==================== design 1
Fig. 1: design 1, floorplan with the power grid
Drawn at 4 px/um. Pins as bars on the die edge. Tap cells in gray.
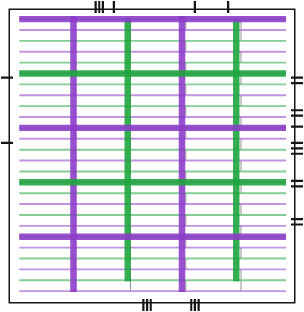

==> config.mk <==
export PLATFORM = sky130hd
export DESIGN_NAME = mullerc_join_sync
export DESIGN_NICKNAME = d
export VERILOG_FILES = /design/src/rtl/mullerc_join_sync.sv
export SDC_FILE = /design/constraint.sdc
export NUM_CORES = 1
export LEC_CHECK = 0
export CAP_MARGIN = 30
export CELL_PAD_IN_SITES_DETAIL_PLACEMENT = 0
export CELL_PAD_IN_SITES_GLOBAL_PLACEMENT = 2
export CORE_AREA = 2 2 69 71
export DETAILED_ROUTE_END_ITERATION = 8
export DIE_AREA = 0 0 71 73
export PLACE_DENSITY = 0.83
export SYNTH_ARGS = -nofsm -noshare
export SYNTH_HDL_FRONTEND = slang
export SYNTH_SLANG_ARGS = --single-unit
==> constraint.sdc <==
create_clock -name clk -period 5.7 [get_ports clk]
set_input_delay 0.57 -clock clk [delete_from_list [all_inputs] [get_ports clk]]
set_output_delay 0.57 -clock clk [all_outputs]
set_load 0.01 [all_outputs]
==> src/rtl/mullerc_join_sync.sv <==
// Clocked N-input Muller C-element join with input synchronisers, edge pulses,
// a wrapping transition counter and stall/timeout detection.
module mullerc_join_sync #(
    parameter int           N        = 2,
    parameter logic         RVAL     = 1'b0,
    parameter logic [N-1:0] INV_MASK = '0,
    parameter int           SYNC_STG = 2,
    parameter int           CNT_W    = 16,
    parameter int           TO_W     = 8,
    parameter int           TIMEOUT  = 200
) (
    input  logic             clk,
    input  logic             rst,
    input  logic [N-1:0]     in,
    input  logic             clr_timeout,
    output logic             o,
    output logic             o_rise,
    output logic             o_fall,
    output logic             pending,
    output logic             timeout,
    output logic [CNT_W-1:0] tog_cnt
);

    // Sync flops reset so that the effective inputs already equal RVAL.
    localparam logic [N-1:0]    SYNC_RST = {N{RVAL}} ^ INV_MASK;
    localparam logic [TO_W-1:0] TO_VAL   = TO_W'(TIMEOUT);

    logic [N-1:0]    sync_out;
    logic [N-1:0]    e;
    logic            all1, all0, mixed, next_o;
    logic [TO_W-1:0] stall;

    generate
        if (SYNC_STG == 0) begin : g_nosync
            assign sync_out = in;
        end else begin : g_sync
            logic [SYNC_STG-1:0][N-1:0] sync_q;
            always_ff @(posedge clk) begin
                if (!rst) begin
                    sync_q <= {SYNC_STG{SYNC_RST}};
                end else begin
                    sync_q[0] <= in;
                    for (int i = 1; i < SYNC_STG; i++)
                        sync_q[i] <= sync_q[i-1];
                end
            end
            assign sync_out = sync_q[SYNC_STG-1];
        end
    endgenerate

    assign e      = sync_out ^ INV_MASK;
    assign all1   = &e;
    assign all0   = ~|e;
    assign mixed  = ~all1 & ~all0;
    assign next_o = all1 ? 1'b1 : (all0 ? 1'b0 : o);

    always_ff @(posedge clk) begin
        if (!rst) begin
            o       <= RVAL;
            o_rise  <= 1'b0;
            o_fall  <= 1'b0;
            pending <= 1'b0;
            timeout <= 1'b0;
            tog_cnt <= '0;
            stall   <= '0;
        end else begin
            o       <= next_o;
            o_rise  <= next_o & ~o;
            o_fall  <= ~next_o & o;
            pending <= mixed;
            if (next_o != o)
                tog_cnt <= tog_cnt + CNT_W'(1);
            if (!mixed)
                stall <= '0;
            else if (stall != TO_VAL)
                stall <= stall + TO_W'(1);
            // A cleared flag re-arms from a still-saturated counter on the next cycle.
            if (stall == TO_VAL && !timeout)
                timeout <= 1'b1;
            else if (clr_timeout)
                timeout <= 1'b0;
        end
    end

endmodule
==================== design 2
### config.mk
export PLATFORM = sky130hd
export DESIGN_NAME = shift_n_multi_read
export DESIGN_NICKNAME = d
export VERILOG_FILES = /design/src/rtl/shift_pkg.sv /design/src/rtl/shift_stage.sv /design/src/rtl/shift_n_multi_read.sv
export SDC_FILE = /design/constraint.sdc
export NUM_CORES = 1
export LEC_CHECK = 0
export CORE_UTILIZATION = 56
export CTS_CLUSTER_DIAMETER = 100
export DETAILED_ROUTE_END_ITERATION = 10
export DONT_BUFFER_PORTS = 1
export GPL_ROUTABILITY_DRIVEN = 0
export PLACE_DENSITY = 0.72
export RECOVER_POWER = 25
export REMOVE_ABC_BUFFERS = 1
export SLEW_MARGIN = 30
export SYNTH_ARGS = -nofsm -noshare
export SYNTH_HDL_FRONTEND = slang
export SYNTH_SLANG_ARGS = --single-unit
### constraint.sdc
create_clock -name clk -period 0.87 [get_ports clk]
set_input_delay 0.087 -clock clk [delete_from_list [all_inputs] [get_ports clk]]
set_output_delay 0.087 -clock clk [all_outputs]
set_load 0.01 [all_outputs]
### src/rtl/shift_pkg.sv
// shift_pkg: shared defaults and fill-state naming for the tapped shift register.
package shift_pkg;
  localparam int DEFAULT_WIDTH = 32;
  localparam int DEFAULT_DEPTH = 3;
  typedef enum logic [1:0] {EMPTY, FILLING, FULL} fill_state_e;
endpackage

### src/rtl/shift_stage.sv
// shift_stage: one word register with load enable and synchronous clear.
module shift_stage #(
  parameter int WIDTH = 32
) (
  input  logic             clk,
  input  logic             rst,
  input  logic             clr,
  input  logic             en,
  input  logic [WIDTH-1:0] d,
  output logic [WIDTH-1:0] q
);
  always_ff @(posedge clk)
    if (rst || clr) q <= '0;
    else if (en) q <= d;
endmodule

### src/rtl/shift_n_multi_read.sv
// shift_n_multi_read: DEPTH-stage tapped shift register with eviction, fill tracking and flush.
// Defining SHIFT_RD_PORT_EN adds a registered random-read port (rd_idx/rd_data).
module shift_n_multi_read
  import shift_pkg::*;
#(
  parameter int WIDTH = DEFAULT_WIDTH,
  parameter int DEPTH = DEFAULT_DEPTH,
  parameter int CNT_W = $clog2(DEPTH+1)
) (
  input  logic                   clk,
  input  logic                   rst,
  input  logic                   write_en,
  input  logic                   flush,
  input  logic [WIDTH-1:0]       data_in,
`ifdef SHIFT_RD_PORT_EN
  input  logic [$clog2(DEPTH)-1:0] rd_idx,
  output logic [WIDTH-1:0]       rd_data,
`endif
  output logic [WIDTH-1:0]       data_out,
  output logic                   out_valid,
  output logic [WIDTH*DEPTH-1:0] taps,
  output logic [CNT_W-1:0]       fill_count,
  output logic                   full
);
  // slot 0 is data_in, slot k+1 is the output of stage k
  logic [WIDTH*(DEPTH+1)-1:0] w_chain;
  logic [WIDTH-1:0]           r_data_out;
  logic                       r_out_valid;
  logic [CNT_W-1:0]           r_fill;
  logic                       r_full;
  assign w_chain[WIDTH-1:0] = data_in;
  for (genvar k = 0; k < DEPTH; k++) begin : g_stage
    shift_stage #(.WIDTH(WIDTH)) u_stage (
      .clk (clk),
      .rst (rst),
      .clr (flush),
      .en  (write_en),
      .d   (w_chain[k*WIDTH +: WIDTH]),
      .q   (w_chain[(k+1)*WIDTH +: WIDTH])
    );
  end
  always_ff @(posedge clk)
    if (rst || flush) begin
      r_data_out  <= '0;
      r_out_valid <= 1'b0;
      r_fill      <= '0;
      r_full      <= 1'b0;
    end else if (write_en) begin
      r_data_out  <= w_chain[DEPTH*WIDTH +: WIDTH];
      r_out_valid <= r_full;
      r_fill      <= r_full ? r_fill : r_fill + CNT_W'(1);
      r_full      <= r_full || (r_fill == CNT_W'(DEPTH-1));
    end else begin
      r_out_valid <= 1'b0;
    end
  assign data_out   = r_data_out;
  assign out_valid  = r_out_valid;
  assign fill_count = r_fill;
  assign full       = r_full;
  assign taps       = w_chain[WIDTH*(DEPTH+1)-1:WIDTH];
`ifdef SHIFT_RD_PORT_EN
  logic [WIDTH-1:0] w_rd;
  logic [WIDTH-1:0] r_rd_data;
  // out-of-range indices fall through to zero
  always_comb begin
    w_rd = '0;
    for (int i = 0; i < DEPTH; i++)
      if (int'(rd_idx) == i) w_rd = w_chain[(i+1)*WIDTH +: WIDTH];
  end
  always_ff @(posedge clk)
    if (rst || flush) r_rd_data <= '0;
    else r_rd_data <= w_rd;
  assign rd_data = r_rd_data;
`endif
endmodule

Fig. 2: design 1, routed metal, one color a layer
Drawn at 4 px/um.
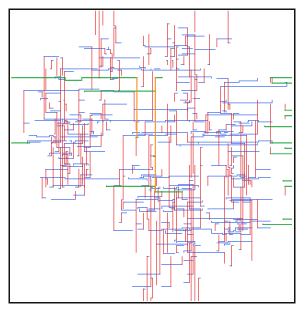
blue -> metal 1  # wire length 1100 um
orange -> metal 4  # wire length 43.5 um
green -> metal 3  # wire length 122 um
red -> metal 2  # wire length 1280 um

Fig. 3: design 1, clock routing
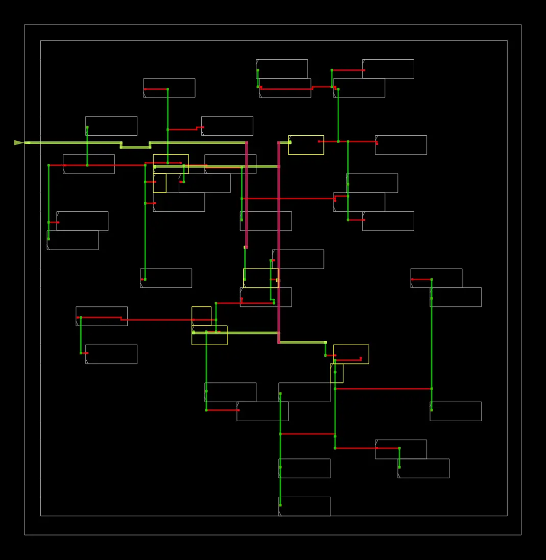
sequential cell count of the final layout: 33
clock network latency to the later pin of the worst-skew pair: 280 ps
clock buf count: 5
total number of clock tree sinks: 33

About Fig. 1:
purple -> VSS
green -> VDD
met4 straps = 4
rows = 25
met5 straps = 5
tap cells = 54
core area: 4536 sq um
vertical extent of the die: 73 um

==> GITHUB_STEP_SUMMARY, design 1 <==
## Synthesis and layout report

| Metric | Value |
|---|---|
| Result of the run | complete, no violations |
| Hold Path End | e[1]$_SDFF_PN0_ |
| Biggest combinational cell group after synthesis | simple AND/OR/NAND/NOR gates |
| Vias in the first global route | 999 |
| Largest fanout of any net on the critical path | 7 |
| Pint | 0.3240 mW |
| Seq pwr share | 56.2% |
| Area reported by Yosys stat | 1443 sq um |
| Leading cell category by total area | multi-input combinational cells |
| Largest vdd supply drop | 132.8 uV |
| Post-Route Skew | 5.480 ps |
| Cell count after synthesis | 148 |
| Top post-synthesis cells by area | sky130_fd_sc_hd__dfxtp_1, sky130_fd_sc_hd__and2_1, sky130_fd_sc_hd__xnor2_1 |
| Clock transition time at the flip-flop clock pins of the worst setup and hold paths | 70 ps |
| Number of hold violations in the final report | 0 |
| Post-Synthesis Net Count | 160 |
| Final #Nets | 188 |
| Multi-input gate area in the final layout | 725.7 sq um |
| Final WL | 2544 um |
| Endpoint of the worst-slack reg-to-reg timing path | tog_cnt[14]$_SDFFE_PN0P_ |
| Hold_buf cts | 0 |
| Worst hold path class | reg2reg |
| Sort of element at the end of the critical path | register |
| Multi-input gates | 102 |
| Non-clock buffer share of cell area | 13.72% |
| Total of buffers placed on input and output ports | 25 |
| Multi-input gate share of the layout cell area | 39.78% |
| # rows | 25 |
| Routed wirelength normalized by instance count | 11.01 um |
| Pin count of the biggest net entering global routing | 29 |
| CTS Root Cell | sky130_fd_sc_hd__clkbuf_8 |
## design 1: layer usage
| metal | wire length [um] | up-vias | GRT usage, % |
|---|---|---|---|
| met2 | 1282 | 19 | 19.11 |
| met1 | 1096 | 490 | 11.44 |
| met5 | 0 | - | 0 |
| met3 | 122 | 6 | 4.144 |
| met4 | 43 | 0 | 5.031 |
| li1 | - | 543 | - |
## design 1: worst reg2reg max path: cells and delay by family (launching register included)
| family | cells | cell delay [ps] |
|---|---|---|
| AND-OR/OR-AND | 2 | 360 |
| adder cells (fa/ha/maj) | 2 | 470 |
| buffers and inverters | 3 | 150 |
| flip-flops | 1 | 320 |
| AND/OR/NAND/NOR | 3 | 990 |
## design 1: stage by stage
step           worst slack (ps)  power [mW]
2_1_floorplan              3597      0.2473
3_3_place_gp               3396      0.2528
3_5_place_dp               3323      0.2531
4_1_cts                    3305      0.4262
5_1_grt                    3091      0.4374
6_report                   3344      0.4171
## design 1: sequential cells by signal, indices dropped and copies added (netlist names)
| name | flops |
|---|---|
| timeout | 1 |
| o | 1 |
| g_sync.sync_q | 2 |
| stall | 8 |
| o_fall | 1 |
| o_rise | 1 |
| tog_cnt | 16 |
| e | 2 |
| pending | 1 |
Fig. 4: design 2, floorplan with the power grid
Drawn at 4 px/um. Pins as bars on the die edge. Tap cells in gray.
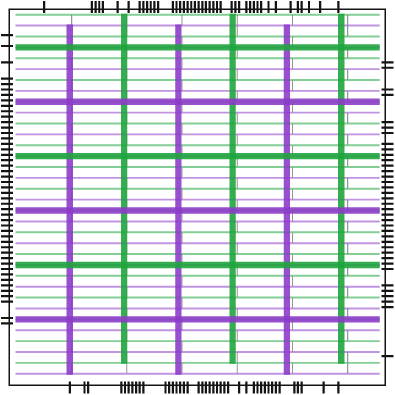
green -> VDD
purple -> VSS
met1 rails = 34
tap cells = 105
met4 straps = 6
rows = 33
met5 straps = 6
largest vdd supply drop: 1465 uV
core area: 8175 sq um
vertical extent of the die: 93.66 um
die width: 93.66 um

==> GITHUB_STEP_SUMMARY, design 2 <==
## Synthesis and layout report

| Metric | Value |
|---|---|
| Reg2reg setup slack | -90 ps |
| # setup viols final | 135 |
| Max-slew violation total from the final report | 0 |
| Number of antenna cells inserted | 0 |
| First-pass GRT wire length | 14070 um |
| Total number of clock tree sinks | 132 |
| Top Layout Cells | sky130_fd_sc_hd__nor2_1, sky130_fd_sc_hd__mux2i_1, sky130_fd_sc_hd__dfxtp_4 |
| Sequential area share after synthesis | 56.17% |
| CTS tree | yes |
| Required time of the critical path | 780 ps |
| Layout Area Growth over Synthesis | 33.09% |
| Router iterations before antenna repair | 4 |
| Leading cell category by total area | sequential cells |
| Worst setup SP type | register |
| Final #Nets | 510 |
| Chip area | 8771 sq um |
| Sequential cell count of the final layout | 132 |
| Number of hold violations in the final report | 131 |
| Failing checks | hold timing, setup timing |
| Clock power frac | 50.5% |
| Maximum number of buffers from clock root to sink | 2 |
| Result of the run | finished with violations |
| Global-route usage over all layers | 20.93% |
| Register area | 3047 sq um |
| Final worst setup slack | -167.8 ps |
| Power dissipated in the clock network | 6.72 mW |
| # rows | 33 |
| Post-route total power | 13.31 mW |
| Drt via density | 5.354 |
| Cell family with the largest share of critical-path delay | flip-flops |
| Sort of element at the end of the critical path | primary output |
| Number of nets with antenna violations after detailed routing | 0 |
| Ratio of cells with drive above 1 in the final layout | 38.07% |
| Detailed Place HPWL | 5242 um |
| Final hold slack | -299.4 ps |
| Hold_buf cts | 34 |
| Buffer-and-inverter tally for the worst setup path | 1 |
==> design 2: cells by family (layout without fill, tap and decap cells) <==
group	count (synthesis)	count (layout)	synth area share [%]
XOR/XNOR	1	1	0.1862
flip-flops	132	132	56.17
AND/OR/NAND/NOR	135	136	10.88
buffers and inverters	31	86	5.000
AND-OR/OR-AND	2	2	0.2659
multiplexers	128	128	27.23
adder cells (fa/ha/maj)	1	1	0.2659
==> design 2: metrics by stage <==
step           worst slack, ps  util, %
2_1_floorplan            -1645        -
3_3_place_gp            -14.65    57.48
3_5_place_dp            -59.12    57.48
4_1_cts                 -196.6    72.94
5_1_grt                 -215.8    76.58
6_report                -167.8    76.58
==> design 2: flip-flops by register name (all words and copies together), names as in the netlist <==
register / cells
fill_count: 2
g_stage.u_stage.q: 96
full: 1
data_out: 32
out_valid: 1
==> design 2: worst register-to-register path: stages, from the launching register on <==
cell and delay (ps):
sky130_fd_sc_hd__dfxtp_2 330, sky130_fd_sc_hd__nor2b_1 270, sky130_fd_sc_hd__nor2_1 100, sky130_fd_sc_hd__a211oi_2 190

==> layout pictures side by side <==
M2 wires.
shot_01.png
Drawn at 4 px/um.
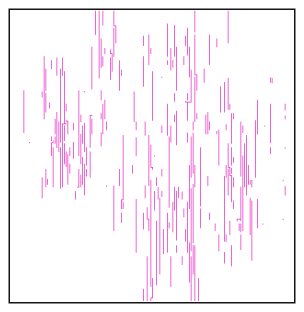
shot_02.png
Drawn at 3 px/um.
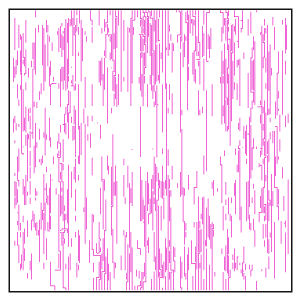
shot_01.png comes from design 1.
shot_02.png comes from design 2.
The one with the largest die is shot_02.png.

Key to shot_02.png:
share of all routed wire = 51%
longest straight run = 42.8 um
nets with wire on the layer = 446


==================== design 3
Fig. 5: design 3, floorplan with the power grid
Drawn at 6 px/um. Pins as bars on the die edge. Tap cells in gray.
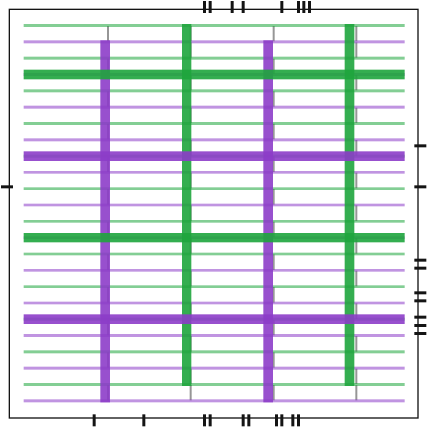

[config.mk]
export PLATFORM = sky130hd
export DESIGN_NAME = encoder_serializer
export DESIGN_NICKNAME = d
export VERILOG_FILES = /design/src/rtl/encoder_serializer.sv
export SDC_FILE = /design/constraint.sdc
export NUM_CORES = 1
export LEC_CHECK = 0
export ABC_AREA = 1
export CAP_MARGIN = 20
export CORE_MARGIN = 2
export CORE_UTILIZATION = 40
export CTS_BUF_LIST = sky130_fd_sc_hd__clkbuf_2
export CTS_CLUSTER_DIAMETER = 30
export DETAILED_ROUTE_END_ITERATION = 8
export PLACE_DENSITY_LB_ADDON = 0.12
export SYNTH_ARGS = -nofsm -noshare
export SYNTH_HDL_FRONTEND = slang
export SYNTH_SLANG_ARGS = --single-unit
[constraint.sdc]
create_clock -name clk -period 2.6 [get_ports clk]
set_input_delay 0.26 -clock clk [delete_from_list [all_inputs] [get_ports clk]]
set_output_delay 0.26 -clock clk [all_outputs]
set_load 0.01 [all_outputs]
[src/rtl/encoder_serializer.sv]
// Multi-hot to binary-index serializer: accepts a select vector and streams the
// index of every set bit, one per valid/ready handshake, in priority order.
module encoder_serializer #(
  parameter int N_IN      = 16,
  parameter int W_OUT     = 4,
  parameter bit LSB_FIRST = 1'b1
) (
  input  logic             clk,
  input  logic             rst,
  input  logic [N_IN-1:0]  encoder_in,
  input  logic             in_valid,
  output logic             in_ready,
  output logic [W_OUT-1:0] encoder_out,
  output logic             out_valid,
  input  logic             out_ready,
  output logic             out_last,
  output logic             empty_pulse
);

  typedef enum logic {IDLE, EMIT} state_t;

  state_t            state, state_next;
  logic [N_IN-1:0]   pending, pending_next;
  logic [W_OUT-1:0]  code_next;
  logic              last_next;
  logic              valid_next;
  logic              empty_next;

  function automatic logic [W_OUT-1:0] prio_index(input logic [N_IN-1:0] v);
    logic [W_OUT-1:0] idx;
    idx = '0;
    // Scan toward the preferred end so that the winning bit is assigned last.
    if (LSB_FIRST) begin
      for (int i = N_IN - 1; i >= 0; i--)
        if (v[i]) idx = W_OUT'(i);
    end else begin
      for (int i = 0; i < N_IN; i++)
        if (v[i]) idx = W_OUT'(i);
    end
    return idx;
  endfunction

  always_ff @(posedge clk or posedge rst) begin
    if (rst) begin
      state       <= IDLE;
      pending     <= '0;
      encoder_out <= '0;
      out_valid   <= 1'b0;
      out_last    <= 1'b0;
      empty_pulse <= 1'b0;
    end else begin
      state       <= state_next;
      pending     <= pending_next;
      encoder_out <= code_next;
      out_valid   <= valid_next;
      out_last    <= last_next;
      empty_pulse <= empty_next;
    end
  end

  always_comb begin
    state_next   = state;
    pending_next = pending;
    empty_next   = 1'b0;
    case (state)
      IDLE: begin
        if (in_valid) begin
          if (encoder_in != '0) begin
            pending_next = encoder_in;
            state_next   = EMIT;
          end else begin
            empty_next = 1'b1;
          end
        end
      end
      EMIT: begin
        if (out_ready) begin
          // encoder_out always names the bit being handed over right now.
          pending_next = pending & ~(N_IN'(1) << encoder_out);
          if (pending_next == '0) state_next = IDLE;
        end
      end
      default: state_next = IDLE;
    endcase
    // Outputs are precomputed from the next pending set so they can be registered.
    code_next  = prio_index(pending_next);
    last_next  = (pending_next != '0) &&
                 ((pending_next & (pending_next - N_IN'(1))) == '0);
    valid_next = (state_next == EMIT);
  end

  assign in_ready = (state == IDLE) && !rst;

endmodule

==================== design 4
--- src/rtl/buzz_arbiter_pkg.sv ---
// Shared sound-path definitions: FSM state encoding, default timing and a
// saturating adder for the event-loss counter.
package buzz_arbiter_pkg;

    typedef enum logic [1:0] {
        ST_IDLE = 2'd0,
        ST_PLAY = 2'd1,
        ST_GAP  = 2'd2
    } state_t;

    localparam int DEF_NUM_SRC     = 3;
    localparam int DEF_HOLD_CYCLES = 5_000_000;
    localparam int DEF_GAP_CYCLES  = 100_000;
    localparam int DEF_CNT_W       = 23;

    function automatic logic [7:0] sat_add8(input logic [7:0] a, input logic [7:0] b);
        logic [8:0] s;
        s = {1'b0, a} + {1'b0, b};
        return s[8] ? 8'hFF : s[7:0];
    endfunction

endpackage

--- src/rtl/evt_edge_detect.sv ---
// Rising-edge detector for the per-source event requests; the history register
// runs every cycle so a level held across mute is never seen as a new event.
module evt_edge_detect #(
    parameter int W = 3
) (
    input  logic         clk,
    input  logic         rst_n,
    input  logic [W-1:0] evt_req,
    output logic [W-1:0] evt_edge
);

    logic [W-1:0] evt_prev;

    always_ff @(posedge clk or negedge rst_n) begin
        if (!rst_n) evt_prev <= '0;
        else        evt_prev <= evt_req;
    end

    assign evt_edge = evt_req & ~evt_prev;

endmodule

--- src/rtl/buzz_arbiter.sv ---
// Piezo buzzer arbiter: one-shot effects win by fixed priority for a hold time,
// background music plays only when idle.
//   state   | meaning
//   IDLE    | bgm on buzzer, serve lowest pending source
//   PLAY    | granted source on buzzer, hold timer running
//   GAP     | silent spacer between grants
module buzz_arbiter
    import buzz_arbiter_pkg::*;
#(
    parameter int NUM_SRC     = DEF_NUM_SRC,
    parameter int HOLD_CYCLES = DEF_HOLD_CYCLES,
    parameter int GAP_CYCLES  = DEF_GAP_CYCLES,
    parameter int CNT_W       = DEF_CNT_W
) (
    input  logic               clk,
    input  logic               rst_n,
    input  logic               en,
    input  logic [NUM_SRC-1:0] evt_req,
    input  logic [NUM_SRC-1:0] src_wave,
    input  logic               bgm_wave,
    output logic               buzz,
    output logic [NUM_SRC-1:0] grant,
    output logic               busy,
    output logic [7:0]         drop_cnt
);

    localparam logic [CNT_W-1:0] HOLD_LOAD = CNT_W'(HOLD_CYCLES - 1);
    localparam logic [CNT_W-1:0] GAP_LOAD  = CNT_W'(GAP_CYCLES - 1);

    state_t             state;
    logic [CNT_W-1:0]   cnt;
    logic [NUM_SRC-1:0] pending;
    logic [NUM_SRC-1:0] evt_edge;
    logic [NUM_SRC-1:0] hi_edge, hi_sel, pend_sel, pend_in;
    logic               preempt, expire;
    logic [7:0]         drop_next;

    function automatic logic [NUM_SRC-1:0] lowest(input logic [NUM_SRC-1:0] v);
        return v & (~v + NUM_SRC'(1));
    endfunction

    function automatic logic [7:0] popc(input logic [NUM_SRC-1:0] v);
        logic [7:0] c;
        c = '0;
        for (int i = 0; i < NUM_SRC; i++) c = c + {7'd0, v[i]};
        return c;
    endfunction

    evt_edge_detect #(.W(NUM_SRC)) u_edge (
        .clk      (clk),
        .rst_n    (rst_n),
        .evt_req  (evt_req),
        .evt_edge (evt_edge)
    );

    // Lower index = higher priority, so grant-1 masks exactly the sources above the grant.
    always_comb begin
        expire   = (state == ST_PLAY) && (cnt == '0);
        hi_edge  = evt_edge & (grant - NUM_SRC'(1));
        preempt  = (state == ST_PLAY) && !expire && (|hi_edge);
        hi_sel   = preempt ? lowest(hi_edge) : '0;
        pend_sel = lowest(pending);
        pend_in  = evt_edge;
        if (state == ST_PLAY && !expire) pend_in = evt_edge & ~grant & ~hi_sel;
        drop_next = sat_add8(drop_cnt, popc(pend_in & pending) + {7'd0, preempt});
    end

    always_ff @(posedge clk or negedge rst_n) begin
        if (!rst_n) begin
            state    <= ST_IDLE;
            cnt      <= '0;
            grant    <= '0;
            pending  <= '0;
            buzz     <= 1'b0;
            drop_cnt <= '0;
        end else if (!en) begin
            state   <= ST_IDLE;
            cnt     <= '0;
            grant   <= '0;
            pending <= '0;
            buzz    <= 1'b0;
        end else begin
            drop_cnt <= drop_next;
            case (state)
                ST_IDLE: begin
                    buzz <= bgm_wave;
                    if (|pending) begin
                        grant   <= pend_sel;
                        pending <= (pending & ~pend_sel) | pend_in;
                        cnt     <= HOLD_LOAD;
                        state   <= ST_PLAY;
                    end else begin
                        pending <= pending | pend_in;
                    end
                end
                ST_PLAY: begin
                    buzz    <= |(src_wave & grant);
                    pending <= pending | pend_in;
                    if (expire) begin
                        grant <= '0;
                        if (GAP_CYCLES == 0) begin
                            state <= ST_IDLE;
                        end else begin
                            cnt   <= GAP_LOAD;
                            state <= ST_GAP;
                        end
                    end else if (preempt) begin
                        grant <= hi_sel;
                        cnt   <= HOLD_LOAD;
                    end else if (|(evt_edge & grant)) begin
                        cnt <= HOLD_LOAD;
                    end else begin
                        cnt <= cnt - 1'b1;
                    end
                end
                ST_GAP: begin
                    buzz    <= 1'b0;
                    grant   <= '0;
                    pending <= pending | pend_in;
                    if (cnt == '0) state <= ST_IDLE;
                    else           cnt   <= cnt - 1'b1;
                end
                default: begin
                    state <= ST_IDLE;
                    grant <= '0;
                    buzz  <= 1'b0;
                end
            endcase
        end
    end

    assign busy = (state != ST_IDLE);

endmodule

--- config.mk ---
export PLATFORM = sky130hd
export DESIGN_NAME = buzz_arbiter
export DESIGN_NICKNAME = d
export VERILOG_FILES = /design/src/rtl/buzz_arbiter_pkg.sv /design/src/rtl/evt_edge_detect.sv /design/src/rtl/buzz_arbiter.sv
export SDC_FILE = /design/constraint.sdc
export NUM_CORES = 1
export LEC_CHECK = 0
export CORE_MARGIN = 2
export CORE_UTILIZATION = 50
export CTS_BUF_LIST = sky130_fd_sc_hd__clkbuf_4 sky130_fd_sc_hd__clkbuf_8
export CTS_CLUSTER_SIZE = 16
export DETAILED_ROUTE_END_ITERATION = 10
export GPL_TIMING_DRIVEN = 0
export HOLD_SLACK_MARGIN = 0.05
export PLACE_DENSITY = 0.7
export SLEW_MARGIN = 25
export SYNTH_ARGS = -nofsm -noshare
export SYNTH_HDL_FRONTEND = slang
export SYNTH_SLANG_ARGS = --single-unit
export TNS_END_PERCENT = 100
--- constraint.sdc ---
create_clock -name clk -period 4.7 [get_ports clk]
set_clock_uncertainty 0.1 [all_clocks]
set_input_delay 0.47 -clock clk [delete_from_list [all_inputs] [get_ports clk]]
set_output_delay 0.47 -clock clk [all_outputs]
set_load 0.005 [all_outputs]
==================== design 5
<file path="src/rtl/ignition_coil_channel.sv">
// One ignition coil channel: charges at a programmable crank angle, fires at a second
// angle or when the dwell limit expires, and reports dwell and fault status.
module ignition_coil_channel #(
    parameter int unsigned ANGLE_W = 16,
    parameter int unsigned DWELL_W = 24
) (
    input  logic               clk,
    input  logic               rst,
    input  logic               hwag_start,
    input  logic [ANGLE_W-1:0] angle,
    input  logic               angle_tick,
    input  logic               cfg_we,
    input  logic               cfg_enable,
    input  logic [ANGLE_W-1:0] cfg_charge_angle,
    input  logic [ANGLE_W-1:0] cfg_fire_angle,
    input  logic [DWELL_W-1:0] cfg_max_dwell,
    output logic               coil,
    output logic               fire_pulse,
    output logic               dwell_timeout,
    output logic               sync_lost,
    output logic [DWELL_W-1:0] dwell_last
);

    localparam int unsigned TICKS_PER_REV = 3840;
    localparam logic [ANGLE_W-1:0] ANGLE_LIMIT = ANGLE_W'(TICKS_PER_REV);

    typedef enum logic [1:0] {
        S_IDLE   = 2'd0,
        S_ARMED  = 2'd1,
        S_CHARGE = 2'd2,
        S_FIRE   = 2'd3
    } state_e;

    state_e             state_q, state_d;
    logic               sh_en_q;
    logic [ANGLE_W-1:0] sh_chg_q, sh_fire_q;
    logic [DWELL_W-1:0] sh_max_q;
    logic               act_en_q;
    logic [ANGLE_W-1:0] act_chg_q, act_fire_q;
    logic [DWELL_W-1:0] act_max_q;
    logic [DWELL_W-1:0] cnt_q, cnt_d, cnt_inc;
    logic               coil_q, coil_d;
    logic               fire_q, fire_d;
    logic               timeout_q, timeout_d;
    logic               sync_lost_q, sync_lost_d;
    logic [DWELL_W-1:0] last_q, last_d;
    logic               load_act;
    logic               chg_hit, fire_hit, timeout_hit;
    logic               act_valid, sh_valid;

    // Targets outside one revolution can never match a real angle.
    assign chg_hit     = angle_tick && (angle == act_chg_q) && (act_chg_q < ANGLE_LIMIT);
    assign fire_hit    = angle_tick && (angle == act_fire_q) && (act_fire_q < ANGLE_LIMIT);
    assign act_valid   = act_chg_q != act_fire_q;
    assign sh_valid    = sh_chg_q != sh_fire_q;
    assign cnt_inc     = (cnt_q == '1) ? cnt_q : cnt_q + DWELL_W'(1);
    assign timeout_hit = (act_max_q != '0) && (cnt_inc == act_max_q);

    // Next-state and registered-output logic.
    always_comb begin
        state_d     = state_q;
        cnt_d       = cnt_q;
        coil_d      = 1'b0;
        fire_d      = 1'b0;
        timeout_d   = timeout_q;
        sync_lost_d = sync_lost_q;
        last_d      = last_q;
        load_act    = 1'b0;
        if (cfg_we) begin
            timeout_d   = 1'b0;
            sync_lost_d = 1'b0;
        end
        unique case (state_q)
            S_IDLE: begin
                load_act = 1'b1;
                if (hwag_start && act_en_q && act_valid) state_d = S_ARMED;
            end
            S_ARMED: begin
                // Active config is frozen here, so a host disable is seen through the shadow.
                if (!hwag_start || !sh_en_q) begin
                    state_d = S_IDLE;
                end else if (chg_hit) begin
                    state_d = S_CHARGE;
                    coil_d  = 1'b1;
                    cnt_d   = '0;
                end
            end
            S_CHARGE: begin
                coil_d = 1'b1;
                cnt_d  = cnt_inc;
                if (!hwag_start) begin
                    state_d     = S_IDLE;
                    coil_d      = 1'b0;
                    sync_lost_d = 1'b1;
                end else if (fire_hit || timeout_hit) begin
                    state_d = S_FIRE;
                    coil_d  = 1'b0;
                    fire_d  = 1'b1;
                    last_d  = cnt_inc;
                    if (!fire_hit) timeout_d = 1'b1;
                end
            end
            S_FIRE: begin
                load_act = 1'b1;
                state_d  = (hwag_start && sh_en_q && sh_valid) ? S_ARMED : S_IDLE;
            end
            default: state_d = S_IDLE;
        endcase
    end

    always_ff @(posedge clk or posedge rst) begin
        if (rst) begin
            state_q     <= S_IDLE;
            cnt_q       <= '0;
            coil_q      <= 1'b0;
            fire_q      <= 1'b0;
            timeout_q   <= 1'b0;
            sync_lost_q <= 1'b0;
            last_q      <= '0;
        end else begin
            state_q     <= state_d;
            cnt_q       <= cnt_d;
            coil_q      <= coil_d;
            fire_q      <= fire_d;
            timeout_q   <= timeout_d;
            sync_lost_q <= sync_lost_d;
            last_q      <= last_d;
        end
    end

    // Shadow config from the host and active config used by the match logic.
    always_ff @(posedge clk or posedge rst) begin
        if (rst) begin
            sh_en_q    <= 1'b0;
            sh_chg_q   <= '0;
            sh_fire_q  <= '0;
            sh_max_q   <= '0;
            act_en_q   <= 1'b0;
            act_chg_q  <= '0;
            act_fire_q <= '0;
            act_max_q  <= '0;
        end else begin
            if (cfg_we) begin
                sh_en_q   <= cfg_enable;
                sh_chg_q  <= cfg_charge_angle;
                sh_fire_q <= cfg_fire_angle;
                sh_max_q  <= cfg_max_dwell;
            end
            if (load_act) begin
                act_en_q   <= sh_en_q;
                act_chg_q  <= sh_chg_q;
                act_fire_q <= sh_fire_q;
                act_max_q  <= sh_max_q;
            end
        end
    end

    assign coil          = coil_q;
    assign fire_pulse    = fire_q;
    assign dwell_timeout = timeout_q;
    assign sync_lost     = sync_lost_q;
    assign dwell_last    = last_q;

endmodule

</file>
<file path="config.mk">
export PLATFORM = sky130hd
export DESIGN_NAME = ignition_coil_channel
export DESIGN_NICKNAME = d
export VERILOG_FILES = /design/src/rtl/ignition_coil_channel.sv
export SDC_FILE = /design/constraint.sdc
export NUM_CORES = 1
export LEC_CHECK = 0
export CAP_MARGIN = 20
export CORE_ASPECT_RATIO = 0.8
export CORE_MARGIN = 5
export CORE_UTILIZATION = 45
export DETAILED_ROUTE_END_ITERATION = 7
export DONT_BUFFER_PORTS = 1
export GPL_ROUTABILITY_DRIVEN = 0
export PLACE_DENSITY_LB_ADDON = 0.25
export SYNTH_ARGS = -nofsm -noshare
export SYNTH_HDL_FRONTEND = slang
export SYNTH_SLANG_ARGS = --single-unit
</file>
<file path="constraint.sdc">
create_clock -name clk -period 8.3 [get_ports clk]
set_input_delay 0.83 -clock clk [delete_from_list [all_inputs] [get_ports clk]]
set_output_delay 0.83 -clock clk [all_outputs]
set_load 0.05 [all_outputs]
</file>
==================== design 6
<file path="src/rtl/instr_loader.sv">
// instr_loader: boot-time loader from a byte stream into instruction RAM.
// Builds big-endian words, checks a payload checksum, then releases the CPU.
module instr_loader #(
  parameter int          DEPTH     = 256,
  parameter logic [31:0] ADDR_BASE = 32'h0000_0000
) (
  input  logic        clk,
  input  logic        reset,
  input  logic        start,
  input  logic [7:0]  in_data,
  input  logic        in_valid,
  output logic        in_ready,
  output logic        WrEn,
  output logic [31:0] WrAddr,
  output logic [31:0] WrData,
  output logic        busy,
  output logic        done,
  output logic        error,
  output logic        cpu_hold
);

  typedef enum logic [2:0] {
    S_IDLE,
    S_LEN_HI,
    S_LEN_LO,
    S_DATA,
    S_CHECK,
    S_DONE,
    S_ERROR
  } state_t;

  localparam logic [16:0] DEPTH_W = 17'(DEPTH);

  state_t      state_q, state_d;
  logic [15:0] len_q, len_d;
  logic [15:0] widx_q, widx_d;
  logic [1:0]  bidx_q, bidx_d;
  logic [23:0] asm_q, asm_d;
  logic [7:0]  csum_q, csum_d;
  logic        wr_en_q, wr_en_d;
  logic [31:0] wr_addr_q, wr_addr_d;
  logic [31:0] wr_data_q, wr_data_d;
  logic        in_ready_q, in_ready_d;
  logic        busy_q, busy_d;
  logic        done_q, done_d;
  logic        error_q, error_d;
  logic        cpu_hold_q, cpu_hold_d;

  logic        xfer;
  logic        restart;
  logic [15:0] len_lo;
  logic        len_bad;
  logic        last_byte;
  logic        last_word;
  logic [31:0] word;

  assign xfer      = in_valid & in_ready_q;
  assign restart   = start &
                     (state_q inside {S_IDLE, S_DONE, S_ERROR});
  assign len_lo    = {len_q[15:8], in_data};
  assign len_bad   = (len_lo == 16'd0) ||
                     ({1'b0, len_lo} > DEPTH_W);
  assign last_byte = (bidx_q == 2'd3);
  assign last_word = (widx_q == (len_q - 16'd1));
  assign word      = {asm_q, in_data};

  assign in_ready = in_ready_q;
  assign WrEn     = wr_en_q;
  assign WrAddr   = wr_addr_q;
  assign WrData   = wr_data_q;
  assign busy     = busy_q;
  assign done     = done_q;
  assign error    = error_q;
  assign cpu_hold = cpu_hold_q;

  // state register
  always_ff @(posedge clk or negedge reset) begin
    if (!reset) state_q <= S_IDLE;
    else        state_q <= state_d;
  end

  // next-state: frame sequencing, sticky DONE/ERROR
  always_comb begin
    state_d = state_q;
    unique case (state_q)
      S_IDLE, S_DONE, S_ERROR: begin
        if (start) state_d = S_LEN_HI;
      end
      S_LEN_HI: begin
        if (xfer) state_d = S_LEN_LO;
      end
      S_LEN_LO: begin
        if (xfer) state_d = len_bad ? S_ERROR : S_DATA;
      end
      S_DATA: begin
        if (xfer && last_byte && last_word)
          state_d = S_CHECK;
      end
      S_CHECK: begin
        if (xfer)
          state_d = (in_data == csum_q) ? S_DONE : S_ERROR;
      end
      default: state_d = S_IDLE;
    endcase
  end

  // status outputs decoded from the next state so they register cleanly
  always_comb begin
    in_ready_d = 1'b0;
    busy_d     = 1'b0;
    done_d     = 1'b0;
    error_d    = 1'b0;
    cpu_hold_d = 1'b1;
    unique case (1'b1)
      (state_d inside {S_LEN_HI, S_LEN_LO, S_DATA, S_CHECK}): begin
        in_ready_d = 1'b1;
        busy_d     = 1'b1;
      end
      (state_d == S_DONE): begin
        done_d     = 1'b1;
        cpu_hold_d = 1'b0;
      end
      (state_d == S_ERROR): begin
        error_d = 1'b1;
      end
      default: ;
    endcase
  end

  // status output registers
  always_ff @(posedge clk or negedge reset) begin
    if (!reset) begin
      in_ready_q <= 1'b0;
      busy_q     <= 1'b0;
      done_q     <= 1'b0;
      error_q    <= 1'b0;
      cpu_hold_q <= 1'b1;
    end else begin
      in_ready_q <= in_ready_d;
      busy_q     <= busy_d;
      done_q     <= done_d;
      error_q    <= error_d;
      cpu_hold_q <= cpu_hold_d;
    end
  end

  // datapath: length latch, word assembly, checksum, write strobe
  always_comb begin
    len_d     = len_q;
    widx_d    = widx_q;
    bidx_d    = bidx_q;
    asm_d     = asm_q;
    csum_d    = csum_q;
    wr_en_d   = 1'b0;
    wr_addr_d = wr_addr_q;
    wr_data_d = wr_data_q;
    if (restart) begin
      len_d  = '0;
      widx_d = '0;
      bidx_d = '0;
      asm_d  = '0;
      csum_d = '0;
    end else if (xfer) begin
      case (state_q)
        S_LEN_HI: len_d = {in_data, len_q[7:0]};
        S_LEN_LO: len_d = len_lo;
        S_DATA: begin
          asm_d  = {asm_q[15:0], in_data};
          csum_d = csum_q + in_data;
          bidx_d = bidx_q + 2'd1;
          if (last_byte) begin
            wr_en_d   = 1'b1;
            wr_data_d = word;
            wr_addr_d = ADDR_BASE + {14'd0, widx_q, 2'b00};
            widx_d    = widx_q + 16'd1;
          end
        end
        default: ;
      endcase
    end
  end

  // datapath registers; RAM contents are never rolled back
  always_ff @(posedge clk or negedge reset) begin
    if (!reset) begin
      len_q     <= '0;
      widx_q    <= '0;
      bidx_q    <= '0;
      asm_q     <= '0;
      csum_q    <= '0;
      wr_en_q   <= 1'b0;
      wr_addr_q <= '0;
      wr_data_q <= '0;
    end else begin
      len_q     <= len_d;
      widx_q    <= widx_d;
      bidx_q    <= bidx_d;
      asm_q     <= asm_d;
      csum_q    <= csum_d;
      wr_en_q   <= wr_en_d;
      wr_addr_q <= wr_addr_d;
      wr_data_q <= wr_data_d;
    end
  end

endmodule

</file>
<file path="config.mk">
export PLATFORM = sky130hd
export DESIGN_NAME = instr_loader
export DESIGN_NICKNAME = d
export VERILOG_FILES = /design/src/rtl/instr_loader.sv
export SDC_FILE = /design/constraint.sdc
export NUM_CORES = 1
export LEC_CHECK = 0
export CAP_MARGIN = 20
export CORE_AREA = 2 2 114 116
export DETAILED_ROUTE_END_ITERATION = 16
export DIE_AREA = 0 0 116 118
export PLACE_DENSITY = 0.76
export SLEW_MARGIN = 15
export SYNTH_ARGS = -nofsm -noshare
export SYNTH_HDL_FRONTEND = slang
export SYNTH_SLANG_ARGS = --single-unit
</file>
<file path="constraint.sdc">
create_clock -name clk -period 2.3 [get_ports clk]
set_input_delay 0.46 -clock clk [delete_from_list [all_inputs] [get_ports clk]]
set_output_delay 0.46 -clock clk [all_outputs]
set_load 0.03 [all_outputs]
</file>
==================== design 7
===== config.mk =====
export PLATFORM = sky130hd
export DESIGN_NAME = ptp_rtc_unit
export DESIGN_NICKNAME = d
export VERILOG_FILES = /design/src/rtl/ptp_rtc_unit.sv
export SDC_FILE = /design/constraint.sdc
export NUM_CORES = 1
export LEC_CHECK = 0
export ABC_AREA = 1
export CAP_MARGIN = 20
export CORE_MARGIN = 4
export CORE_UTILIZATION = 45
export DETAILED_ROUTE_END_ITERATION = 16
export DONT_BUFFER_PORTS = 1
export PLACE_DENSITY_LB_ADDON = 0.1
export SLEW_MARGIN = 20
export SYNTH_ARGS = -nofsm -noshare
export SYNTH_HDL_FRONTEND = slang
export SYNTH_SLANG_ARGS = --single-unit

===== constraint.sdc =====
create_clock -name rtc_clk -period 24.5 [get_ports rtc_clk]
set_clock_uncertainty 0.1 [all_clocks]
set_input_delay 7.35 -clock rtc_clk [delete_from_list [all_inputs] [get_ports rtc_clk]]
set_output_delay 7.35 -clock rtc_clk [all_outputs]
set_load 0.01 [all_outputs]

===== src/rtl/ptp_rtc_unit.sv =====
// PTPv2 real-time clock: free-running {sec, ns, fns} time base with a per-cycle increment,
// fine drift correction, and a two-cycle command port for load, offset step and drift setup.
module ptp_rtc_unit #(
  parameter int unsigned NS_PER_SEC = 1_000_000_000
) (
  input  logic        rtc_clk,
  input  logic        rtc_rst_n,
  input  logic [23:0] tick_inc_i,
  input  logic        cmd_vld_i,
  output logic        cmd_rdy_o,
  input  logic [1:0]  cmd_op_i,
  input  logic        cmd_neg_i,
  input  logic [47:0] cmd_sec_i,
  input  logic [31:0] cmd_ns_i,
  output logic [79:0] rtc_std_o,
  output logic [15:0] rtc_fns_o,
  output logic        pps_o,
  output logic        time_vld_o
);

  // Handshake: a command transfers on a rising edge where cmd_vld_i && cmd_rdy_o; cmd_rdy_o is
  // high only in IDLE, so after each transfer the port is closed for exactly one APPLY cycle.

  typedef enum logic {IDLE, APPLY} state_t;

  localparam logic [1:0]  OP_LOAD  = 2'b00;
  localparam logic [1:0]  OP_STEP  = 2'b01;
  localparam logic [1:0]  OP_DRIFT = 2'b10;
  localparam logic [33:0] NS1      = 34'(NS_PER_SEC);
  localparam logic [33:0] NS2      = NS1 << 1;

  state_t      state, state_nxt;
  logic [47:0] sec;
  logic [31:0] ns;
  logic [15:0] fns;
  logic [23:0] drift_period, drift_cnt;
  logic        drift_neg;
  logic [1:0]  cmd_op_q;
  logic        cmd_neg_q;
  logic [47:0] cmd_sec_q;
  logic [31:0] cmd_ns_q;
  logic        time_vld, pps;

  logic        is_load, is_step, is_drift, xfer;
  logic        drift_fire, sec_up;
  logic [17:0] drift_adj, fns_sum;
  logic [33:0] step_adj, ns_sum, ns_norm;
  logic [47:0] sec_norm;

  always_comb begin
    state_nxt = state;
    case (state)
      IDLE:    if (cmd_vld_i) state_nxt = APPLY;
      APPLY:   state_nxt = IDLE;
      default: state_nxt = IDLE;
    endcase
  end

  assign cmd_rdy_o = (state == IDLE);
  assign xfer      = cmd_vld_i && (state == IDLE);
  assign is_load   = (state == APPLY) && (cmd_op_q == OP_LOAD);
  assign is_step   = (state == APPLY) && (cmd_op_q == OP_STEP);
  assign is_drift  = (state == APPLY) && (cmd_op_q == OP_DRIFT);

  always_comb begin
    drift_fire = (drift_period != 24'd0) && (drift_cnt == drift_period - 24'd1);
    drift_adj  = 18'd0;
    if (drift_fire) drift_adj = drift_neg ? 18'h3FFFF : 18'd1;
    // fns_sum[17:16] is the signed carry into ns: 01 = +1, 11 = -1.
    fns_sum  = {2'b00, fns} + {2'b00, tick_inc_i[15:0]} + drift_adj;
    step_adj = 34'd0;
    if (is_step) step_adj = cmd_neg_q ? (34'd0 - {2'b00, cmd_ns_q}) : {2'b00, cmd_ns_q};
    ns_sum = {2'b00, ns} + {26'd0, tick_inc_i[23:16]}
           + {{32{fns_sum[17]}}, fns_sum[17:16]} + step_adj;
    ns_norm  = ns_sum;
    sec_norm = sec;
    sec_up   = 1'b0;
    if (ns_sum[33]) begin
      ns_norm  = ns_sum + NS1;
      sec_norm = sec - 48'd1;
    end else if (ns_sum >= NS2) begin
      ns_norm  = ns_sum - NS2;
      sec_norm = sec + 48'd2;
      sec_up   = 1'b1;
    end else if (ns_sum >= NS1) begin
      ns_norm  = ns_sum - NS1;
      sec_norm = sec + 48'd1;
      sec_up   = 1'b1;
    end
  end

  always_ff @(posedge rtc_clk or negedge rtc_rst_n) begin
    if (!rtc_rst_n) begin
      state        <= IDLE;
      sec          <= '0;
      ns           <= '0;
      fns          <= '0;
      drift_period <= '0;
      drift_cnt    <= '0;
      drift_neg    <= 1'b0;
      cmd_op_q     <= '0;
      cmd_neg_q    <= 1'b0;
      cmd_sec_q    <= '0;
      cmd_ns_q     <= '0;
      time_vld     <= 1'b0;
      pps          <= 1'b0;
    end else begin
      state <= state_nxt;
      if (xfer) begin
        cmd_op_q  <= cmd_op_i;
        cmd_neg_q <= cmd_neg_i;
        cmd_sec_q <= cmd_sec_i;
        cmd_ns_q  <= cmd_ns_i;
      end
      // A load replaces the whole time value; the tick of that cycle is dropped.
      if (is_load) begin
        sec      <= cmd_sec_q;
        ns       <= cmd_ns_q;
        fns      <= '0;
        time_vld <= 1'b1;
      end else begin
        sec <= sec_norm;
        ns  <= ns_norm[31:0];
        fns <= fns_sum[15:0];
      end
      pps <= sec_up && !is_load && !is_step;
      if (is_drift) begin
        drift_period <= cmd_ns_q[23:0];
        drift_neg    <= cmd_neg_q;
        drift_cnt    <= '0;
      end else if (drift_period == 24'd0 || drift_fire) begin
        drift_cnt <= '0;
      end else begin
        drift_cnt <= drift_cnt + 24'd1;
      end
    end
  end

  assign rtc_std_o  = {sec, ns};
  assign rtc_fns_o  = fns;
  assign pps_o      = pps;
  assign time_vld_o = time_vld;

endmodule

Fig. 6: design 3, M2 wires
Drawn at 4 px/um.
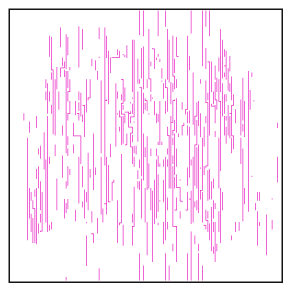
nets with wire on the layer = 248
longest straight run = 35.0 um
met2 layer usage reported by global route: 35.29%
final WL: 4444 um
total number of vias: 1661

Fig. 7: design 3, routed metal, one color a layer
Drawn at 6 px/um.
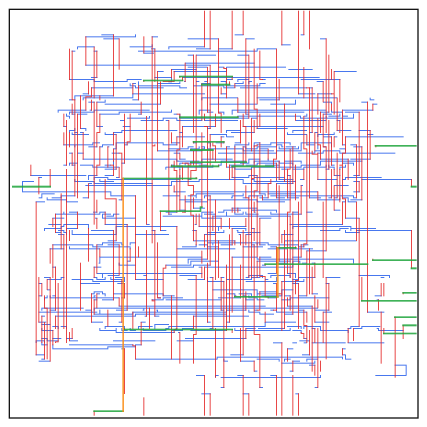
orange -> metal 4  # wire length 46.9 um
blue -> metal 1  # wire length 2170 um
red -> metal 2  # wire length 2060 um
green -> metal 3  # wire length 175 um
global-route usage over all layers: 21.57%
routed wirelength normalized by instance count: 13.23 um

Notes on Fig. 5 above:
green -> VDD
purple -> VSS
rows = 23
met5 straps = 4
signal pins = 28
tap cells = 50

==> GITHUB_STEP_SUMMARY, design 3 <==
## Synthesis and layout report

| Metric | Value |
|---|---|
| Result of the run | complete, no violations |
| Pin count of the biggest net entering global routing | 24 |
| Most Crowded Layer GR | met2 |
| Core area | 3971 sq um |
| Instance count on the critical path | 18 |
| Final hold slack | 229.9 ps |
| Clock network latency to the later pin of the worst-skew pair | 350 ps |
| RSZ-0062 raised after global routing | false |
| Total of warnings raised by yosys | 0 |
| Last element of the critical path | encoder_out[0]$_DFF_PP0_ |
| Cell count after placement | 332 |
| Post-route standard cell area excluding fillers | 2126 sq um |
| Post-synthesis async set-or-reset flop share | 100.0% |
| Most instantiated library cell after synthesis | sky130_fd_sc_hd__nand2_1 |
| Amount of wire on met2 after detailed routing | 2055 um |
| Total setup buffers inserted after CTS | 0 |
| Sort of element at the end of the critical path | register |
| Top Metal Used | met4 |
| Max-slew headroom | 64.04% |
| Grt total ovfl | 0 |
| Pre-CTS setup slack | 15.10 ps |
| Number of H-tree branching levels | 1 |
| Largest fanout of any net on the critical path | 11 |
| Cell count after synthesis | 240 |
| Warning total across the stage logs | 26 |
## design 3: state kept, by name (all words and copies together) (netlist names)
register and count:
out_last 1, empty_pulse 1, state 1, pending 16, encoder_out 4
## design 3: kinds of logic after synthesis
kind of cell           count (synthesis)  synth area share (%)
AND/OR/NAND/NOR                      123                 34.51
AND-OR/OR-AND                         46                 18.33
flip-flops                            23                 35.28
buffers and inverters                 48                 11.89
## design 3: final cells by class
| type | instances | area, sq um |
|---|---|---|
| flip-flops and latches | 23 | 575.6 |
| repair buffers | 47 | 432.9 |
| well taps | 50 | 62.56 |
| fillers | 427 | 1846 |
| clock buffers | 3 | 15.01 |
| clock inverters | 1 | 5.005 |
| multi-input cells | 169 | 870.8 |
| inverters | 43 | 163.9 |
## design 3: tightest hold or removal path, cell delays in order
cell and delay [ps]:
sky130_fd_sc_hd__clkdlybuf4s50_1 410, sky130_fd_sc_hd__inv_1 60, sky130_fd_sc_hd__buf_4 290
## design 3: timing repair
| item | in CTS | in global routing |
|---|---|---|
| gates resized | 0 | 2 |
| hold endpoints to repair | 0 | 0 |
| hold buffers | 0 | 0 |
| setup endpoints to repair | 0 | 1 |
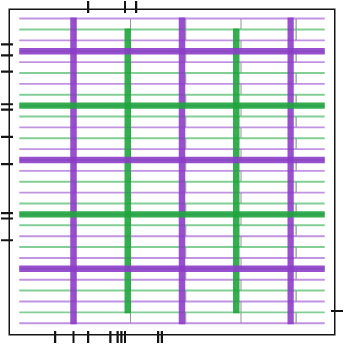
Fig. 8. Floorplan with the power grid (design 4).
Drawn at 4 px/um. Pins as bars on the die edge. Tap cells in gray.
green -> VDD
purple -> VSS
signal pins = 23
met1 rails = 29
rows = 28
tap cells = 75
met4 straps = 5
die width: 81.03 um

==> GITHUB_STEP_SUMMARY, design 4 <==
## Synthesis and layout report

| Metric | Value |
|---|---|
| Result of the run | complete, no violations |
| Vias in the first global route | 2802 |
| Post-synthesis async set-or-reset flop share | 100.0% |
| Layout Area Growth over Synthesis | 16.03% |
| Final worst setup slack | 446.2 ps |
| Number of clock buffers inserted by TritonCTS | 5 |
| Post-Synthesis Net Count | 359 |
| Post-Synthesis Mean Instance Area | 8.777 sq um |
| R2R Path Start | state[1]$_DFFE_PN0P_ |
| First-pass GRT wire length | 13720 um |
| Grt total ovfl | 0 |
| Sequential cell count of the final layout | 43 |
| Hold Path End | cnt[18]$_DFFE_PN0P_ |
| # setup viols final | 0 |
| Clock network share of area | 3.962% |
| Post-synthesis instance area | 2967 sq um |
| Sort of element at the end of the critical path | register |
| Startpoint of the most critical hold path | cnt[18]$_DFFE_PN0P_ |
| Maximum number of buffers from clock root to sink | 2 |
| Worst setup SP type | register |
design 4: cell usage in the layout (no fill, tap or decap), drive strengths merged, types with 6 or more instances in the layout:
cell type,instances
a21o,6
a21oi,13
a22o,12
clkbuf,12
clkdlybuf4s50,21
dfrtp,43
ha,8
inv,14
nand2,29
nand3,18
nor2,37
nor3,14
o211ai,14
o21ai,28
or3,7
design 4: registers in the layout, indices dropped and copies added, names as in the netlist:
| register | flops |
|---|---|
| grant | 3 |
| u_edge.evt_prev | 3 |
| buzz | 1 |
| state | 2 |
| drop_cnt | 8 |
| cnt | 23 |
| pending | 3 |
design 4: logic make-up after synthesis:
group | Yosys count | share of synthesized area, %
simple gates | 144 | 27.08
compound gates | 111 | 26.53
flops | 43 | 36.27
buf+inv | 24 | 3.163
fa+ha+maj | 11 | 5.399
xor+xnor | 3 | 0.8859
mux | 2 | 0.6748
design 4: routing by layer:
layer	vias to the layer above	share of wire, %	GRT usage, %
met5	-	0	0
met4	0	3.0	10.34
li1	1348	-	-
met3	32	6.3	4.333
met2	130	46	42.48
met1	1348	45	37.16
Fig. 9: design 5, M2 wires
Drawn at 1.5 px/um.
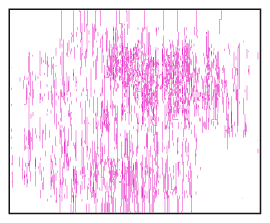
nets with wire on the layer = 755
longest straight run = 53.9 um
share of all routed wire = 42%
main direction = vertical
wire length on this layer = 9370 um
total number of vias: 6400
met2 layer usage reported by global route: 28.44%
final WL: 22490 um

==> GITHUB_STEP_SUMMARY, design 5 <==
## Synthesis and layout report

| Metric | Value |
|---|---|
| Endpoint of the worst-slack reg-to-reg timing path | dwell_last[18]$_DFFE_PP0P_ |
| Cell family with the largest share of critical-path delay | simple AND/OR/NAND/NOR gates |
| Slew @ Worst Pin | 963.4 ps |
| Netlist cell types | 66 |
| Max-capacitance violation count | 0 |
| Buffer-and-inverter tally for the worst setup path | 1 |
| Total setup buffers inserted after CTS | 0 |
| Reg2reg setup slack | 3370 ps |
| Chip area | 22510 sq um |
| Post-route standard cell area excluding fillers | 9637 sq um |
| Tally of non-filler cells in the final layout | 1049 |
| Multi-input gate area in the final layout | 4323 sq um |
| Met3 Wirelength | 2534 um |
| Final hold slack | 431.0 ps |
| Result of the run | complete, no violations |
| Ratio of cells with drive above 1 in the final layout | 21.52% |
| Final Critical Period | 4932 ps |
| Drt drc | 0 |
| Warning total across the stage logs | 30 |
| Top Layout Cells | sky130_fd_sc_hd__dfrtp_1, sky130_fd_sc_hd__mux2_2, sky130_fd_sc_hd__xnor2_1 |
| Grt total ovfl | 0 |
| Post-Route Skew | 15.43 ps |
==> design 5: metal layers <==
layer  vias up  GRT usage, %
met1      3126         29.29
met2       325         28.44
met5         -             0
li1       2880             -
met3        67         8.168
met4         2         5.861
==> design 5: flip-flops by register name (all words and copies together) (netlist names) <==
name	flops
sh_en_q	1
act_chg_q	16
coil	1
sh_max_q	24
state_q	2
act_en_q	1
sync_lost	1
act_fire_q	16
cnt_q	24
fire_pulse	1
sh_fire_q	16
dwell_timeout	1
act_max_q	24
dwell_last	24
sh_chg_q	16
==> design 5: cells in the mapped netlist (all sizes together) (4+ instances only) <==
cell	instances
a2111oi	4
a211oi	4
a21oi	33
a22o	4
and2	5
and3	4
and4	7
buf	13
clkbuf	32
dfrtp	168
ha	6
inv	27
mux2	130
mux2i	10
nand2	42
nand2b	6
nand3	27
nand4	31
nor2	26
nor3	10
nor4	23
o21ai	37
o22ai	10
or3	6
or4	5
xnor2	56
xor2	23
==> design 5: cells by family after synthesis <==
kind of cell	after synthesis
simple gates	203
buf+inv	72
compound gates	129
xor+xnor	80
flops	168
mux	140
fa+ha+maj	6
Fig. 10: design 7, floorplan with the power grid
Drawn at 1.5 px/um. Pins as bars on the die edge. Tap cells in gray.
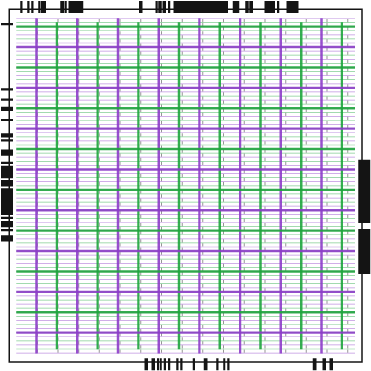
purple -> VSS
green -> VDD
met1 rails = 83
tap cells = 672
vertical extent of the die: 234.2 um
die width: 234.2 um
core area: 50380 sq um

==> GITHUB_STEP_SUMMARY, design 7 <==
## Synthesis and layout report

| Metric | Value |
|---|---|
| Slowest-stage cell, CP | sky130_fd_sc_hd__xnor2_1 |
| Register fraction of the total cell area | 23.62% |
| Number of ports placed on the die boundary | 209 |
| Max-slew violation total from the final report | 0 |
| Router iterations before antenna repair | 7 |
| Number of tap instances | 672 |
| Detailed Place HPWL | 69820 um |
| Cell count after synthesis | 3639 |
| Multi-input gate share of the layout cell area | 60.38% |
| Multiplexer area fraction after synthesis | 0% |
| Synthesized flop and latch total | 231 |
| Total number of vias | 23.84k |
| # setup viols final | 0 |
| Buffer-and-inverter tally for the worst setup path | 9 |
| Final Cycle Share | 66.53% |
| Area reported by Yosys stat | 23020 sq um |
| Clock buf count | 39 |
| Hold Path End | cmd_sec_q[30]$_DFFE_PN0P_ |
| Multi-input gates | 2770 |
| Most used DFF post-synth | sky130_fd_sc_hd__dfrtp_1 |
| Result of the run | complete, no violations |
| Post-synthesis async set-or-reset flop share | 100.0% |
| Last element of the critical path | ns[9]$_DFF_PN0_ |
| Number of clock buffers inserted by TritonCTS | 28 |
| Total number of clock tree sinks | 231 |
| Tally of non-filler cells in the final layout | 4255 |
| Drt via density | 5.603 |
| Reg2reg setup slack | 12080 ps |
-- design 7: sequential cells by signal, summed over array words and instances (netlist names), 2 cells and up --
| signal | flops |
|---|---|
| cmd_op_q | 2 |
| rtc_fns_o | 16 |
| ns | 32 |
| sec | 48 |
| cmd_ns_q | 32 |
| drift_period | 24 |
| drift_cnt | 24 |
| cmd_sec_q | 48 |
-- design 7: per-stage QoR --
step	hold slack, ps	area (sq um)	utilization (%)
floorplan	341.4	23020	-
global placement	359.5	23430	46.52
detailed placement	359.8	23440	46.53
CTS	376.0	24470	48.58
global route	393.4	24470	48.58
finish	373.0	24470	48.58
-- design 7: metal layers --
| metal | vias to the layer above | GRT usage, % |
|---|---|---|
| li1 | 11463 | - |
| met1 | 11239 | 45.28 |
| met2 | 979 | 48.11 |
| met3 | 154 | 6.791 |
| met4 | 4 | 9.023 |
| met5 | - | 0 |
Fig. 11: design 6, M2 wires
Drawn at 2 px/um.
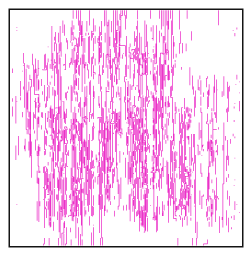
wire length on this layer = 7730 um
longest straight run = 48.3 um
nets with wire on the layer = 686
main direction = vertical
share of all routed wire = 51%
total number of vias: 5322
final WL: 15300 um
met2 layer usage reported by global route: 38.41%

==> GITHUB_STEP_SUMMARY, design 6 <==
## Synthesis and layout report

| Metric | Value |
|---|---|
| Result of the run | finished with violations |
| Failing checks | setup timing |
| Vias in the first global route | 5203 |
| Filler cell count in the final layout | 1001 |
| Final Cycle Share | 100.5% |
| Fraction of the core area covered by cells at the end of the flow | 64.00% |
| Multi-input gate share of the layout cell area | 36.11% |
| Routed metal-1 wirelength | 6363 um |
| Clock transition time at the flip-flop clock pins of the worst setup and hold paths | 60 ps |
| Post-synthesis async set-or-reset flop share | 100.0% |
| Total of warnings raised by yosys | 0 |
| Number of H-tree branching levels | 4 |
| Area fraction in xor and xnor cells | 4.426% |
| Max-slew headroom | 56.52% |
| Clock network share of area | 7.134% |
| Post-Route Skew | 6.479 ps |
| Worst hold path class | in2async |
| Final worst setup slack | -10.96 ps |
| # setup viols final | 1 |
| Number of hold violations in the final report | 0 |
| Multiplexer area fraction after synthesis | 1.305% |
| Top post-synthesis cells by area | sky130_fd_sc_hd__dfrtp_1, sky130_fd_sc_hd__nand2_1, sky130_fd_sc_hd__o21ai_0 |
| Count of non-CTS inverters in the layout | 16 |
| Most Crowded Layer GR | met2 |
| Number of non-clock buffers | 126 |
| Number of nets with antenna violations after detailed routing | 0 |
| Number of antenna cells inserted | 0 |
| Post-synthesis instance area | 6135 sq um |
| Router iterations before antenna repair | 6 |
| Clock network latency to the later pin of the worst-skew pair | 420 ps |
| Die width | 116 um |
| Maximum number of buffers from clock root to sink | 2 |
| Crit path from | len_q[1]$_DFFE_PN0P_ |
| Worst setup SP type | register |
| Netlist cell types | 66 |
| Sequential cell count of the final layout | 122 |
| Warning total across the stage logs | 27 |
-- design 6: state kept, by name (all words and copies together), names as in the netlist --
name	cells
WrData	32
asm_q	24
WrAddr	16
len_q	16
widx_q	16
csum_q	8
state_q	3
bidx_q	2
WrEn	1
busy	1
cpu_hold	1
done	1
error	1
-- design 6: timing repair --
action,4_1_cts,5_1_grt
cloned,0,0
setup buffers,1,3
hold endpoints to repair,1,0
hold buffers,1,0
resized,5,19
pin swaps,3,7
setup endpoints to repair,4,8
-- design 6: worst paths after layout --
check                           cells after the start  slack (ps)               endpoint
worst max register to register                      9         -10   state_q[0]$_DFF_PN0_
worst min-delay path                                2         390  WrAddr[6]$_DFFE_PN0P_
min in group clk                                    2         470  WrAddr[7]$_DFFE_PN0P_
max in group asynchronous                           3        1370     cpu_hold$_DFF_PN1_
worst max-delay path                                9         -10   state_q[0]$_DFF_PN0_
worst min register to register                      2         470  WrAddr[7]$_DFFE_PN0P_

==> screenshots <==
Met3 routing.
image #1
Drawn at 4 px/um.
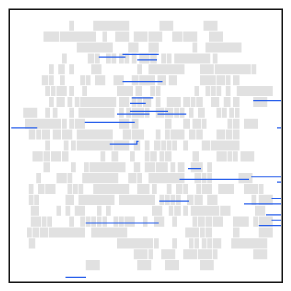
image #2
Drawn at 1 px/um.
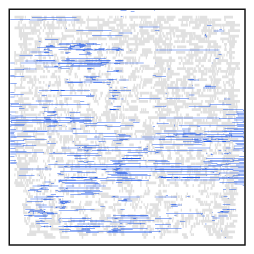
image #3
Drawn at 2 px/um.
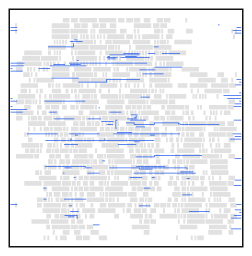
image #4
Drawn at 3 px/um.
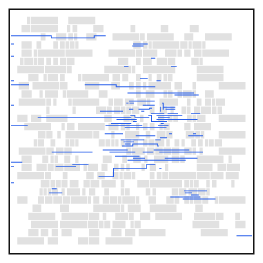
image #5
Drawn at 1.5 px/um.
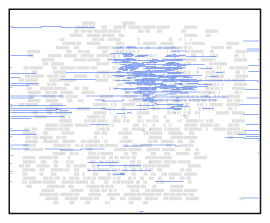
image #5 -> design 5
image #4 -> design 4
image #2 -> design 7
image #3 -> design 6
image #1 -> design 3
- largest die: image #2


==================== design 8
## config.mk

```make
export PLATFORM = sky130hd
export DESIGN_NAME = id_alu_latch
export DESIGN_NICKNAME = d
export VERILOG_FILES = /design/src/rtl/id_alu_latch.sv
export SDC_FILE = /design/constraint.sdc
export NUM_CORES = 1
export LEC_CHECK = 0
export CAP_MARGIN = 20
export CORE_UTILIZATION = 32
export DETAILED_ROUTE_END_ITERATION = 12
export PLACE_DENSITY_LB_ADDON = 0.2
export SETUP_SLACK_MARGIN = 0.2
export SYNTH_ARGS = -nofsm -noshare
export SYNTH_HDL_FRONTEND = slang
export SYNTH_SLANG_ARGS = --single-unit
```

## constraint.sdc

```tcl
create_clock -name gclk -period 2.1 [get_ports gclk]
set_input_delay 0.42 -clock gclk [delete_from_list [all_inputs] [get_ports gclk]]
set_output_delay 0.42 -clock gclk [all_outputs]
set_load 0.1 [all_outputs]
```

## src/rtl/id_alu_latch.sv

```systemverilog
// ID/ALU pipeline register with load-use interlock.
// Captures the decoded instruction and forwarded operands at the end of ID,
// inserts a bubble when an operand depends on a load sitting in ALU, honours
// downstream hold and branch flush, and counts load-use bubbles (saturating).
//
// Ports:
//   gclk, grst_n          clock, asynchronous active-low reset
//   ID_*                  decoded instruction and operand data from ID
//   ALU_Hold              ALU stage cannot accept a new instruction
//   Flush                 squash the instruction currently in ID
//   StallCntClr           synchronous clear of StallCount
//   ID_Stall              combinational: ID/IF must hold this cycle
//   ALU_*                 registered instruction presented to the ALU stage
//   StallCount            saturating load-use bubble counter
module id_alu_latch #(
  parameter int unsigned WORD_WIDTH     = 16,
  parameter int unsigned REG_ADDR_WIDTH = 3,
  parameter int unsigned CBUS_WIDTH     = 24,
  parameter int unsigned CNT_WIDTH      = 16
) (
  input  logic                      gclk,
  input  logic                      grst_n,
  input  logic                      ID_Valid,
  input  logic [CBUS_WIDTH-1:0]     ID_ControlBus,
  input  logic                      ID_WbEnable,
  input  logic                      ID_MemRead,
  input  logic [REG_ADDR_WIDTH-1:0] ID_WbAddr,
  input  logic [REG_ADDR_WIDTH-1:0] ID_RegDstAddr,
  input  logic [REG_ADDR_WIDTH-1:0] ID_RegSrcAddr,
  input  logic [REG_ADDR_WIDTH-1:0] ID_RegExtAddr,
  input  logic                      ID_UseDst,
  input  logic                      ID_UseSrc,
  input  logic                      ID_UseExt,
  input  logic [WORD_WIDTH-1:0]     ID_RegDstData,
  input  logic [WORD_WIDTH-1:0]     ID_RegSrcData,
  input  logic [WORD_WIDTH-1:0]     ID_RegExtData,
  input  logic                      ALU_Hold,
  input  logic                      Flush,
  input  logic                      StallCntClr,
  output logic                      ID_Stall,
  output logic                      ALU_Valid,
  output logic                      ALU_WbEnable,
  output logic                      ALU_MemRead,
  output logic [REG_ADDR_WIDTH-1:0] ALU_WbAddr,
  output logic [CBUS_WIDTH-1:0]     ALU_ControlBus,
  output logic [WORD_WIDTH-1:0]     ALU_DstData,
  output logic [WORD_WIDTH-1:0]     ALU_SrcData,
  output logic [WORD_WIDTH-1:0]     ALU_ExtData,
  output logic [CNT_WIDTH-1:0]      StallCount
);

  logic flush_pending;
  logic load_in_alu;
  logic operand_hit;
  logic load_use;
  logic bubble;

  // Hazard detection: only operands that are actually read can stall.
  always_comb begin
    load_in_alu = ALU_Valid & ALU_MemRead & ALU_WbEnable;
    operand_hit = (ID_UseDst & (ID_RegDstAddr == ALU_WbAddr)) |
                  (ID_UseSrc & (ID_RegSrcAddr == ALU_WbAddr)) |
                  (ID_UseExt & (ID_RegExtAddr == ALU_WbAddr));
    load_use    = load_in_alu & ID_Valid & operand_hit;
    ID_Stall    = ALU_Hold | load_use;
    bubble      = Flush | flush_pending | load_use;
  end

  // Pipeline register; a flush seen during a hold is remembered so it
  // turns into exactly one bubble on the first non-hold edge.
  always_ff @(posedge gclk or negedge grst_n) begin
    if (!grst_n) begin
      flush_pending  <= 1'b0;
      ALU_Valid      <= 1'b0;
      ALU_WbEnable   <= 1'b0;
      ALU_MemRead    <= 1'b0;
      ALU_WbAddr     <= '0;
      ALU_ControlBus <= '0;
      ALU_DstData    <= '0;
      ALU_SrcData    <= '0;
      ALU_ExtData    <= '0;
    end else if (ALU_Hold) begin
      if (Flush) flush_pending <= 1'b1;
    end else if (bubble) begin
      flush_pending  <= 1'b0;
      ALU_Valid      <= 1'b0;
      ALU_WbEnable   <= 1'b0;
      ALU_MemRead    <= 1'b0;
      ALU_WbAddr     <= '0;
      ALU_ControlBus <= '0;
      ALU_DstData    <= '0;
      ALU_SrcData    <= '0;
      ALU_ExtData    <= '0;
    end else begin
      ALU_Valid      <= ID_Valid;
      ALU_WbEnable   <= ID_Valid & ID_WbEnable;
      ALU_MemRead    <= ID_Valid & ID_MemRead;
      ALU_WbAddr     <= ID_WbAddr;
      ALU_ControlBus <= ID_ControlBus;
      ALU_DstData    <= ID_RegDstData;
      ALU_SrcData    <= ID_RegSrcData;
      ALU_ExtData    <= ID_RegExtData;
    end
  end

  // Saturating load-use bubble counter; clear wins over increment.
  always_ff @(posedge gclk or negedge grst_n) begin
    if (!grst_n) begin
      StallCount <= '0;
    end else if (StallCntClr) begin
      StallCount <= '0;
    end else if (load_use && !ALU_Hold && (StallCount != {CNT_WIDTH{1'b1}})) begin
      StallCount <= StallCount + CNT_WIDTH'(1);
    end
  end

endmodule

```

==================== design 9
`src/rtl/mux_scan_if.sv`:
```
// mux_scan_if: control, data and output handshake bundle for mux_scan.
// Latency: none. This file only groups the wires.
// Backpressure: carries out_valid/out_ready. The master drives the inputs and
//   the ready signal, and the slave (mux_scan) drives the sample outputs.
// Ports: g_n, mode, sel, d, out_ready (master->slave);
//        out_valid, y, w, out_ch, scan_wrap (slave->master);
//        chan_mask (master->slave) only when MUX_SCAN_CHAN_MASK_EN is defined.
interface mux_scan_if #(
  parameter int N_CH = 8,
  parameter int W    = 1
);
  localparam int SW = (N_CH > 1) ? $clog2(N_CH) : 1;

  logic              g_n;
  logic              mode;
  logic [SW-1:0]     sel;
  logic [N_CH*W-1:0] d;
  logic              out_ready;
  logic              out_valid;
  logic [W-1:0]      y;
  logic [W-1:0]      w;
  logic [SW-1:0]     out_ch;
  logic              scan_wrap;
`ifdef MUX_SCAN_CHAN_MASK_EN
  logic [N_CH-1:0]   chan_mask;
`endif

  modport master (
`ifdef MUX_SCAN_CHAN_MASK_EN
    output chan_mask,
`endif
    output g_n, mode, sel, d, out_ready,
    input  out_valid, y, w, out_ch, scan_wrap
  );

  modport slave (
`ifdef MUX_SCAN_CHAN_MASK_EN
    input  chan_mask,
`endif
    input  g_n, mode, sel, d, out_ready,
    output out_valid, y, w, out_ch, scan_wrap
  );
endinterface

```
`src/rtl/mux_scan.sv`:
```
// mux_scan: N_CH x W registered mux with an active-low strobe, manual or auto-scan select.
// Latency: 1 cycle from sel/d to y in manual mode. In scan mode a channel is sampled every DWELL+1 cycles.
// Backpressure: the output slot holds y/w/out_ch stable while out_valid && !out_ready, and the scan waits in EMIT.
// Ports: clk, rst_n (async active-low), bus (mux_scan_if.slave: g_n, mode, sel, d,
//   out_ready in; out_valid, y, w = ~y, out_ch, scan_wrap out).
// Option: MUX_SCAN_CHAN_MASK_EN adds bus.chan_mask. Scan skips disabled channels,
//   and manual capture of a disabled channel returns zero data.
module mux_scan #(
  parameter int N_CH  = 8,
  parameter int W     = 1,
  parameter int DWELL = 4
) (
  input logic       clk,
  input logic       rst_n,
  mux_scan_if.slave bus
);
  localparam int SW = (N_CH > 1) ? $clog2(N_CH) : 1;
  localparam logic [7:0] DLAST = 8'((DWELL > 0) ? DWELL - 1 : 0);

  typedef enum logic [1:0] {S_IDLE, S_DWELL, S_EMIT} state_t;

  state_t          state;
  logic [SW-1:0]   ptr;
  logic [7:0]      cnt;
  logic [W-1:0]    y_q;
  logic [SW-1:0]   out_ch_q;
  logic            out_valid_q;
  logic            scan_wrap_q;
  logic            mode_q;

  logic [N_CH-1:0] en_mask;
  logic [SW-1:0]   first_ch, next_ch, last_ch, cap_ch;
  logic [W-1:0]    cap_dat;
  logic            slot_free, mode_chg, scan_run, man_cap, scan_cap, cap;

`ifdef MUX_SCAN_CHAN_MASK_EN
  assign en_mask = bus.chan_mask;
`else
  assign en_mask = '1;
`endif

  // Data of one channel. Out-of-range or disabled channels read as zero.
  function automatic logic [W-1:0] chan_data(input logic [N_CH*W-1:0] dv,
                                             input logic [N_CH-1:0]   m,
                                             input logic [SW-1:0]     idx);
    logic [W-1:0] r;
    r = '0;
    if (int'(idx) < N_CH) begin
      if (m[idx]) r = dv[int'(idx)*W +: W];
    end
    return r;
  endfunction

  // Cyclic search for an enabled channel. With incl=1 the search starts at p
  // itself, and with incl=0 it starts just after p. With no channel enabled it returns p.
  function automatic logic [SW-1:0] find_en(input logic [SW-1:0]   p,
                                            input logic [N_CH-1:0] m,
                                            input logic            incl);
    logic [SW-1:0] r;
    logic          found;
    int            idx;
    r     = p;
    found = 1'b0;
    for (int i = 0; i < N_CH; i++) begin
      idx = (int'(p) + i + (incl ? 0 : 1)) % N_CH;
      if (!found && m[idx]) begin
        r     = SW'(idx);
        found = 1'b1;
      end
    end
    return r;
  endfunction

  // Highest enabled index. scan_wrap is raised when this channel is captured.
  function automatic logic [SW-1:0] top_en(input logic [N_CH-1:0] m);
    logic [SW-1:0] r;
    r = '0;
    for (int i = 0; i < N_CH; i++) begin
      if (m[i]) r = SW'(i);
    end
    return r;
  endfunction

  always_comb begin
    slot_free = !out_valid_q || bus.out_ready;
    mode_chg  = (bus.mode != mode_q);
    // The scan only runs while the strobe is active, the mode is steady and
    // at least one channel is enabled. Otherwise it is held in IDLE.
    scan_run  = bus.mode && !bus.g_n && !mode_chg && (en_mask != '0);
    man_cap   = !bus.mode && !bus.g_n;
    scan_cap  = scan_run && (state == S_EMIT);
    cap       = slot_free && (man_cap || scan_cap);
    first_ch  = find_en('0, en_mask, 1'b1);
    next_ch   = find_en(ptr, en_mask, 1'b0);
    last_ch   = top_en(en_mask);
    cap_ch    = bus.mode ? ptr : bus.sel;
    cap_dat   = chan_data(bus.d, en_mask, cap_ch);
  end

  always_ff @(posedge clk or negedge rst_n) begin
    if (!rst_n) begin
      state       <= S_IDLE;
      ptr         <= '0;
      cnt         <= '0;
      y_q         <= '0;
      out_ch_q    <= '0;
      out_valid_q <= 1'b0;
      scan_wrap_q <= 1'b0;
      mode_q      <= 1'b0;
    end else begin
      mode_q      <= bus.mode;
      scan_wrap_q <= 1'b0;

      // Output slot
      if (cap) begin
        y_q         <= cap_dat;
        out_ch_q    <= cap_ch;
        out_valid_q <= 1'b1;
        scan_wrap_q <= scan_cap && (cap_ch == last_ch);
      end else if (slot_free) begin
        out_valid_q <= 1'b0;
        // With the strobe inactive, the idle output shows the 74151 disabled level.
        if (bus.g_n) y_q <= '0;
      end

      // Scan sequencer
      if (!scan_run) begin
        state <= S_IDLE;
        ptr   <= '0;
        cnt   <= '0;
      end else begin
        case (state)
          S_IDLE: begin
            ptr   <= first_ch;
            cnt   <= '0;
            state <= (DWELL == 0) ? S_EMIT : S_DWELL;
          end
          S_DWELL: begin
            if (cnt == DLAST) begin
              cnt   <= '0;
              state <= S_EMIT;
            end else begin
              cnt <= cnt + 8'd1;
            end
          end
          S_EMIT: begin
            // Wait here until the slot frees. The sample is taken on that edge.
            if (slot_free) begin
              ptr   <= next_ch;
              cnt   <= '0;
              state <= (DWELL == 0) ? S_EMIT : S_DWELL;
            end
          end
          default: state <= S_IDLE;
        endcase
      end
    end
  end

  assign bus.y         = y_q;
  assign bus.w         = ~y_q;
  assign bus.out_ch    = out_ch_q;
  assign bus.out_valid = out_valid_q;
  assign bus.scan_wrap = scan_wrap_q;

endmodule

```
`src/flat_wrapper.sv`:
```
// flat-port wrapper written by rule: the top's interface ports become plain ports
module mux_scan_flat 
#(
  parameter int N_CH  = 8,
  parameter int W     = 1,
  parameter int DWELL = 4
)
  (clk, rst_n, bus_g_n, bus_mode, bus_sel, bus_d, bus_out_ready, bus_out_valid, bus_y, bus_w, bus_out_ch, bus_scan_wrap);
  mux_scan_if #(.N_CH(N_CH), .W(W)) bus_i ();
  input logic clk;
  input logic rst_n;
  input wire logic [$bits(bus_i.g_n)-1:0] bus_g_n;
  input wire logic [$bits(bus_i.mode)-1:0] bus_mode;
  input wire logic [$bits(bus_i.sel)-1:0] bus_sel;
  input wire logic [$bits(bus_i.d)-1:0] bus_d;
  input wire logic [$bits(bus_i.out_ready)-1:0] bus_out_ready;
  output wire logic [$bits(bus_i.out_valid)-1:0] bus_out_valid;
  output wire logic [$bits(bus_i.y)-1:0] bus_y;
  output wire logic [$bits(bus_i.w)-1:0] bus_w;
  output wire logic [$bits(bus_i.out_ch)-1:0] bus_out_ch;
  output wire logic [$bits(bus_i.scan_wrap)-1:0] bus_scan_wrap;
  assign bus_i.g_n = bus_g_n;
  assign bus_i.mode = bus_mode;
  assign bus_i.sel = bus_sel;
  assign bus_i.d = bus_d;
  assign bus_i.out_ready = bus_out_ready;
  assign bus_out_valid = bus_i.out_valid;
  assign bus_y = bus_i.y;
  assign bus_w = bus_i.w;
  assign bus_out_ch = bus_i.out_ch;
  assign bus_scan_wrap = bus_i.scan_wrap;
  mux_scan #(.N_CH(N_CH), .W(W), .DWELL(DWELL)) u_core (.clk(clk), .rst_n(rst_n), .bus(bus_i));
endmodule
```
`config.mk`:
```
export PLATFORM = sky130hd
export DESIGN_NAME = mux_scan_flat
export DESIGN_NICKNAME = d
export VERILOG_FILES = /design/src/rtl/mux_scan_if.sv /design/src/rtl/mux_scan.sv /design/src/flat_wrapper.sv
export SDC_FILE = /design/constraint.sdc
export NUM_CORES = 1
export LEC_CHECK = 0
export ABC_AREA = 1
export CAP_MARGIN = 0
export CELL_PAD_IN_SITES_DETAIL_PLACEMENT = 1
export CELL_PAD_IN_SITES_GLOBAL_PLACEMENT = 2
export CORE_ASPECT_RATIO = 1.1
export CORE_UTILIZATION = 30
export CTS_CLUSTER_SIZE = 25
export DETAILED_ROUTE_END_ITERATION = 7
export PLACE_DENSITY = 0.88
export SLEW_MARGIN = 0
export SYNTH_ARGS = -nofsm -noshare
export SYNTH_HDL_FRONTEND = slang
export SYNTH_SLANG_ARGS = --single-unit
export TNS_END_PERCENT = 30
```
`constraint.sdc`:
```
create_clock -name clk -period 2.53 [get_ports clk]
set_input_delay 0.253 -clock clk [delete_from_list [all_inputs] [get_ports clk]]
set_output_delay 0.253 -clock clk [all_outputs]
set_load 0.01 [all_outputs]
```
==================== design 10
`src/rtl/addsub_arbiter.sv`:
```
// Round-robin front end that shares one add/sub unit between two requesters
// and returns the result with locally computed carry/overflow flags.
//
// state | meaning
// IDLE  | no operation in flight; the arbitration winner is offered ready
// EXEC  | shared unit enabled; result and flags captured at the end of the cycle
// RESP  | response presented; a new winner may be accepted when it is consumed
module addsub_arbiter #(
    parameter int WIDTH = 32
) (
    input  logic             clk,
    input  logic             rst_n,

    input  logic             req0_valid,
    output logic             req0_ready,
    input  logic [WIDTH-1:0] req0_a,
    input  logic [WIDTH-1:0] req0_b,
    input  logic             req0_sub,
    input  logic             req0_unsigned,

    input  logic             req1_valid,
    output logic             req1_ready,
    input  logic [WIDTH-1:0] req1_a,
    input  logic [WIDTH-1:0] req1_b,
    input  logic             req1_sub,
    input  logic             req1_unsigned,

    output logic             resp_valid,
    input  logic             resp_ready,
    output logic             resp_id,
    output logic [WIDTH-1:0] resp_data,
    output logic             resp_carry,
    output logic             resp_overflow,

    output logic [WIDTH-1:0] au_value1,
    output logic [WIDTH-1:0] au_value2,
    output logic             au_control,
    output logic             au_signedness,
    output logic             au_en,
    input  logic [WIDTH-1:0] au_value_out
);

    typedef enum logic [1:0] {
        IDLE = 2'd0,
        EXEC = 2'd1,
        RESP = 2'd2
    } state_t;

    state_t           state;
    logic             last_grant;
    logic [WIDTH-1:0] op_a;
    logic [WIDTH-1:0] op_b;
    logic             op_sub;
    logic             op_unsigned;
    logic             op_id;

    logic             any_valid;
    logic             win_id;
    logic             accepting;
    logic             grant;
    logic [WIDTH-1:0] win_a;
    logic [WIDTH-1:0] win_b;
    logic             win_sub;
    logic             win_unsigned;

    assign any_valid = req0_valid | req1_valid;
    // With both requesting, the side that did not win last time goes next.
    assign win_id    = (req0_valid & req1_valid) ? ~last_grant : req1_valid;

    // Gating with rst_n keeps ready low for the whole reset window.
    assign accepting = rst_n & ((state == IDLE) | ((state == RESP) & resp_ready));
    assign grant     = accepting & any_valid;

    assign req0_ready = grant & ~win_id;
    assign req1_ready = grant & win_id;

    assign win_a        = win_id ? req1_a        : req0_a;
    assign win_b        = win_id ? req1_b        : req0_b;
    assign win_sub      = win_id ? req1_sub      : req0_sub;
    assign win_unsigned = win_id ? req1_unsigned : req0_unsigned;

    assign au_value1     = op_a;
    assign au_value2     = op_b;
    assign au_control    = op_sub;
    assign au_signedness = op_unsigned;

    // Flags are rebuilt from the MSBs of a, the effective b and the sum, so
    // the shared unit's own flag outputs are not needed.
    logic [WIDTH-1:0] b_eff;
    logic             a_msb;
    logic             b_msb;
    logic             s_msb;
    logic             carry_in_msb;
    logic             flag_carry;
    logic             flag_overflow;

    assign b_eff        = op_b ^ {WIDTH{op_sub}};
    assign a_msb        = op_a[WIDTH-1];
    assign b_msb        = b_eff[WIDTH-1];
    assign s_msb        = au_value_out[WIDTH-1];
    assign carry_in_msb = a_msb ^ b_msb ^ s_msb;
    assign flag_carry   = (a_msb & b_msb) | (a_msb & carry_in_msb) | (b_msb & carry_in_msb);

    always_comb begin
        flag_overflow = 1'b0;
        if (op_unsigned) begin
            flag_overflow = flag_carry ^ op_sub;
        end else begin
            flag_overflow = (a_msb == b_msb) && (s_msb != a_msb);
        end
    end

    always_ff @(posedge clk or negedge rst_n) begin
        if (!rst_n) begin
            state         <= IDLE;
            last_grant    <= 1'b1;
            op_a          <= '0;
            op_b          <= '0;
            op_sub        <= 1'b0;
            op_unsigned   <= 1'b0;
            op_id         <= 1'b0;
            au_en         <= 1'b0;
            resp_valid    <= 1'b0;
            resp_id       <= 1'b0;
            resp_data     <= '0;
            resp_carry    <= 1'b0;
            resp_overflow <= 1'b0;
        end else begin
            // A grant is only possible in IDLE or in a consumed RESP, and in
            // both cases the next state is EXEC.
            au_en <= grant;
            if (grant) begin
                op_a        <= win_a;
                op_b        <= win_b;
                op_sub      <= win_sub;
                op_unsigned <= win_unsigned;
                op_id       <= win_id;
                last_grant  <= win_id;
            end

            case (state)
                IDLE: begin
                    if (grant) begin
                        state <= EXEC;
                    end
                end
                EXEC: begin
                    resp_data     <= au_value_out;
                    resp_carry    <= flag_carry;
                    resp_overflow <= flag_overflow;
                    resp_id       <= op_id;
                    resp_valid    <= 1'b1;
                    state         <= RESP;
                end
                RESP: begin
                    if (resp_ready) begin
                        resp_valid <= 1'b0;
                        state      <= grant ? EXEC : IDLE;
                    end
                end
                default: begin
                    state <= IDLE;
                end
            endcase
        end
    end

endmodule

```
`config.mk`:
```
export PLATFORM = sky130hd
export DESIGN_NAME = addsub_arbiter
export DESIGN_NICKNAME = d
export VERILOG_FILES = /design/src/rtl/addsub_arbiter.sv
export SDC_FILE = /design/constraint.sdc
export NUM_CORES = 1
export LEC_CHECK = 0
export CORE_MARGIN = 4
export CORE_UTILIZATION = 36
export CTS_BUF_LIST = sky130_fd_sc_hd__clkbuf_16
export DETAILED_ROUTE_END_ITERATION = 10
export PLACE_DENSITY_LB_ADDON = 0.12
export SKIP_LAST_GASP = 1
export SLEW_MARGIN = 20
export SYNTH_ARGS = -nofsm -noshare
export SYNTH_HDL_FRONTEND = slang
export SYNTH_SLANG_ARGS = --single-unit
```
`constraint.sdc`:
```
create_clock -name clk -period 1.8 [get_ports clk]
set_input_delay 0.45 -clock clk [delete_from_list [all_inputs] [get_ports clk]]
set_output_delay 0.45 -clock clk [all_outputs]
set_load 0.05 [all_outputs]
```
Fig. 12: design 9, M2 wires
Drawn at 4 px/um.
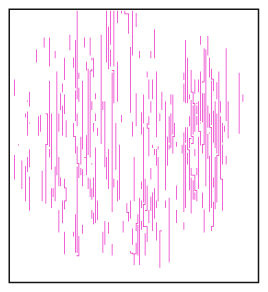
nets with wire on the layer = 171
main direction = vertical
wire length on this layer = 1650 um

Fig. 13: design 9, clock routing
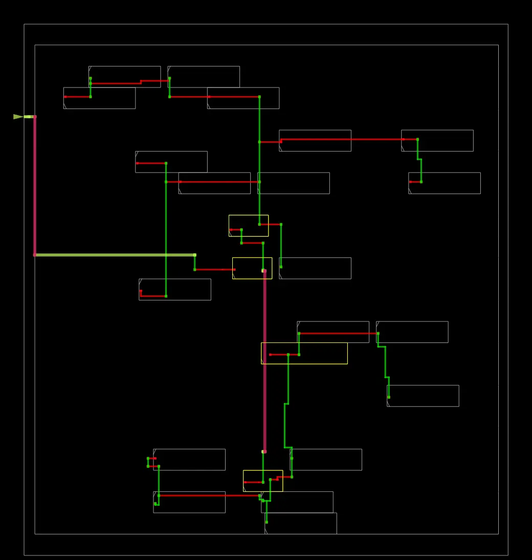
clock buf count: 3
sequential cell count of the final layout: 20
Post-Route Skew: 5.766 ps

==> GITHUB_STEP_SUMMARY, design 9 <==
## Synthesis and layout report

| Metric | Value |
|---|---|
| Pint | 0.6018 mW |
| Post-route standard cell area excluding fillers | 1543 sq um |
| Clock network share of area | 4.623% |
| Share of total power in combinational logic | 14.7% |
| Register fraction of the total cell area | 32.44% |
| Total of buffers placed on input and output ports | 22 |
| Largest Pwr Group | sequential cells |
| Sequential area share after synthesis | 42.19% |
| Max-slew headroom | 61.15% |
| Number of cells upsized or downsized after cts | 0 |
| Chip area | 4209 sq um |
| Biggest combinational cell group after synthesis | simple AND/OR/NAND/NOR gates |
| Vertical extent of the die | 67.95 um |
| Cell count after placement | 232 |
| Sequential-cell power consumption | 0.340 mW |
| Routed wirelength normalized by instance count | 12.69 um |
| Slew @ Worst Pin | 580.6 ps |
| Total setup buffers inserted after CTS | 0 |
| Area fraction in xor and xnor cells | 1.477% |
| Result of the run | complete, no violations |
| Worst setup SP type | input pin |
-- design 9: worst paths after layout --
path / cells after the start / end / startpoint / slack, ps
hold / removal: 2 / u_core.cnt[4]$_DFFE_PN0P_ / rst_n / 330
hold reg to reg: 2 / u_core.bus.out_ch[0]$_DFFE_PN0P_ / u_core.bus.out_ch[0]$_DFFE_PN0P_ / 490
setup / recovery: 9 / u_core.bus.y$_DFFE_PN0P_ / bus_mode / 870
setup reg to reg: 6 / u_core.state[0]$_DFFE_PN0P_ / u_core.cnt[0]$_DFFE_PN0P_ / 1060
min in group clk: 2 / u_core.bus.out_ch[0]$_DFFE_PN0P_ / u_core.bus.out_ch[0]$_DFFE_PN0P_ / 490
max in group asynchronous: 2 / u_core.cnt[3]$_DFFE_PN0P_ / rst_n / 1990
-- design 9: flip-flops by register name, indices dropped and copies added, names as in the netlist --
name	cells
u_core.bus.out_ch	3
u_core.bus.out_valid	1
u_core.bus.scan_wrap	1
u_core.bus.y	1
u_core.cnt	8
u_core.mode_q	1
u_core.ptr	3
u_core.state	2
-- design 9: worst max-delay path, delay by kind of cell --
family                 cells  cell delay, ps
buffers and inverters      1             630
AND/OR/NAND/NOR            8             960
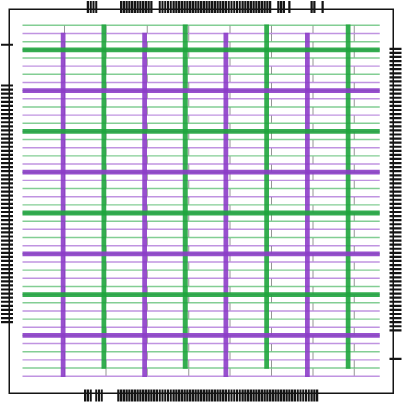
Fig. 14. Floorplan with the power grid (design 10).
Drawn at 3 px/um. Pins as bars on the die edge. Tap cells in gray.
purple -> VSS
green -> VDD
rows = 43
met5 straps = 8

==> GITHUB_STEP_SUMMARY, design 10 <==
## Synthesis and layout report

| Metric | Value |
|---|---|
| DRC marker count from the first detailed-route iteration | 114 |
| R2R Path Start | last_grant$_DFFE_PN1P_ |
| Final #Nets | 777 |
| Post-synth top area cell | sky130_fd_sc_hd__dfrtp_1 |
| Failing checks | setup timing |
| Result of the run | finished with violations |
| Seq pwr share | 30.7% |
| Core area | 13930 sq um |
| Total setup buffers inserted after CTS | 8 |
| Power density normalized to cell area | 1445 nW/um^2 |
| # setup viols final | 2 |
| Endpoint of the worst-slack reg-to-reg timing path | au_value2[14]$_DFFE_PN0P_ |
| Reported combinational group power | 6.56 mW |
| Number of ports placed on the die boundary | 274 |
| Final worst setup slack | -75.27 ps |
| Worst hold path class | in2async |
| Met3 Wirelength | 1242 um |
| Pre-CTS setup slack | -463.0 ps |
design 10: cell type report:
type,instances,share of cell area (%)
Sequential cell,107,32.14
Inverter,2,0.09006
Clock inverter,7,0.4653
Clock buffer,9,2.702
Multi-Input combinational cell,189,28.13
Timing Repair Buffer,297,33.77
Tap cell,180,2.702
design 10: worst max-delay path by stage:
stage          slack, ps                   start    endpoint  cells after the start
2_1_floorplan        -20              resp_ready  req0_ready                      5
3_3_place_gp        -440              req0_valid  req1_ready                      5
3_5_place_dp        -460              req0_valid  req1_ready                      5
4_1_cts             -100  last_grant$_DFFE_PN1P_  req1_ready                      4
5_1_grt             -130  last_grant$_DFFE_PN1P_  req1_ready                      4
6_report             -80  last_grant$_DFFE_PN1P_  req1_ready                      4
design 10: sequential cells by signal (all words and copies together) (netlist names):
| name | count |
|---|---|
| au_control | 1 |
| au_en | 1 |
| au_signedness | 1 |
| au_value1 | 32 |
| au_value2 | 32 |
| last_grant | 1 |
| op_id | 1 |
| resp_carry | 1 |
| resp_data | 32 |
| resp_id | 1 |
| resp_overflow | 1 |
| resp_valid | 1 |
| state | 2 |
Fig. 15: design 8, floorplan with the power grid
Drawn at 3 px/um. Pins as bars on the die edge. Tap cells in gray.
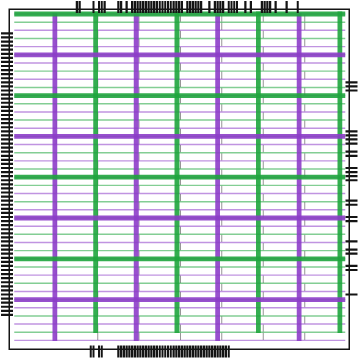
purple -> VSS
green -> VDD
met4 straps = 8
met5 straps = 8

==> GITHUB_STEP_SUMMARY, design 8 <==
## Synthesis and layout report

| Metric | Value |
|---|---|
| Result of the run | finished with violations |
| Failing checks | setup timing |
| Count of non-CTS inverters in the layout | 4 |
| Leakage power figure | 3.055 nW |
| Multi-input gates | 180 |
| Multi-input gate share of the layout cell area | 24.67% |
| Final worst setup slack | -64.60 ps |
| Chip area | 12740 sq um |
| # setup viols final | 29 |
| Post-route standard cell area excluding fillers | 6665 sq um |
| Worst reg-to-reg path cell count | 7 |
| Number of clock buffers inserted by TritonCTS | 9 |
| Number of ports placed on the die boundary | 190 |
| Buffer-and-inverter tally for the worst setup path | 1 |
| Power density normalized to cell area | 763.9 nW/um^2 |
| Required time of the critical path | 1680 ps |
| CTS tree | yes |
| Worst setup SP type | register |
| Worst hold path class | in2reg |
| Routed wirelength normalized by instance count | 16.98 um |
| Die width | 112.9 um |
| Total number of vias | 3398 |
| Total setup buffers inserted after CTS | 16 |
[design 8: registers in the layout (all words and copies together) (netlist names)]
name and flops:
ALU_WbEnable 1, flush_pending 1, ALU_ControlBus 24, ALU_ExtData 16, ALU_WbAddr 3, ALU_SrcData 16
ALU_Valid 1, StallCount 16, ALU_DstData 16, ALU_MemRead 1
[design 8: how the worst max path moves through the flow]
stage                                      endpoint  slack [ps]  cells past startpoint
after floorplan                            ID_Stall        -270                      6
after global placement    StallCount[6]$_DFFE_PN0P_        -230                      6
after detailed placement  StallCount[6]$_DFFE_PN0P_        -240                      6
after CTS                                  ID_Stall         -60                      5
after global routing                       ID_Stall        -140                      5
final                                      ID_Stall         -60                      5
[design 8: stage by stage]
stage                     setup WS [ps]  util, %  power (mW)  hold slack [ps]  std cells
after floorplan                  -267.1        -       3.034            124.4        302
after global placement           -225.6    49.58       3.504            275.0        636
after detailed placement         -236.4    49.58       3.516            281.8        636
after CTS                        -64.63    54.51       5.140            438.9        671
after global routing             -139.4    55.49       5.285            466.6        675
final                            -64.60    55.49       5.091            436.7        675

==> gallery <==
Routed metal, one color a layer.
panel A
Drawn at 6 px/um.
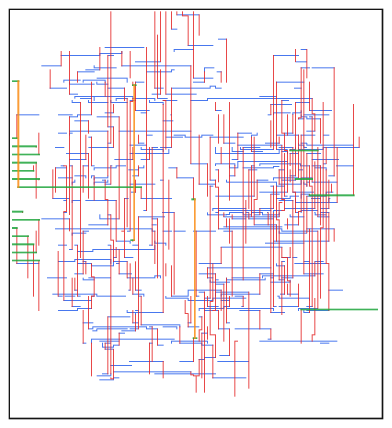
panel B
Drawn at 3 px/um.
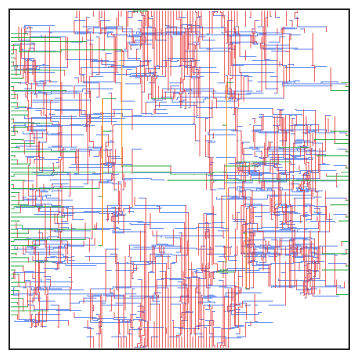
panel C
Drawn at 3 px/um.
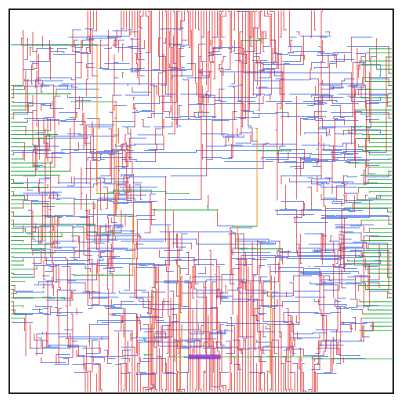
- most wire: panel C
panel B -> design 8
panel C -> design 10
panel A -> design 9


==================== design 11
Fig. 16: design 11, routed metal, one color a layer
Drawn at 1.5 px/um.
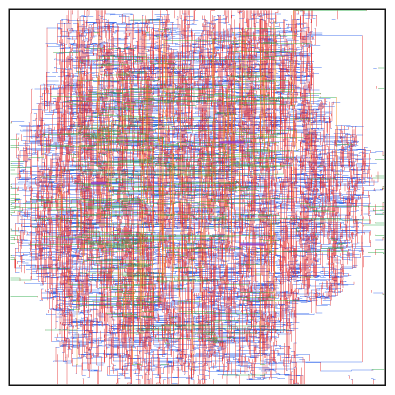

<file path="src/rtl/wb_seq_pkg.sv">
// Shared definitions for the Wishbone bus sequencer: FSM encoding, register
// offsets, bit positions and the timeout result marker.
package wb_seq_pkg;

  typedef enum logic [2:0] {
    S_IDLE  = 3'd0,
    S_FETCH = 3'd1,
    S_WAIT  = 3'd2,
    S_NEXT  = 3'd3,
    S_DONE  = 3'd4
  } state_t;

  // Register offsets, in words (wb_adr_i[5:2])
  localparam logic [3:0] OFF_CTRL   = 4'h0;
  localparam logic [3:0] OFF_PERIOD = 4'h1;
  localparam logic [3:0] OFF_STATUS = 4'h2;

  // Upper two offset bits select a bank; lower two select the entry
  localparam logic [1:0] BANK_MISC     = 2'b00;
  localparam logic [1:0] BANK_ENT_ADR  = 2'b01;
  localparam logic [1:0] BANK_ENT_WDAT = 2'b10;
  localparam logic [1:0] BANK_RESULT   = 2'b11;

  localparam logic [31:0] DEAD_BEEF = 32'hDEAD_BEEF;

  localparam int CTRL_EN      = 0;
  localparam int CTRL_START   = 1;
  localparam int CTRL_LAST_LO = 2;

  localparam int STAT_BUSY   = 1 - 1;
  localparam int STAT_TOERR  = 1;
  localparam int STAT_OVR    = 2;
  localparam int STAT_SEQ_LO = 8;

  localparam int ENT_WE = 0;
  localparam int ENT_EN = 1;

  // LAST is clamped so the sequence never walks past the implemented table
  function automatic logic [1:0] sat_last(input logic [1:0] v, input int n);
    if (int'(v) > n - 1) return 2'(n - 1);
    return v;
  endfunction

endpackage

</file>
<file path="src/rtl/wb_seq_ticker.sv">
// Period counter: emits a one-cycle tick every PERIOD cycles while enabled.
module wb_seq_ticker (
  input  logic        clk,
  input  logic        rst,
  input  logic        en,
  input  logic [31:0] period,
  input  logic        clr,
  output logic        tick
);

  logic [31:0] count;

  assign tick = en && (period != 32'd0) && (count == period - 32'd1);

  always_ff @(posedge clk or negedge rst) begin
    if (!rst) begin
      count <= 32'd0;
    end else if (!en || (period == 32'd0) || clr || tick) begin
      count <= 32'd0;
    end else begin
      count <= count + 32'd1;
    end
  end

endmodule

</file>
<file path="src/rtl/wb_bus_sequencer.sv">
// Wishbone master that replays a small CPU-programmed transaction table on a
// periodic tick or a START write; read results land in shadow registers.
module wb_bus_sequencer
  import wb_seq_pkg::*;
#(
  parameter int N_ENTRIES = 4,
  parameter int TIMEOUT   = 255
) (
  input  logic        clk,
  input  logic        rst,
  input  logic [31:0] wb_adr_i,
  input  logic [31:0] wb_dat_i,
  output logic [31:0] wb_dat_o,
  input  logic        wb_stb_i,
  input  logic        wb_cyc_i,
  input  logic        wb_we_i,
  input  logic [3:0]  wb_sel_i,
  output logic        wb_ack_o,
  output logic [31:0] m_adr_o,
  output logic [31:0] m_dat_o,
  input  logic [31:0] m_dat_i,
  output logic [3:0]  m_sel_o,
  output logic        m_we_o,
  output logic        m_cyc_o,
  output logic        m_stb_o,
  input  logic        m_ack_i,
  output logic        irq
);

  localparam int TO_W = $clog2(TIMEOUT + 1);
  localparam logic [2:0] N_ENT = 3'(N_ENTRIES);

  logic        en;
  logic [1:0]  last;
  logic [31:0] period;
  logic        toerr;
  logic        ovr;
  logic [7:0]  seq_count;
  logic [31:0] ent_adr  [N_ENTRIES];
  logic [31:0] ent_wdat [N_ENTRIES];
  logic [31:0] result   [N_ENTRIES];

  state_t          state, state_nxt;
  logic [1:0]      idx;
  logic [TO_W-1:0] tcount;

  logic        acc, wr, rd;
  logic [3:0]  off;
  logic [1:0]  sub;
  logic        ent_ok;
  logic        start_pulse, period_wr, stat_wr;
  logic        tick, trigger, busy;
  logic        ack_hit, to_hit;
  logic [31:0] rd_data;
  logic        unused;

  assign unused = ^{wb_adr_i[31:6], wb_adr_i[1:0], wb_sel_i};

  assign acc    = wb_stb_i & wb_cyc_i & ~wb_ack_o;
  assign wr     = acc & wb_we_i;
  assign rd     = acc & ~wb_we_i;
  assign off    = wb_adr_i[5:2];
  assign sub    = off[1:0];
  assign ent_ok = {1'b0, sub} < N_ENT;

  assign start_pulse = wr && (off == OFF_CTRL) && wb_dat_i[CTRL_START];
  assign period_wr   = wr && (off == OFF_PERIOD);
  assign stat_wr     = wr && (off == OFF_STATUS);

  assign busy    = (state != S_IDLE);
  assign trigger = tick | start_pulse;
  assign ack_hit = (state == S_WAIT) && m_ack_i;
  assign to_hit  = (state == S_WAIT) && !m_ack_i && (tcount == TO_W'(TIMEOUT - 1));

  assign m_sel_o = 4'hF;
  assign irq     = (state == S_DONE);

  wb_seq_ticker u_ticker (
    .clk    (clk),
    .rst    (rst),
    .en     (en),
    .period (period),
    .clr    (period_wr),
    .tick   (tick)
  );

  always_comb begin
    rd_data = 32'd0;
    case (off[3:2])
      BANK_MISC: begin
        case (off)
          OFF_CTRL:   rd_data = {28'd0, last, 1'b0, en};
          OFF_PERIOD: rd_data = period;
          OFF_STATUS: rd_data = {16'd0, seq_count, 5'd0, ovr, toerr, busy};
          default:    rd_data = 32'd0;
        endcase
      end
      BANK_ENT_ADR:  if (ent_ok) rd_data = ent_adr[sub];
      BANK_ENT_WDAT: if (ent_ok) rd_data = ent_wdat[sub];
      BANK_RESULT:   if (ent_ok) rd_data = result[sub];
      default:       rd_data = 32'd0;
    endcase
  end

  // Slave port, configuration registers and sticky status
  always_ff @(posedge clk or negedge rst) begin
    if (!rst) begin
      wb_ack_o  <= 1'b0;
      wb_dat_o  <= 32'd0;
      en        <= 1'b0;
      last      <= 2'd0;
      period    <= 32'd0;
      toerr     <= 1'b0;
      ovr       <= 1'b0;
      seq_count <= 8'd0;
      for (int i = 0; i < N_ENTRIES; i++) begin
        ent_adr[i]  <= 32'd0;
        ent_wdat[i] <= 32'd0;
      end
    end else begin
      wb_ack_o <= wb_stb_i & wb_cyc_i & ~wb_ack_o;
      if (rd) wb_dat_o <= rd_data;
      if (wr) begin
        if (off == OFF_CTRL) begin
          en   <= wb_dat_i[CTRL_EN];
          last <= sat_last(wb_dat_i[CTRL_LAST_LO +: 2], N_ENTRIES);
        end
        if (off == OFF_PERIOD) period <= wb_dat_i;
        if (ent_ok && off[3:2] == BANK_ENT_ADR)  ent_adr[sub]  <= wb_dat_i;
        if (ent_ok && off[3:2] == BANK_ENT_WDAT) ent_wdat[sub] <= wb_dat_i;
      end
      // A new event wins over a simultaneous clear
      if (to_hit) toerr <= 1'b1;
      else if (stat_wr && wb_dat_i[STAT_TOERR]) toerr <= 1'b0;
      if (trigger && busy) ovr <= 1'b1;
      else if (stat_wr && wb_dat_i[STAT_OVR]) ovr <= 1'b0;
      if (state == S_DONE) seq_count <= seq_count + 8'd1;
    end
  end

  always_comb begin
    state_nxt = state;
    case (state)
      S_IDLE:  if (trigger) state_nxt = S_FETCH;
      S_FETCH: state_nxt = ent_adr[idx][ENT_EN] ? S_WAIT : S_NEXT;
      S_WAIT:  if (ack_hit || to_hit) state_nxt = S_NEXT;
      S_NEXT:  state_nxt = (idx == last) ? S_DONE : S_FETCH;
      S_DONE:  state_nxt = S_IDLE;
      default: state_nxt = S_IDLE;
    endcase
  end

  // Master port datapath: the NEXT/FETCH states guarantee an idle bus gap
  always_ff @(posedge clk or negedge rst) begin
    if (!rst) begin
      state   <= S_IDLE;
      idx     <= 2'd0;
      tcount  <= '0;
      m_adr_o <= 32'd0;
      m_dat_o <= 32'd0;
      m_we_o  <= 1'b0;
      m_cyc_o <= 1'b0;
      m_stb_o <= 1'b0;
      for (int i = 0; i < N_ENTRIES; i++) result[i] <= 32'd0;
    end else begin
      state <= state_nxt;
      case (state)
        S_IDLE: if (trigger) idx <= 2'd0;
        S_FETCH: begin
          if (ent_adr[idx][ENT_EN]) begin
            m_adr_o <= {ent_adr[idx][31:2], 2'b00};
            m_we_o  <= ent_adr[idx][ENT_WE];
            m_dat_o <= ent_wdat[idx];
            m_cyc_o <= 1'b1;
            m_stb_o <= 1'b1;
            tcount  <= '0;
          end
        end
        S_WAIT: begin
          if (ack_hit) begin
            m_cyc_o <= 1'b0;
            m_stb_o <= 1'b0;
            if (!m_we_o) result[idx] <= m_dat_i;
          end else if (to_hit) begin
            m_cyc_o <= 1'b0;
            m_stb_o <= 1'b0;
            if (!m_we_o) result[idx] <= DEAD_BEEF;
          end else begin
            tcount <= tcount + 1'b1;
          end
        end
        S_NEXT: if (idx != last) idx <= idx + 2'd1;
        default: ;
      endcase
    end
  end

endmodule

</file>
<file path="config.mk">
export PLATFORM = sky130hd
export DESIGN_NAME = wb_bus_sequencer
export DESIGN_NICKNAME = d
export VERILOG_FILES = /design/src/rtl/wb_seq_pkg.sv /design/src/rtl/wb_seq_ticker.sv /design/src/rtl/wb_bus_sequencer.sv
export SDC_FILE = /design/constraint.sdc
export NUM_CORES = 1
export LEC_CHECK = 0
export ABC_AREA = 0
export CELL_PAD_IN_SITES_DETAIL_PLACEMENT = 1
export CELL_PAD_IN_SITES_GLOBAL_PLACEMENT = 1
export CORE_MARGIN = 2
export CORE_UTILIZATION = 46
export CTS_CLUSTER_SIZE = 14
export DETAILED_ROUTE_END_ITERATION = 7
export GPL_TIMING_DRIVEN = 0
export PLACE_DENSITY = 0.8
export SYNTH_ARGS = -nofsm -noshare
export SYNTH_HDL_FRONTEND = slang
export SYNTH_HIERARCHICAL = 1
export SYNTH_SLANG_ARGS = --single-unit
</file>
<file path="constraint.sdc">
create_clock -name clk -period 5.1 [get_ports clk]
set_input_delay 1.53 -clock clk [delete_from_list [all_inputs] [get_ports clk]]
set_output_delay 1.53 -clock clk [all_outputs]
set_load 0.005 [all_outputs]
</file>
==================== design 12
## config.mk

```make
export PLATFORM = sky130hd
export DESIGN_NAME = regfile_write_arbiter
export DESIGN_NICKNAME = d
export VERILOG_FILES = /design/src/rtl/regfile_write_arbiter_pkg.sv /design/src/rtl/regfile_write_arbiter_rr.sv /design/src/rtl/regfile_write_arbiter.sv
export SDC_FILE = /design/constraint.sdc
export NUM_CORES = 1
export LEC_CHECK = 0
export CORE_ASPECT_RATIO = 1.5
export CORE_MARGIN = 1
export CORE_UTILIZATION = 37
export CTS_CLUSTER_SIZE = 28
export DETAILED_ROUTE_END_ITERATION = 10
export GPL_TIMING_DRIVEN = 0
export PLACE_DENSITY = 0.89
export SYNTH_ARGS = -nofsm -noshare
export SYNTH_HDL_FRONTEND = slang
export SYNTH_SLANG_ARGS = --single-unit
```

## constraint.sdc

```tcl
create_clock -name CLK -period 2.2 [get_ports CLK]
set_input_delay 0.44 -clock CLK [delete_from_list [all_inputs] [get_ports CLK]]
set_output_delay 0.44 -clock CLK [all_outputs]
set_load 0.02 [all_outputs]
```

## src/rtl/regfile_write_arbiter_pkg.sv

```systemverilog
// ---------------------------------------------------------------------------
// regfile_write_arbiter_pkg
// Shared constants and types for the register-file write arbiter.
//   DATA_W     : register data width
//   ADDR_W     : register address width
//   NREG       : number of registers (2**ADDR_W)
//   port_sel_e : identifies a write-back requester (PORT_A = ALU,
//                PORT_B = data-memory load return)
// ---------------------------------------------------------------------------
package regfile_write_arbiter_pkg;

    localparam int DATA_W = 8;
    localparam int ADDR_W = 3;
    localparam int NREG   = 1 << ADDR_W;

    typedef enum logic {
        PORT_A = 1'b0,
        PORT_B = 1'b1
    } port_sel_e;

endpackage

```

## src/rtl/regfile_write_arbiter_rr.sv

```systemverilog
// ---------------------------------------------------------------------------
// rr_arbiter2
// Two-requester round-robin arbiter. The grant is combinational from the
// requests and the LAST pointer. A sole requester always wins. On a tie,
// the port that did not win last time wins.
//   CLK    : system clock
//   RESET  : asynchronous active-low reset (LAST returns to PORT_B)
//   req[0] : port A request    req[1] : port B request
//   gnt    : one-hot grant, bit order matches req
// ---------------------------------------------------------------------------
module rr_arbiter2
    import regfile_write_arbiter_pkg::*;
(
    input  logic       CLK,
    input  logic       RESET,
    input  logic [1:0] req,
    output logic [1:0] gnt
);

    port_sel_e last;

    // NOTE: every signal assigned in a combinational block gets a default
    // first, so that no path leaves it unassigned and infers a latch.
    always_comb begin
        gnt = 2'b00;
        if (req[0] && (!req[1] || last == PORT_B)) begin
            gnt[0] = 1'b1;
        end else if (req[1]) begin
            gnt[1] = 1'b1;
        end
    end

    // NOTE: sequential state uses non-blocking assignments, so every
    // flop samples the values present before the clock edge.
    always_ff @(posedge CLK or negedge RESET) begin
        if (!RESET) begin
            last <= PORT_B;
        end else if (gnt[0]) begin
            last <= PORT_A;
        end else if (gnt[1]) begin
            last <= PORT_B;
        end
    end

endmodule

```

## src/rtl/regfile_write_arbiter.sv

```systemverilog
// ---------------------------------------------------------------------------
// regfile_write_arbiter
// Shares the single register-file write port between the ALU (port A) and
// the load-return path (port B). Arbitrates round-robin, registers the
// winning write onto WRITE/INADDRESS/IN, and publishes a per-register busy
// scoreboard so decode can stall reads of registers with writes in flight.
//   CLK, RESET               : clock, asynchronous active-low reset
//   REQ_x/ADDR_x/DATA_x      : requester x write request, held until GNT_x
//   GNT_x                    : requester x accepted at this rising edge
//   WRITE/INADDRESS/IN       : registered write to the register file
//   RD1ADDR/RD2ADDR          : read addresses being decoded
//   BUSY                     : bit r set while a write to r is outstanding
//   STALL                    : a decoded read address hits BUSY
// ---------------------------------------------------------------------------
module regfile_write_arbiter
    import regfile_write_arbiter_pkg::*;
(
    input  logic              CLK,
    input  logic              RESET,

    input  logic              REQ_A,
    input  logic [ADDR_W-1:0] ADDR_A,
    input  logic [DATA_W-1:0] DATA_A,
    output logic              GNT_A,

    input  logic              REQ_B,
    input  logic [ADDR_W-1:0] ADDR_B,
    input  logic [DATA_W-1:0] DATA_B,
    output logic              GNT_B,

    output logic              WRITE,
    output logic [ADDR_W-1:0] INADDRESS,
    output logic [DATA_W-1:0] IN,

    input  logic [ADDR_W-1:0] RD1ADDR,
    input  logic [ADDR_W-1:0] RD2ADDR,
    output logic [NREG-1:0]   BUSY,
    output logic              STALL
);

    logic [1:0] gnt;

    rr_arbiter2 u_arb (
        .CLK   (CLK),
        .RESET (RESET),
        .req   ({REQ_B, REQ_A}),
        .gnt   (gnt)
    );

    assign GNT_A = gnt[0];
    assign GNT_B = gnt[1];

    // Output stage. INADDRESS/IN hold between writes; only WRITE pulses.
    // NOTE: the address/data registers are reset too, so the file never
    // sees an X address, and a write registered before reset is dropped.
    always_ff @(posedge CLK or negedge RESET) begin
        if (!RESET) begin
            WRITE     <= 1'b0;
            INADDRESS <= '0;
            IN        <= '0;
        end else if (GNT_A) begin
            WRITE     <= 1'b1;
            INADDRESS <= ADDR_A;
            IN        <= DATA_A;
        end else if (GNT_B) begin
            WRITE     <= 1'b1;
            INADDRESS <= ADDR_B;
            IN        <= DATA_B;
        end else begin
            WRITE     <= 1'b0;
        end
    end

    // Scoreboard: a register is busy while a request for it is queued at
    // either port or while its registered write has not yet been committed.
    always_comb begin
        BUSY = '0;
        for (int r = 0; r < NREG; r++) begin
            BUSY[r] = (REQ_A && ADDR_A == ADDR_W'(r)) ||
                      (REQ_B && ADDR_B == ADDR_W'(r)) ||
                      (WRITE && INADDRESS == ADDR_W'(r));
        end
    end

    assign STALL = BUSY[RD1ADDR] | BUSY[RD2ADDR];

endmodule

```


==> screenshots <==
Met3 routing.
picture 1
Drawn at 1 px/um.
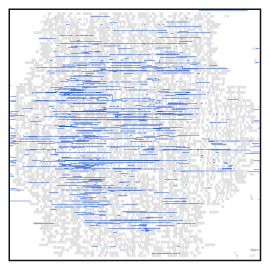
picture 2
Drawn at 4 px/um.
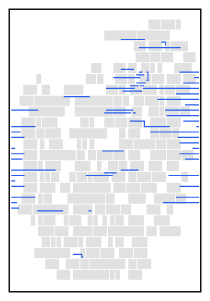
Design 12 is picture 2.
Design 11 is picture 1.
Of these, largest die: picture 1

Key to picture 1:
longest straight run = 134 um
main direction = horizontal
wire length on this layer = 8470 um
nets with wire on the layer = 352
share of all routed wire = 8.4%

Fig. 17: design 11, floorplan with the power grid
Drawn at 1.5 px/um. Pins as bars on the die edge. Tap cells in gray.
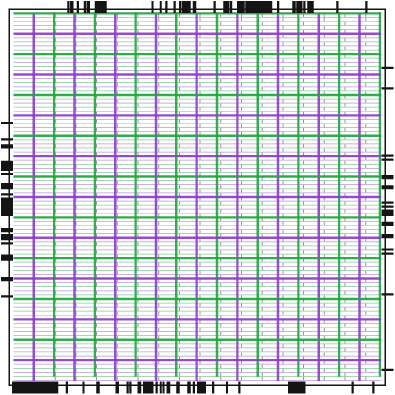
green -> VDD
purple -> VSS
tap cells = 782
met5 straps = 18

Notes on Fig. 16 above:
blue -> metal 1  # wire length 39.4 mm
orange -> metal 4  # wire length 4640 um
red -> metal 2  # wire length 48.0 mm
green -> metal 3  # wire length 8470 um
purple -> metal 5  # wire length 37.7 um

==> GITHUB_STEP_SUMMARY, design 11 <==
## Synthesis and layout report

| Metric | Value |
|---|---|
| Result of the run | complete, no violations |
| Top post-synthesis cells by area | sky130_fd_sc_hd__dfrtp_1, sky130_fd_sc_hd__mux2_2, sky130_fd_sc_hd__mux4_2 |
| Die width | 249.8 um |
| Global-route usage over all layers | 32.12% |
| Worst hold path class | reg2reg |
| Final Critical Period | 5009 ps |
| Weighted congestion at the end of routability-driven global placement | 0.9214 |
| Area share, top type | 51.43% |
| Reported combinational group power | 3.81 mW |
| Most common library cell in the layout ignoring fill and taps | sky130_fd_sc_hd__dfrtp_1 |
| Registers with the highest flip-flop counts | ent_adr: 128 flops, ent_wdat: 128 flops, result: 128 flops |
| Global-route met1 utilization | 41.58% |
| Post-route total power | 14.88 mW |
| Chip area | 62380 sq um |
| Initial core utilization | 46.29% |
| Required time of the critical path | 5600 ps |
| Most instantiated library cell after synthesis | sky130_fd_sc_hd__dfrtp_1 |
| Buffer-and-inverter tally for the worst setup path | 1 |
| Routed metal-1 wirelength | 39380 um |
| Cell family with the largest share of critical-path delay | simple AND/OR/NAND/NOR gates |
| Met2 layer usage reported by global route | 51.89% |
| Total of buffers placed on input and output ports | 169 |
| Synthesized flop and latch total | 571 |
| Switching power summed over all nets | 4.712 mW |
| Router iterations before antenna repair | 5 |
| Final Cycle Share | 98.22% |
| Final WL | 100500 um |
| Top Metal Used | met5 |
## design 11: cell type report
| class | instances | area [sq um] | share of cell area, % |
|---|---|---|---|
| buffer | 162 | 763.2 | 2.329 |
| clock buffer | 79 | 1734 | 5.292 |
| clock inverter | 32 | 431.7 | 1.317 |
| inverter | 16 | 60.06 | 0.1833 |
| multi-input combinational | 1465 | 12700 | 38.77 |
| sequential | 571 | 14290 | 43.61 |
| tap | 782 | 978.4 | 2.986 |
| timing repair buffer | 173 | 1807 | 5.514 |
## design 11: cells by family (layout without fill, tap and decap cells)
kind of cell             after synthesis  count (layout)  synth area share (%)
AND-OR/OR-AND                        335             335                 9.265
XOR/XNOR                              88              88                 2.774
adder cells (fa/ha/maj)               10              10                0.4504
buffers and inverters                178             462                 2.964
flip-flops                           571             571                 51.43
multiplexers                         519             519                 24.40
other                                  2               6               0.02703
AND/OR/NAND/NOR                      507             507                 8.683
## design 11: tightest hold or removal path: stages, from the launching register on
cell and delay (ps):
sky130_fd_sc_hd__dfrtp_1 340, sky130_fd_sc_hd__nand2_1 50, sky130_fd_sc_hd__nand2_1 60
## design 11: timing repair
item,CTS,global route
hold buffers,0,0
setup endpoints to repair,3,3
pin swaps,0,0
gates cloned,0,0
resized,1,2
Fig. 18: design 12, M2 wires
Drawn at 4 px/um.
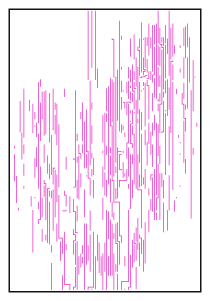
longest straight run = 32.0 um
main direction = vertical
nets with wire on the layer = 202
share of all routed wire = 54%
wire length on this layer = 2090 um

Fig. 19: design 12, floorplan with the power grid
Drawn at 6 px/um. Pins as bars on the die edge. Tap cells in gray.
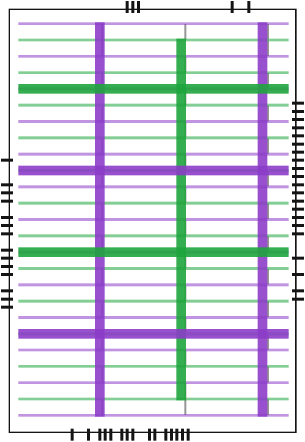
green -> VDD
purple -> VSS
met1 rails = 25
signal pins = 55
met4 straps = 3
tap cells = 39
rows = 24
die width: 47.52 um
core area: 2943 sq um
vertical extent of the die: 70.28 um

==> GITHUB_STEP_SUMMARY, design 12 <==
## Synthesis and layout report

| Metric | Value |
|---|---|
| Result of the run | finished with violations |
| Failing checks | setup timing |
| Post-Route Skew | 1.566 ps |
| Final Critical Period | 2606 ps |
| Number of ports placed on the die boundary | 55 |
| Met2 layer usage reported by global route | 45.51% |
| Synthesized flop and latch total | 13 |
| Met3 Wirelength | 273 um |
| Crit path from | REQ_B |
| Final worst setup slack | -406.0 ps |
| Detailed Place HPWL | 2814 um |
| # setup viols final | 1 |
| Max-slew violation total from the final report | 0 |
| Number of H-tree branching levels | 1 |
| Final WL | 3872 um |
## design 12: placed cells by master, fill, tap and decap left out, types with 3 or more instances in the layout
cell type                         count
sky130_fd_sc_hd__dfrtp_1              8
sky130_fd_sc_hd__o22ai_1             11
sky130_fd_sc_hd__dlygate4sd2_1        7
sky130_fd_sc_hd__nor2_1              25
sky130_fd_sc_hd__or3_4                3
sky130_fd_sc_hd__nand4_1              3
sky130_fd_sc_hd__buf_4               12
sky130_fd_sc_hd__dfrtp_2              4
sky130_fd_sc_hd__clkdlybuf4s50_1     35
sky130_fd_sc_hd__nand3_1              3
sky130_fd_sc_hd__nor4bb_1             8
sky130_fd_sc_hd__mux2_2              11
sky130_fd_sc_hd__clkbuf_2             4
sky130_fd_sc_hd__nand2_1              4
sky130_fd_sc_hd__clkbuf_8             3
sky130_fd_sc_hd__inv_1                3
sky130_fd_sc_hd__nand4b_1            12
## design 12: area by class of cell
| type | instances | area, sq um |
|---|---|---|
| buffer | 11 | 78.83 |
| inverter | 3 | 11.26 |
| clock buffer | 4 | 45.04 |
| fill | 261 | 1142 |
| multi-input combinational | 101 | 774.5 |
| sequential | 13 | 331.6 |
| timing repair buffer | 55 | 510.5 |
| tap | 39 | 48.80 |


==> screenshots <==
Floorplan with the power grid.
Plate I
Drawn at 2 px/um. Pins as bars on the die edge. Tap cells in gray.
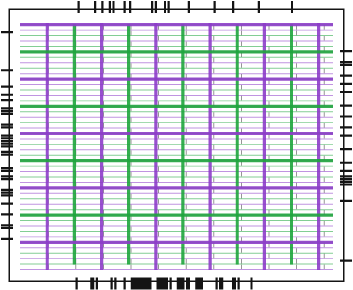
Plate II
Drawn at 6 px/um. Pins as bars on the die edge. Tap cells in gray.
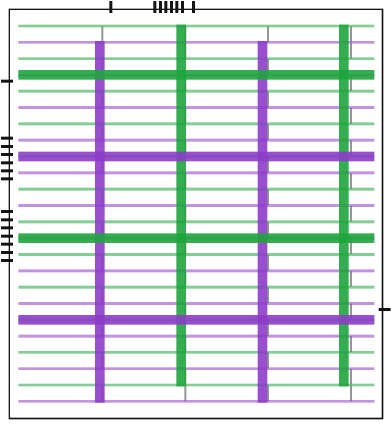
Plate III
Drawn at 3 px/um. Pins as bars on the die edge. Tap cells in gray.
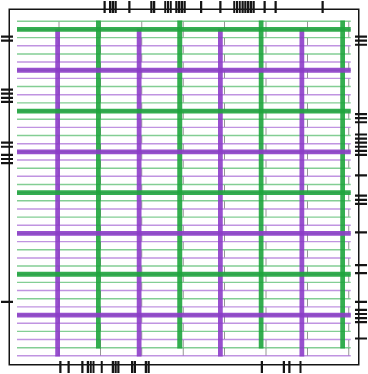
Plate I comes from design 5.
Plate III comes from design 6.
Plate II comes from design 9.

Key to Plate III:
purple -> VSS
green -> VDD
met1 rails = 42
tap cells = 172
rows = 41


==> screenshots <==
Met3 routing.
(a)
Drawn at 4 px/um.
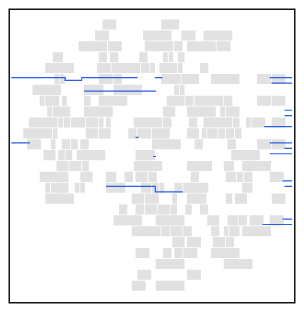
(b)
Drawn at 3 px/um.
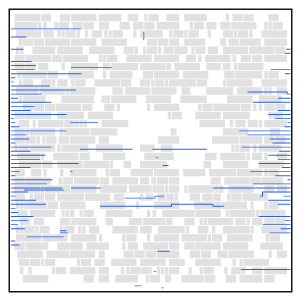
(c)
Drawn at 2 px/um.
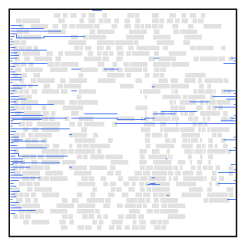
(d)
Drawn at 4 px/um.
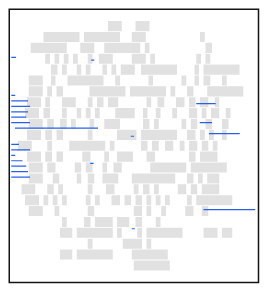
(e)
Drawn at 2 px/um.
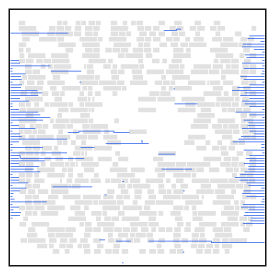
(e): design 10
(a): design 1
(c): design 8
(d): design 9
(b): design 2

Power figures rest on the tool's default switching activity, not on a simulated workload.
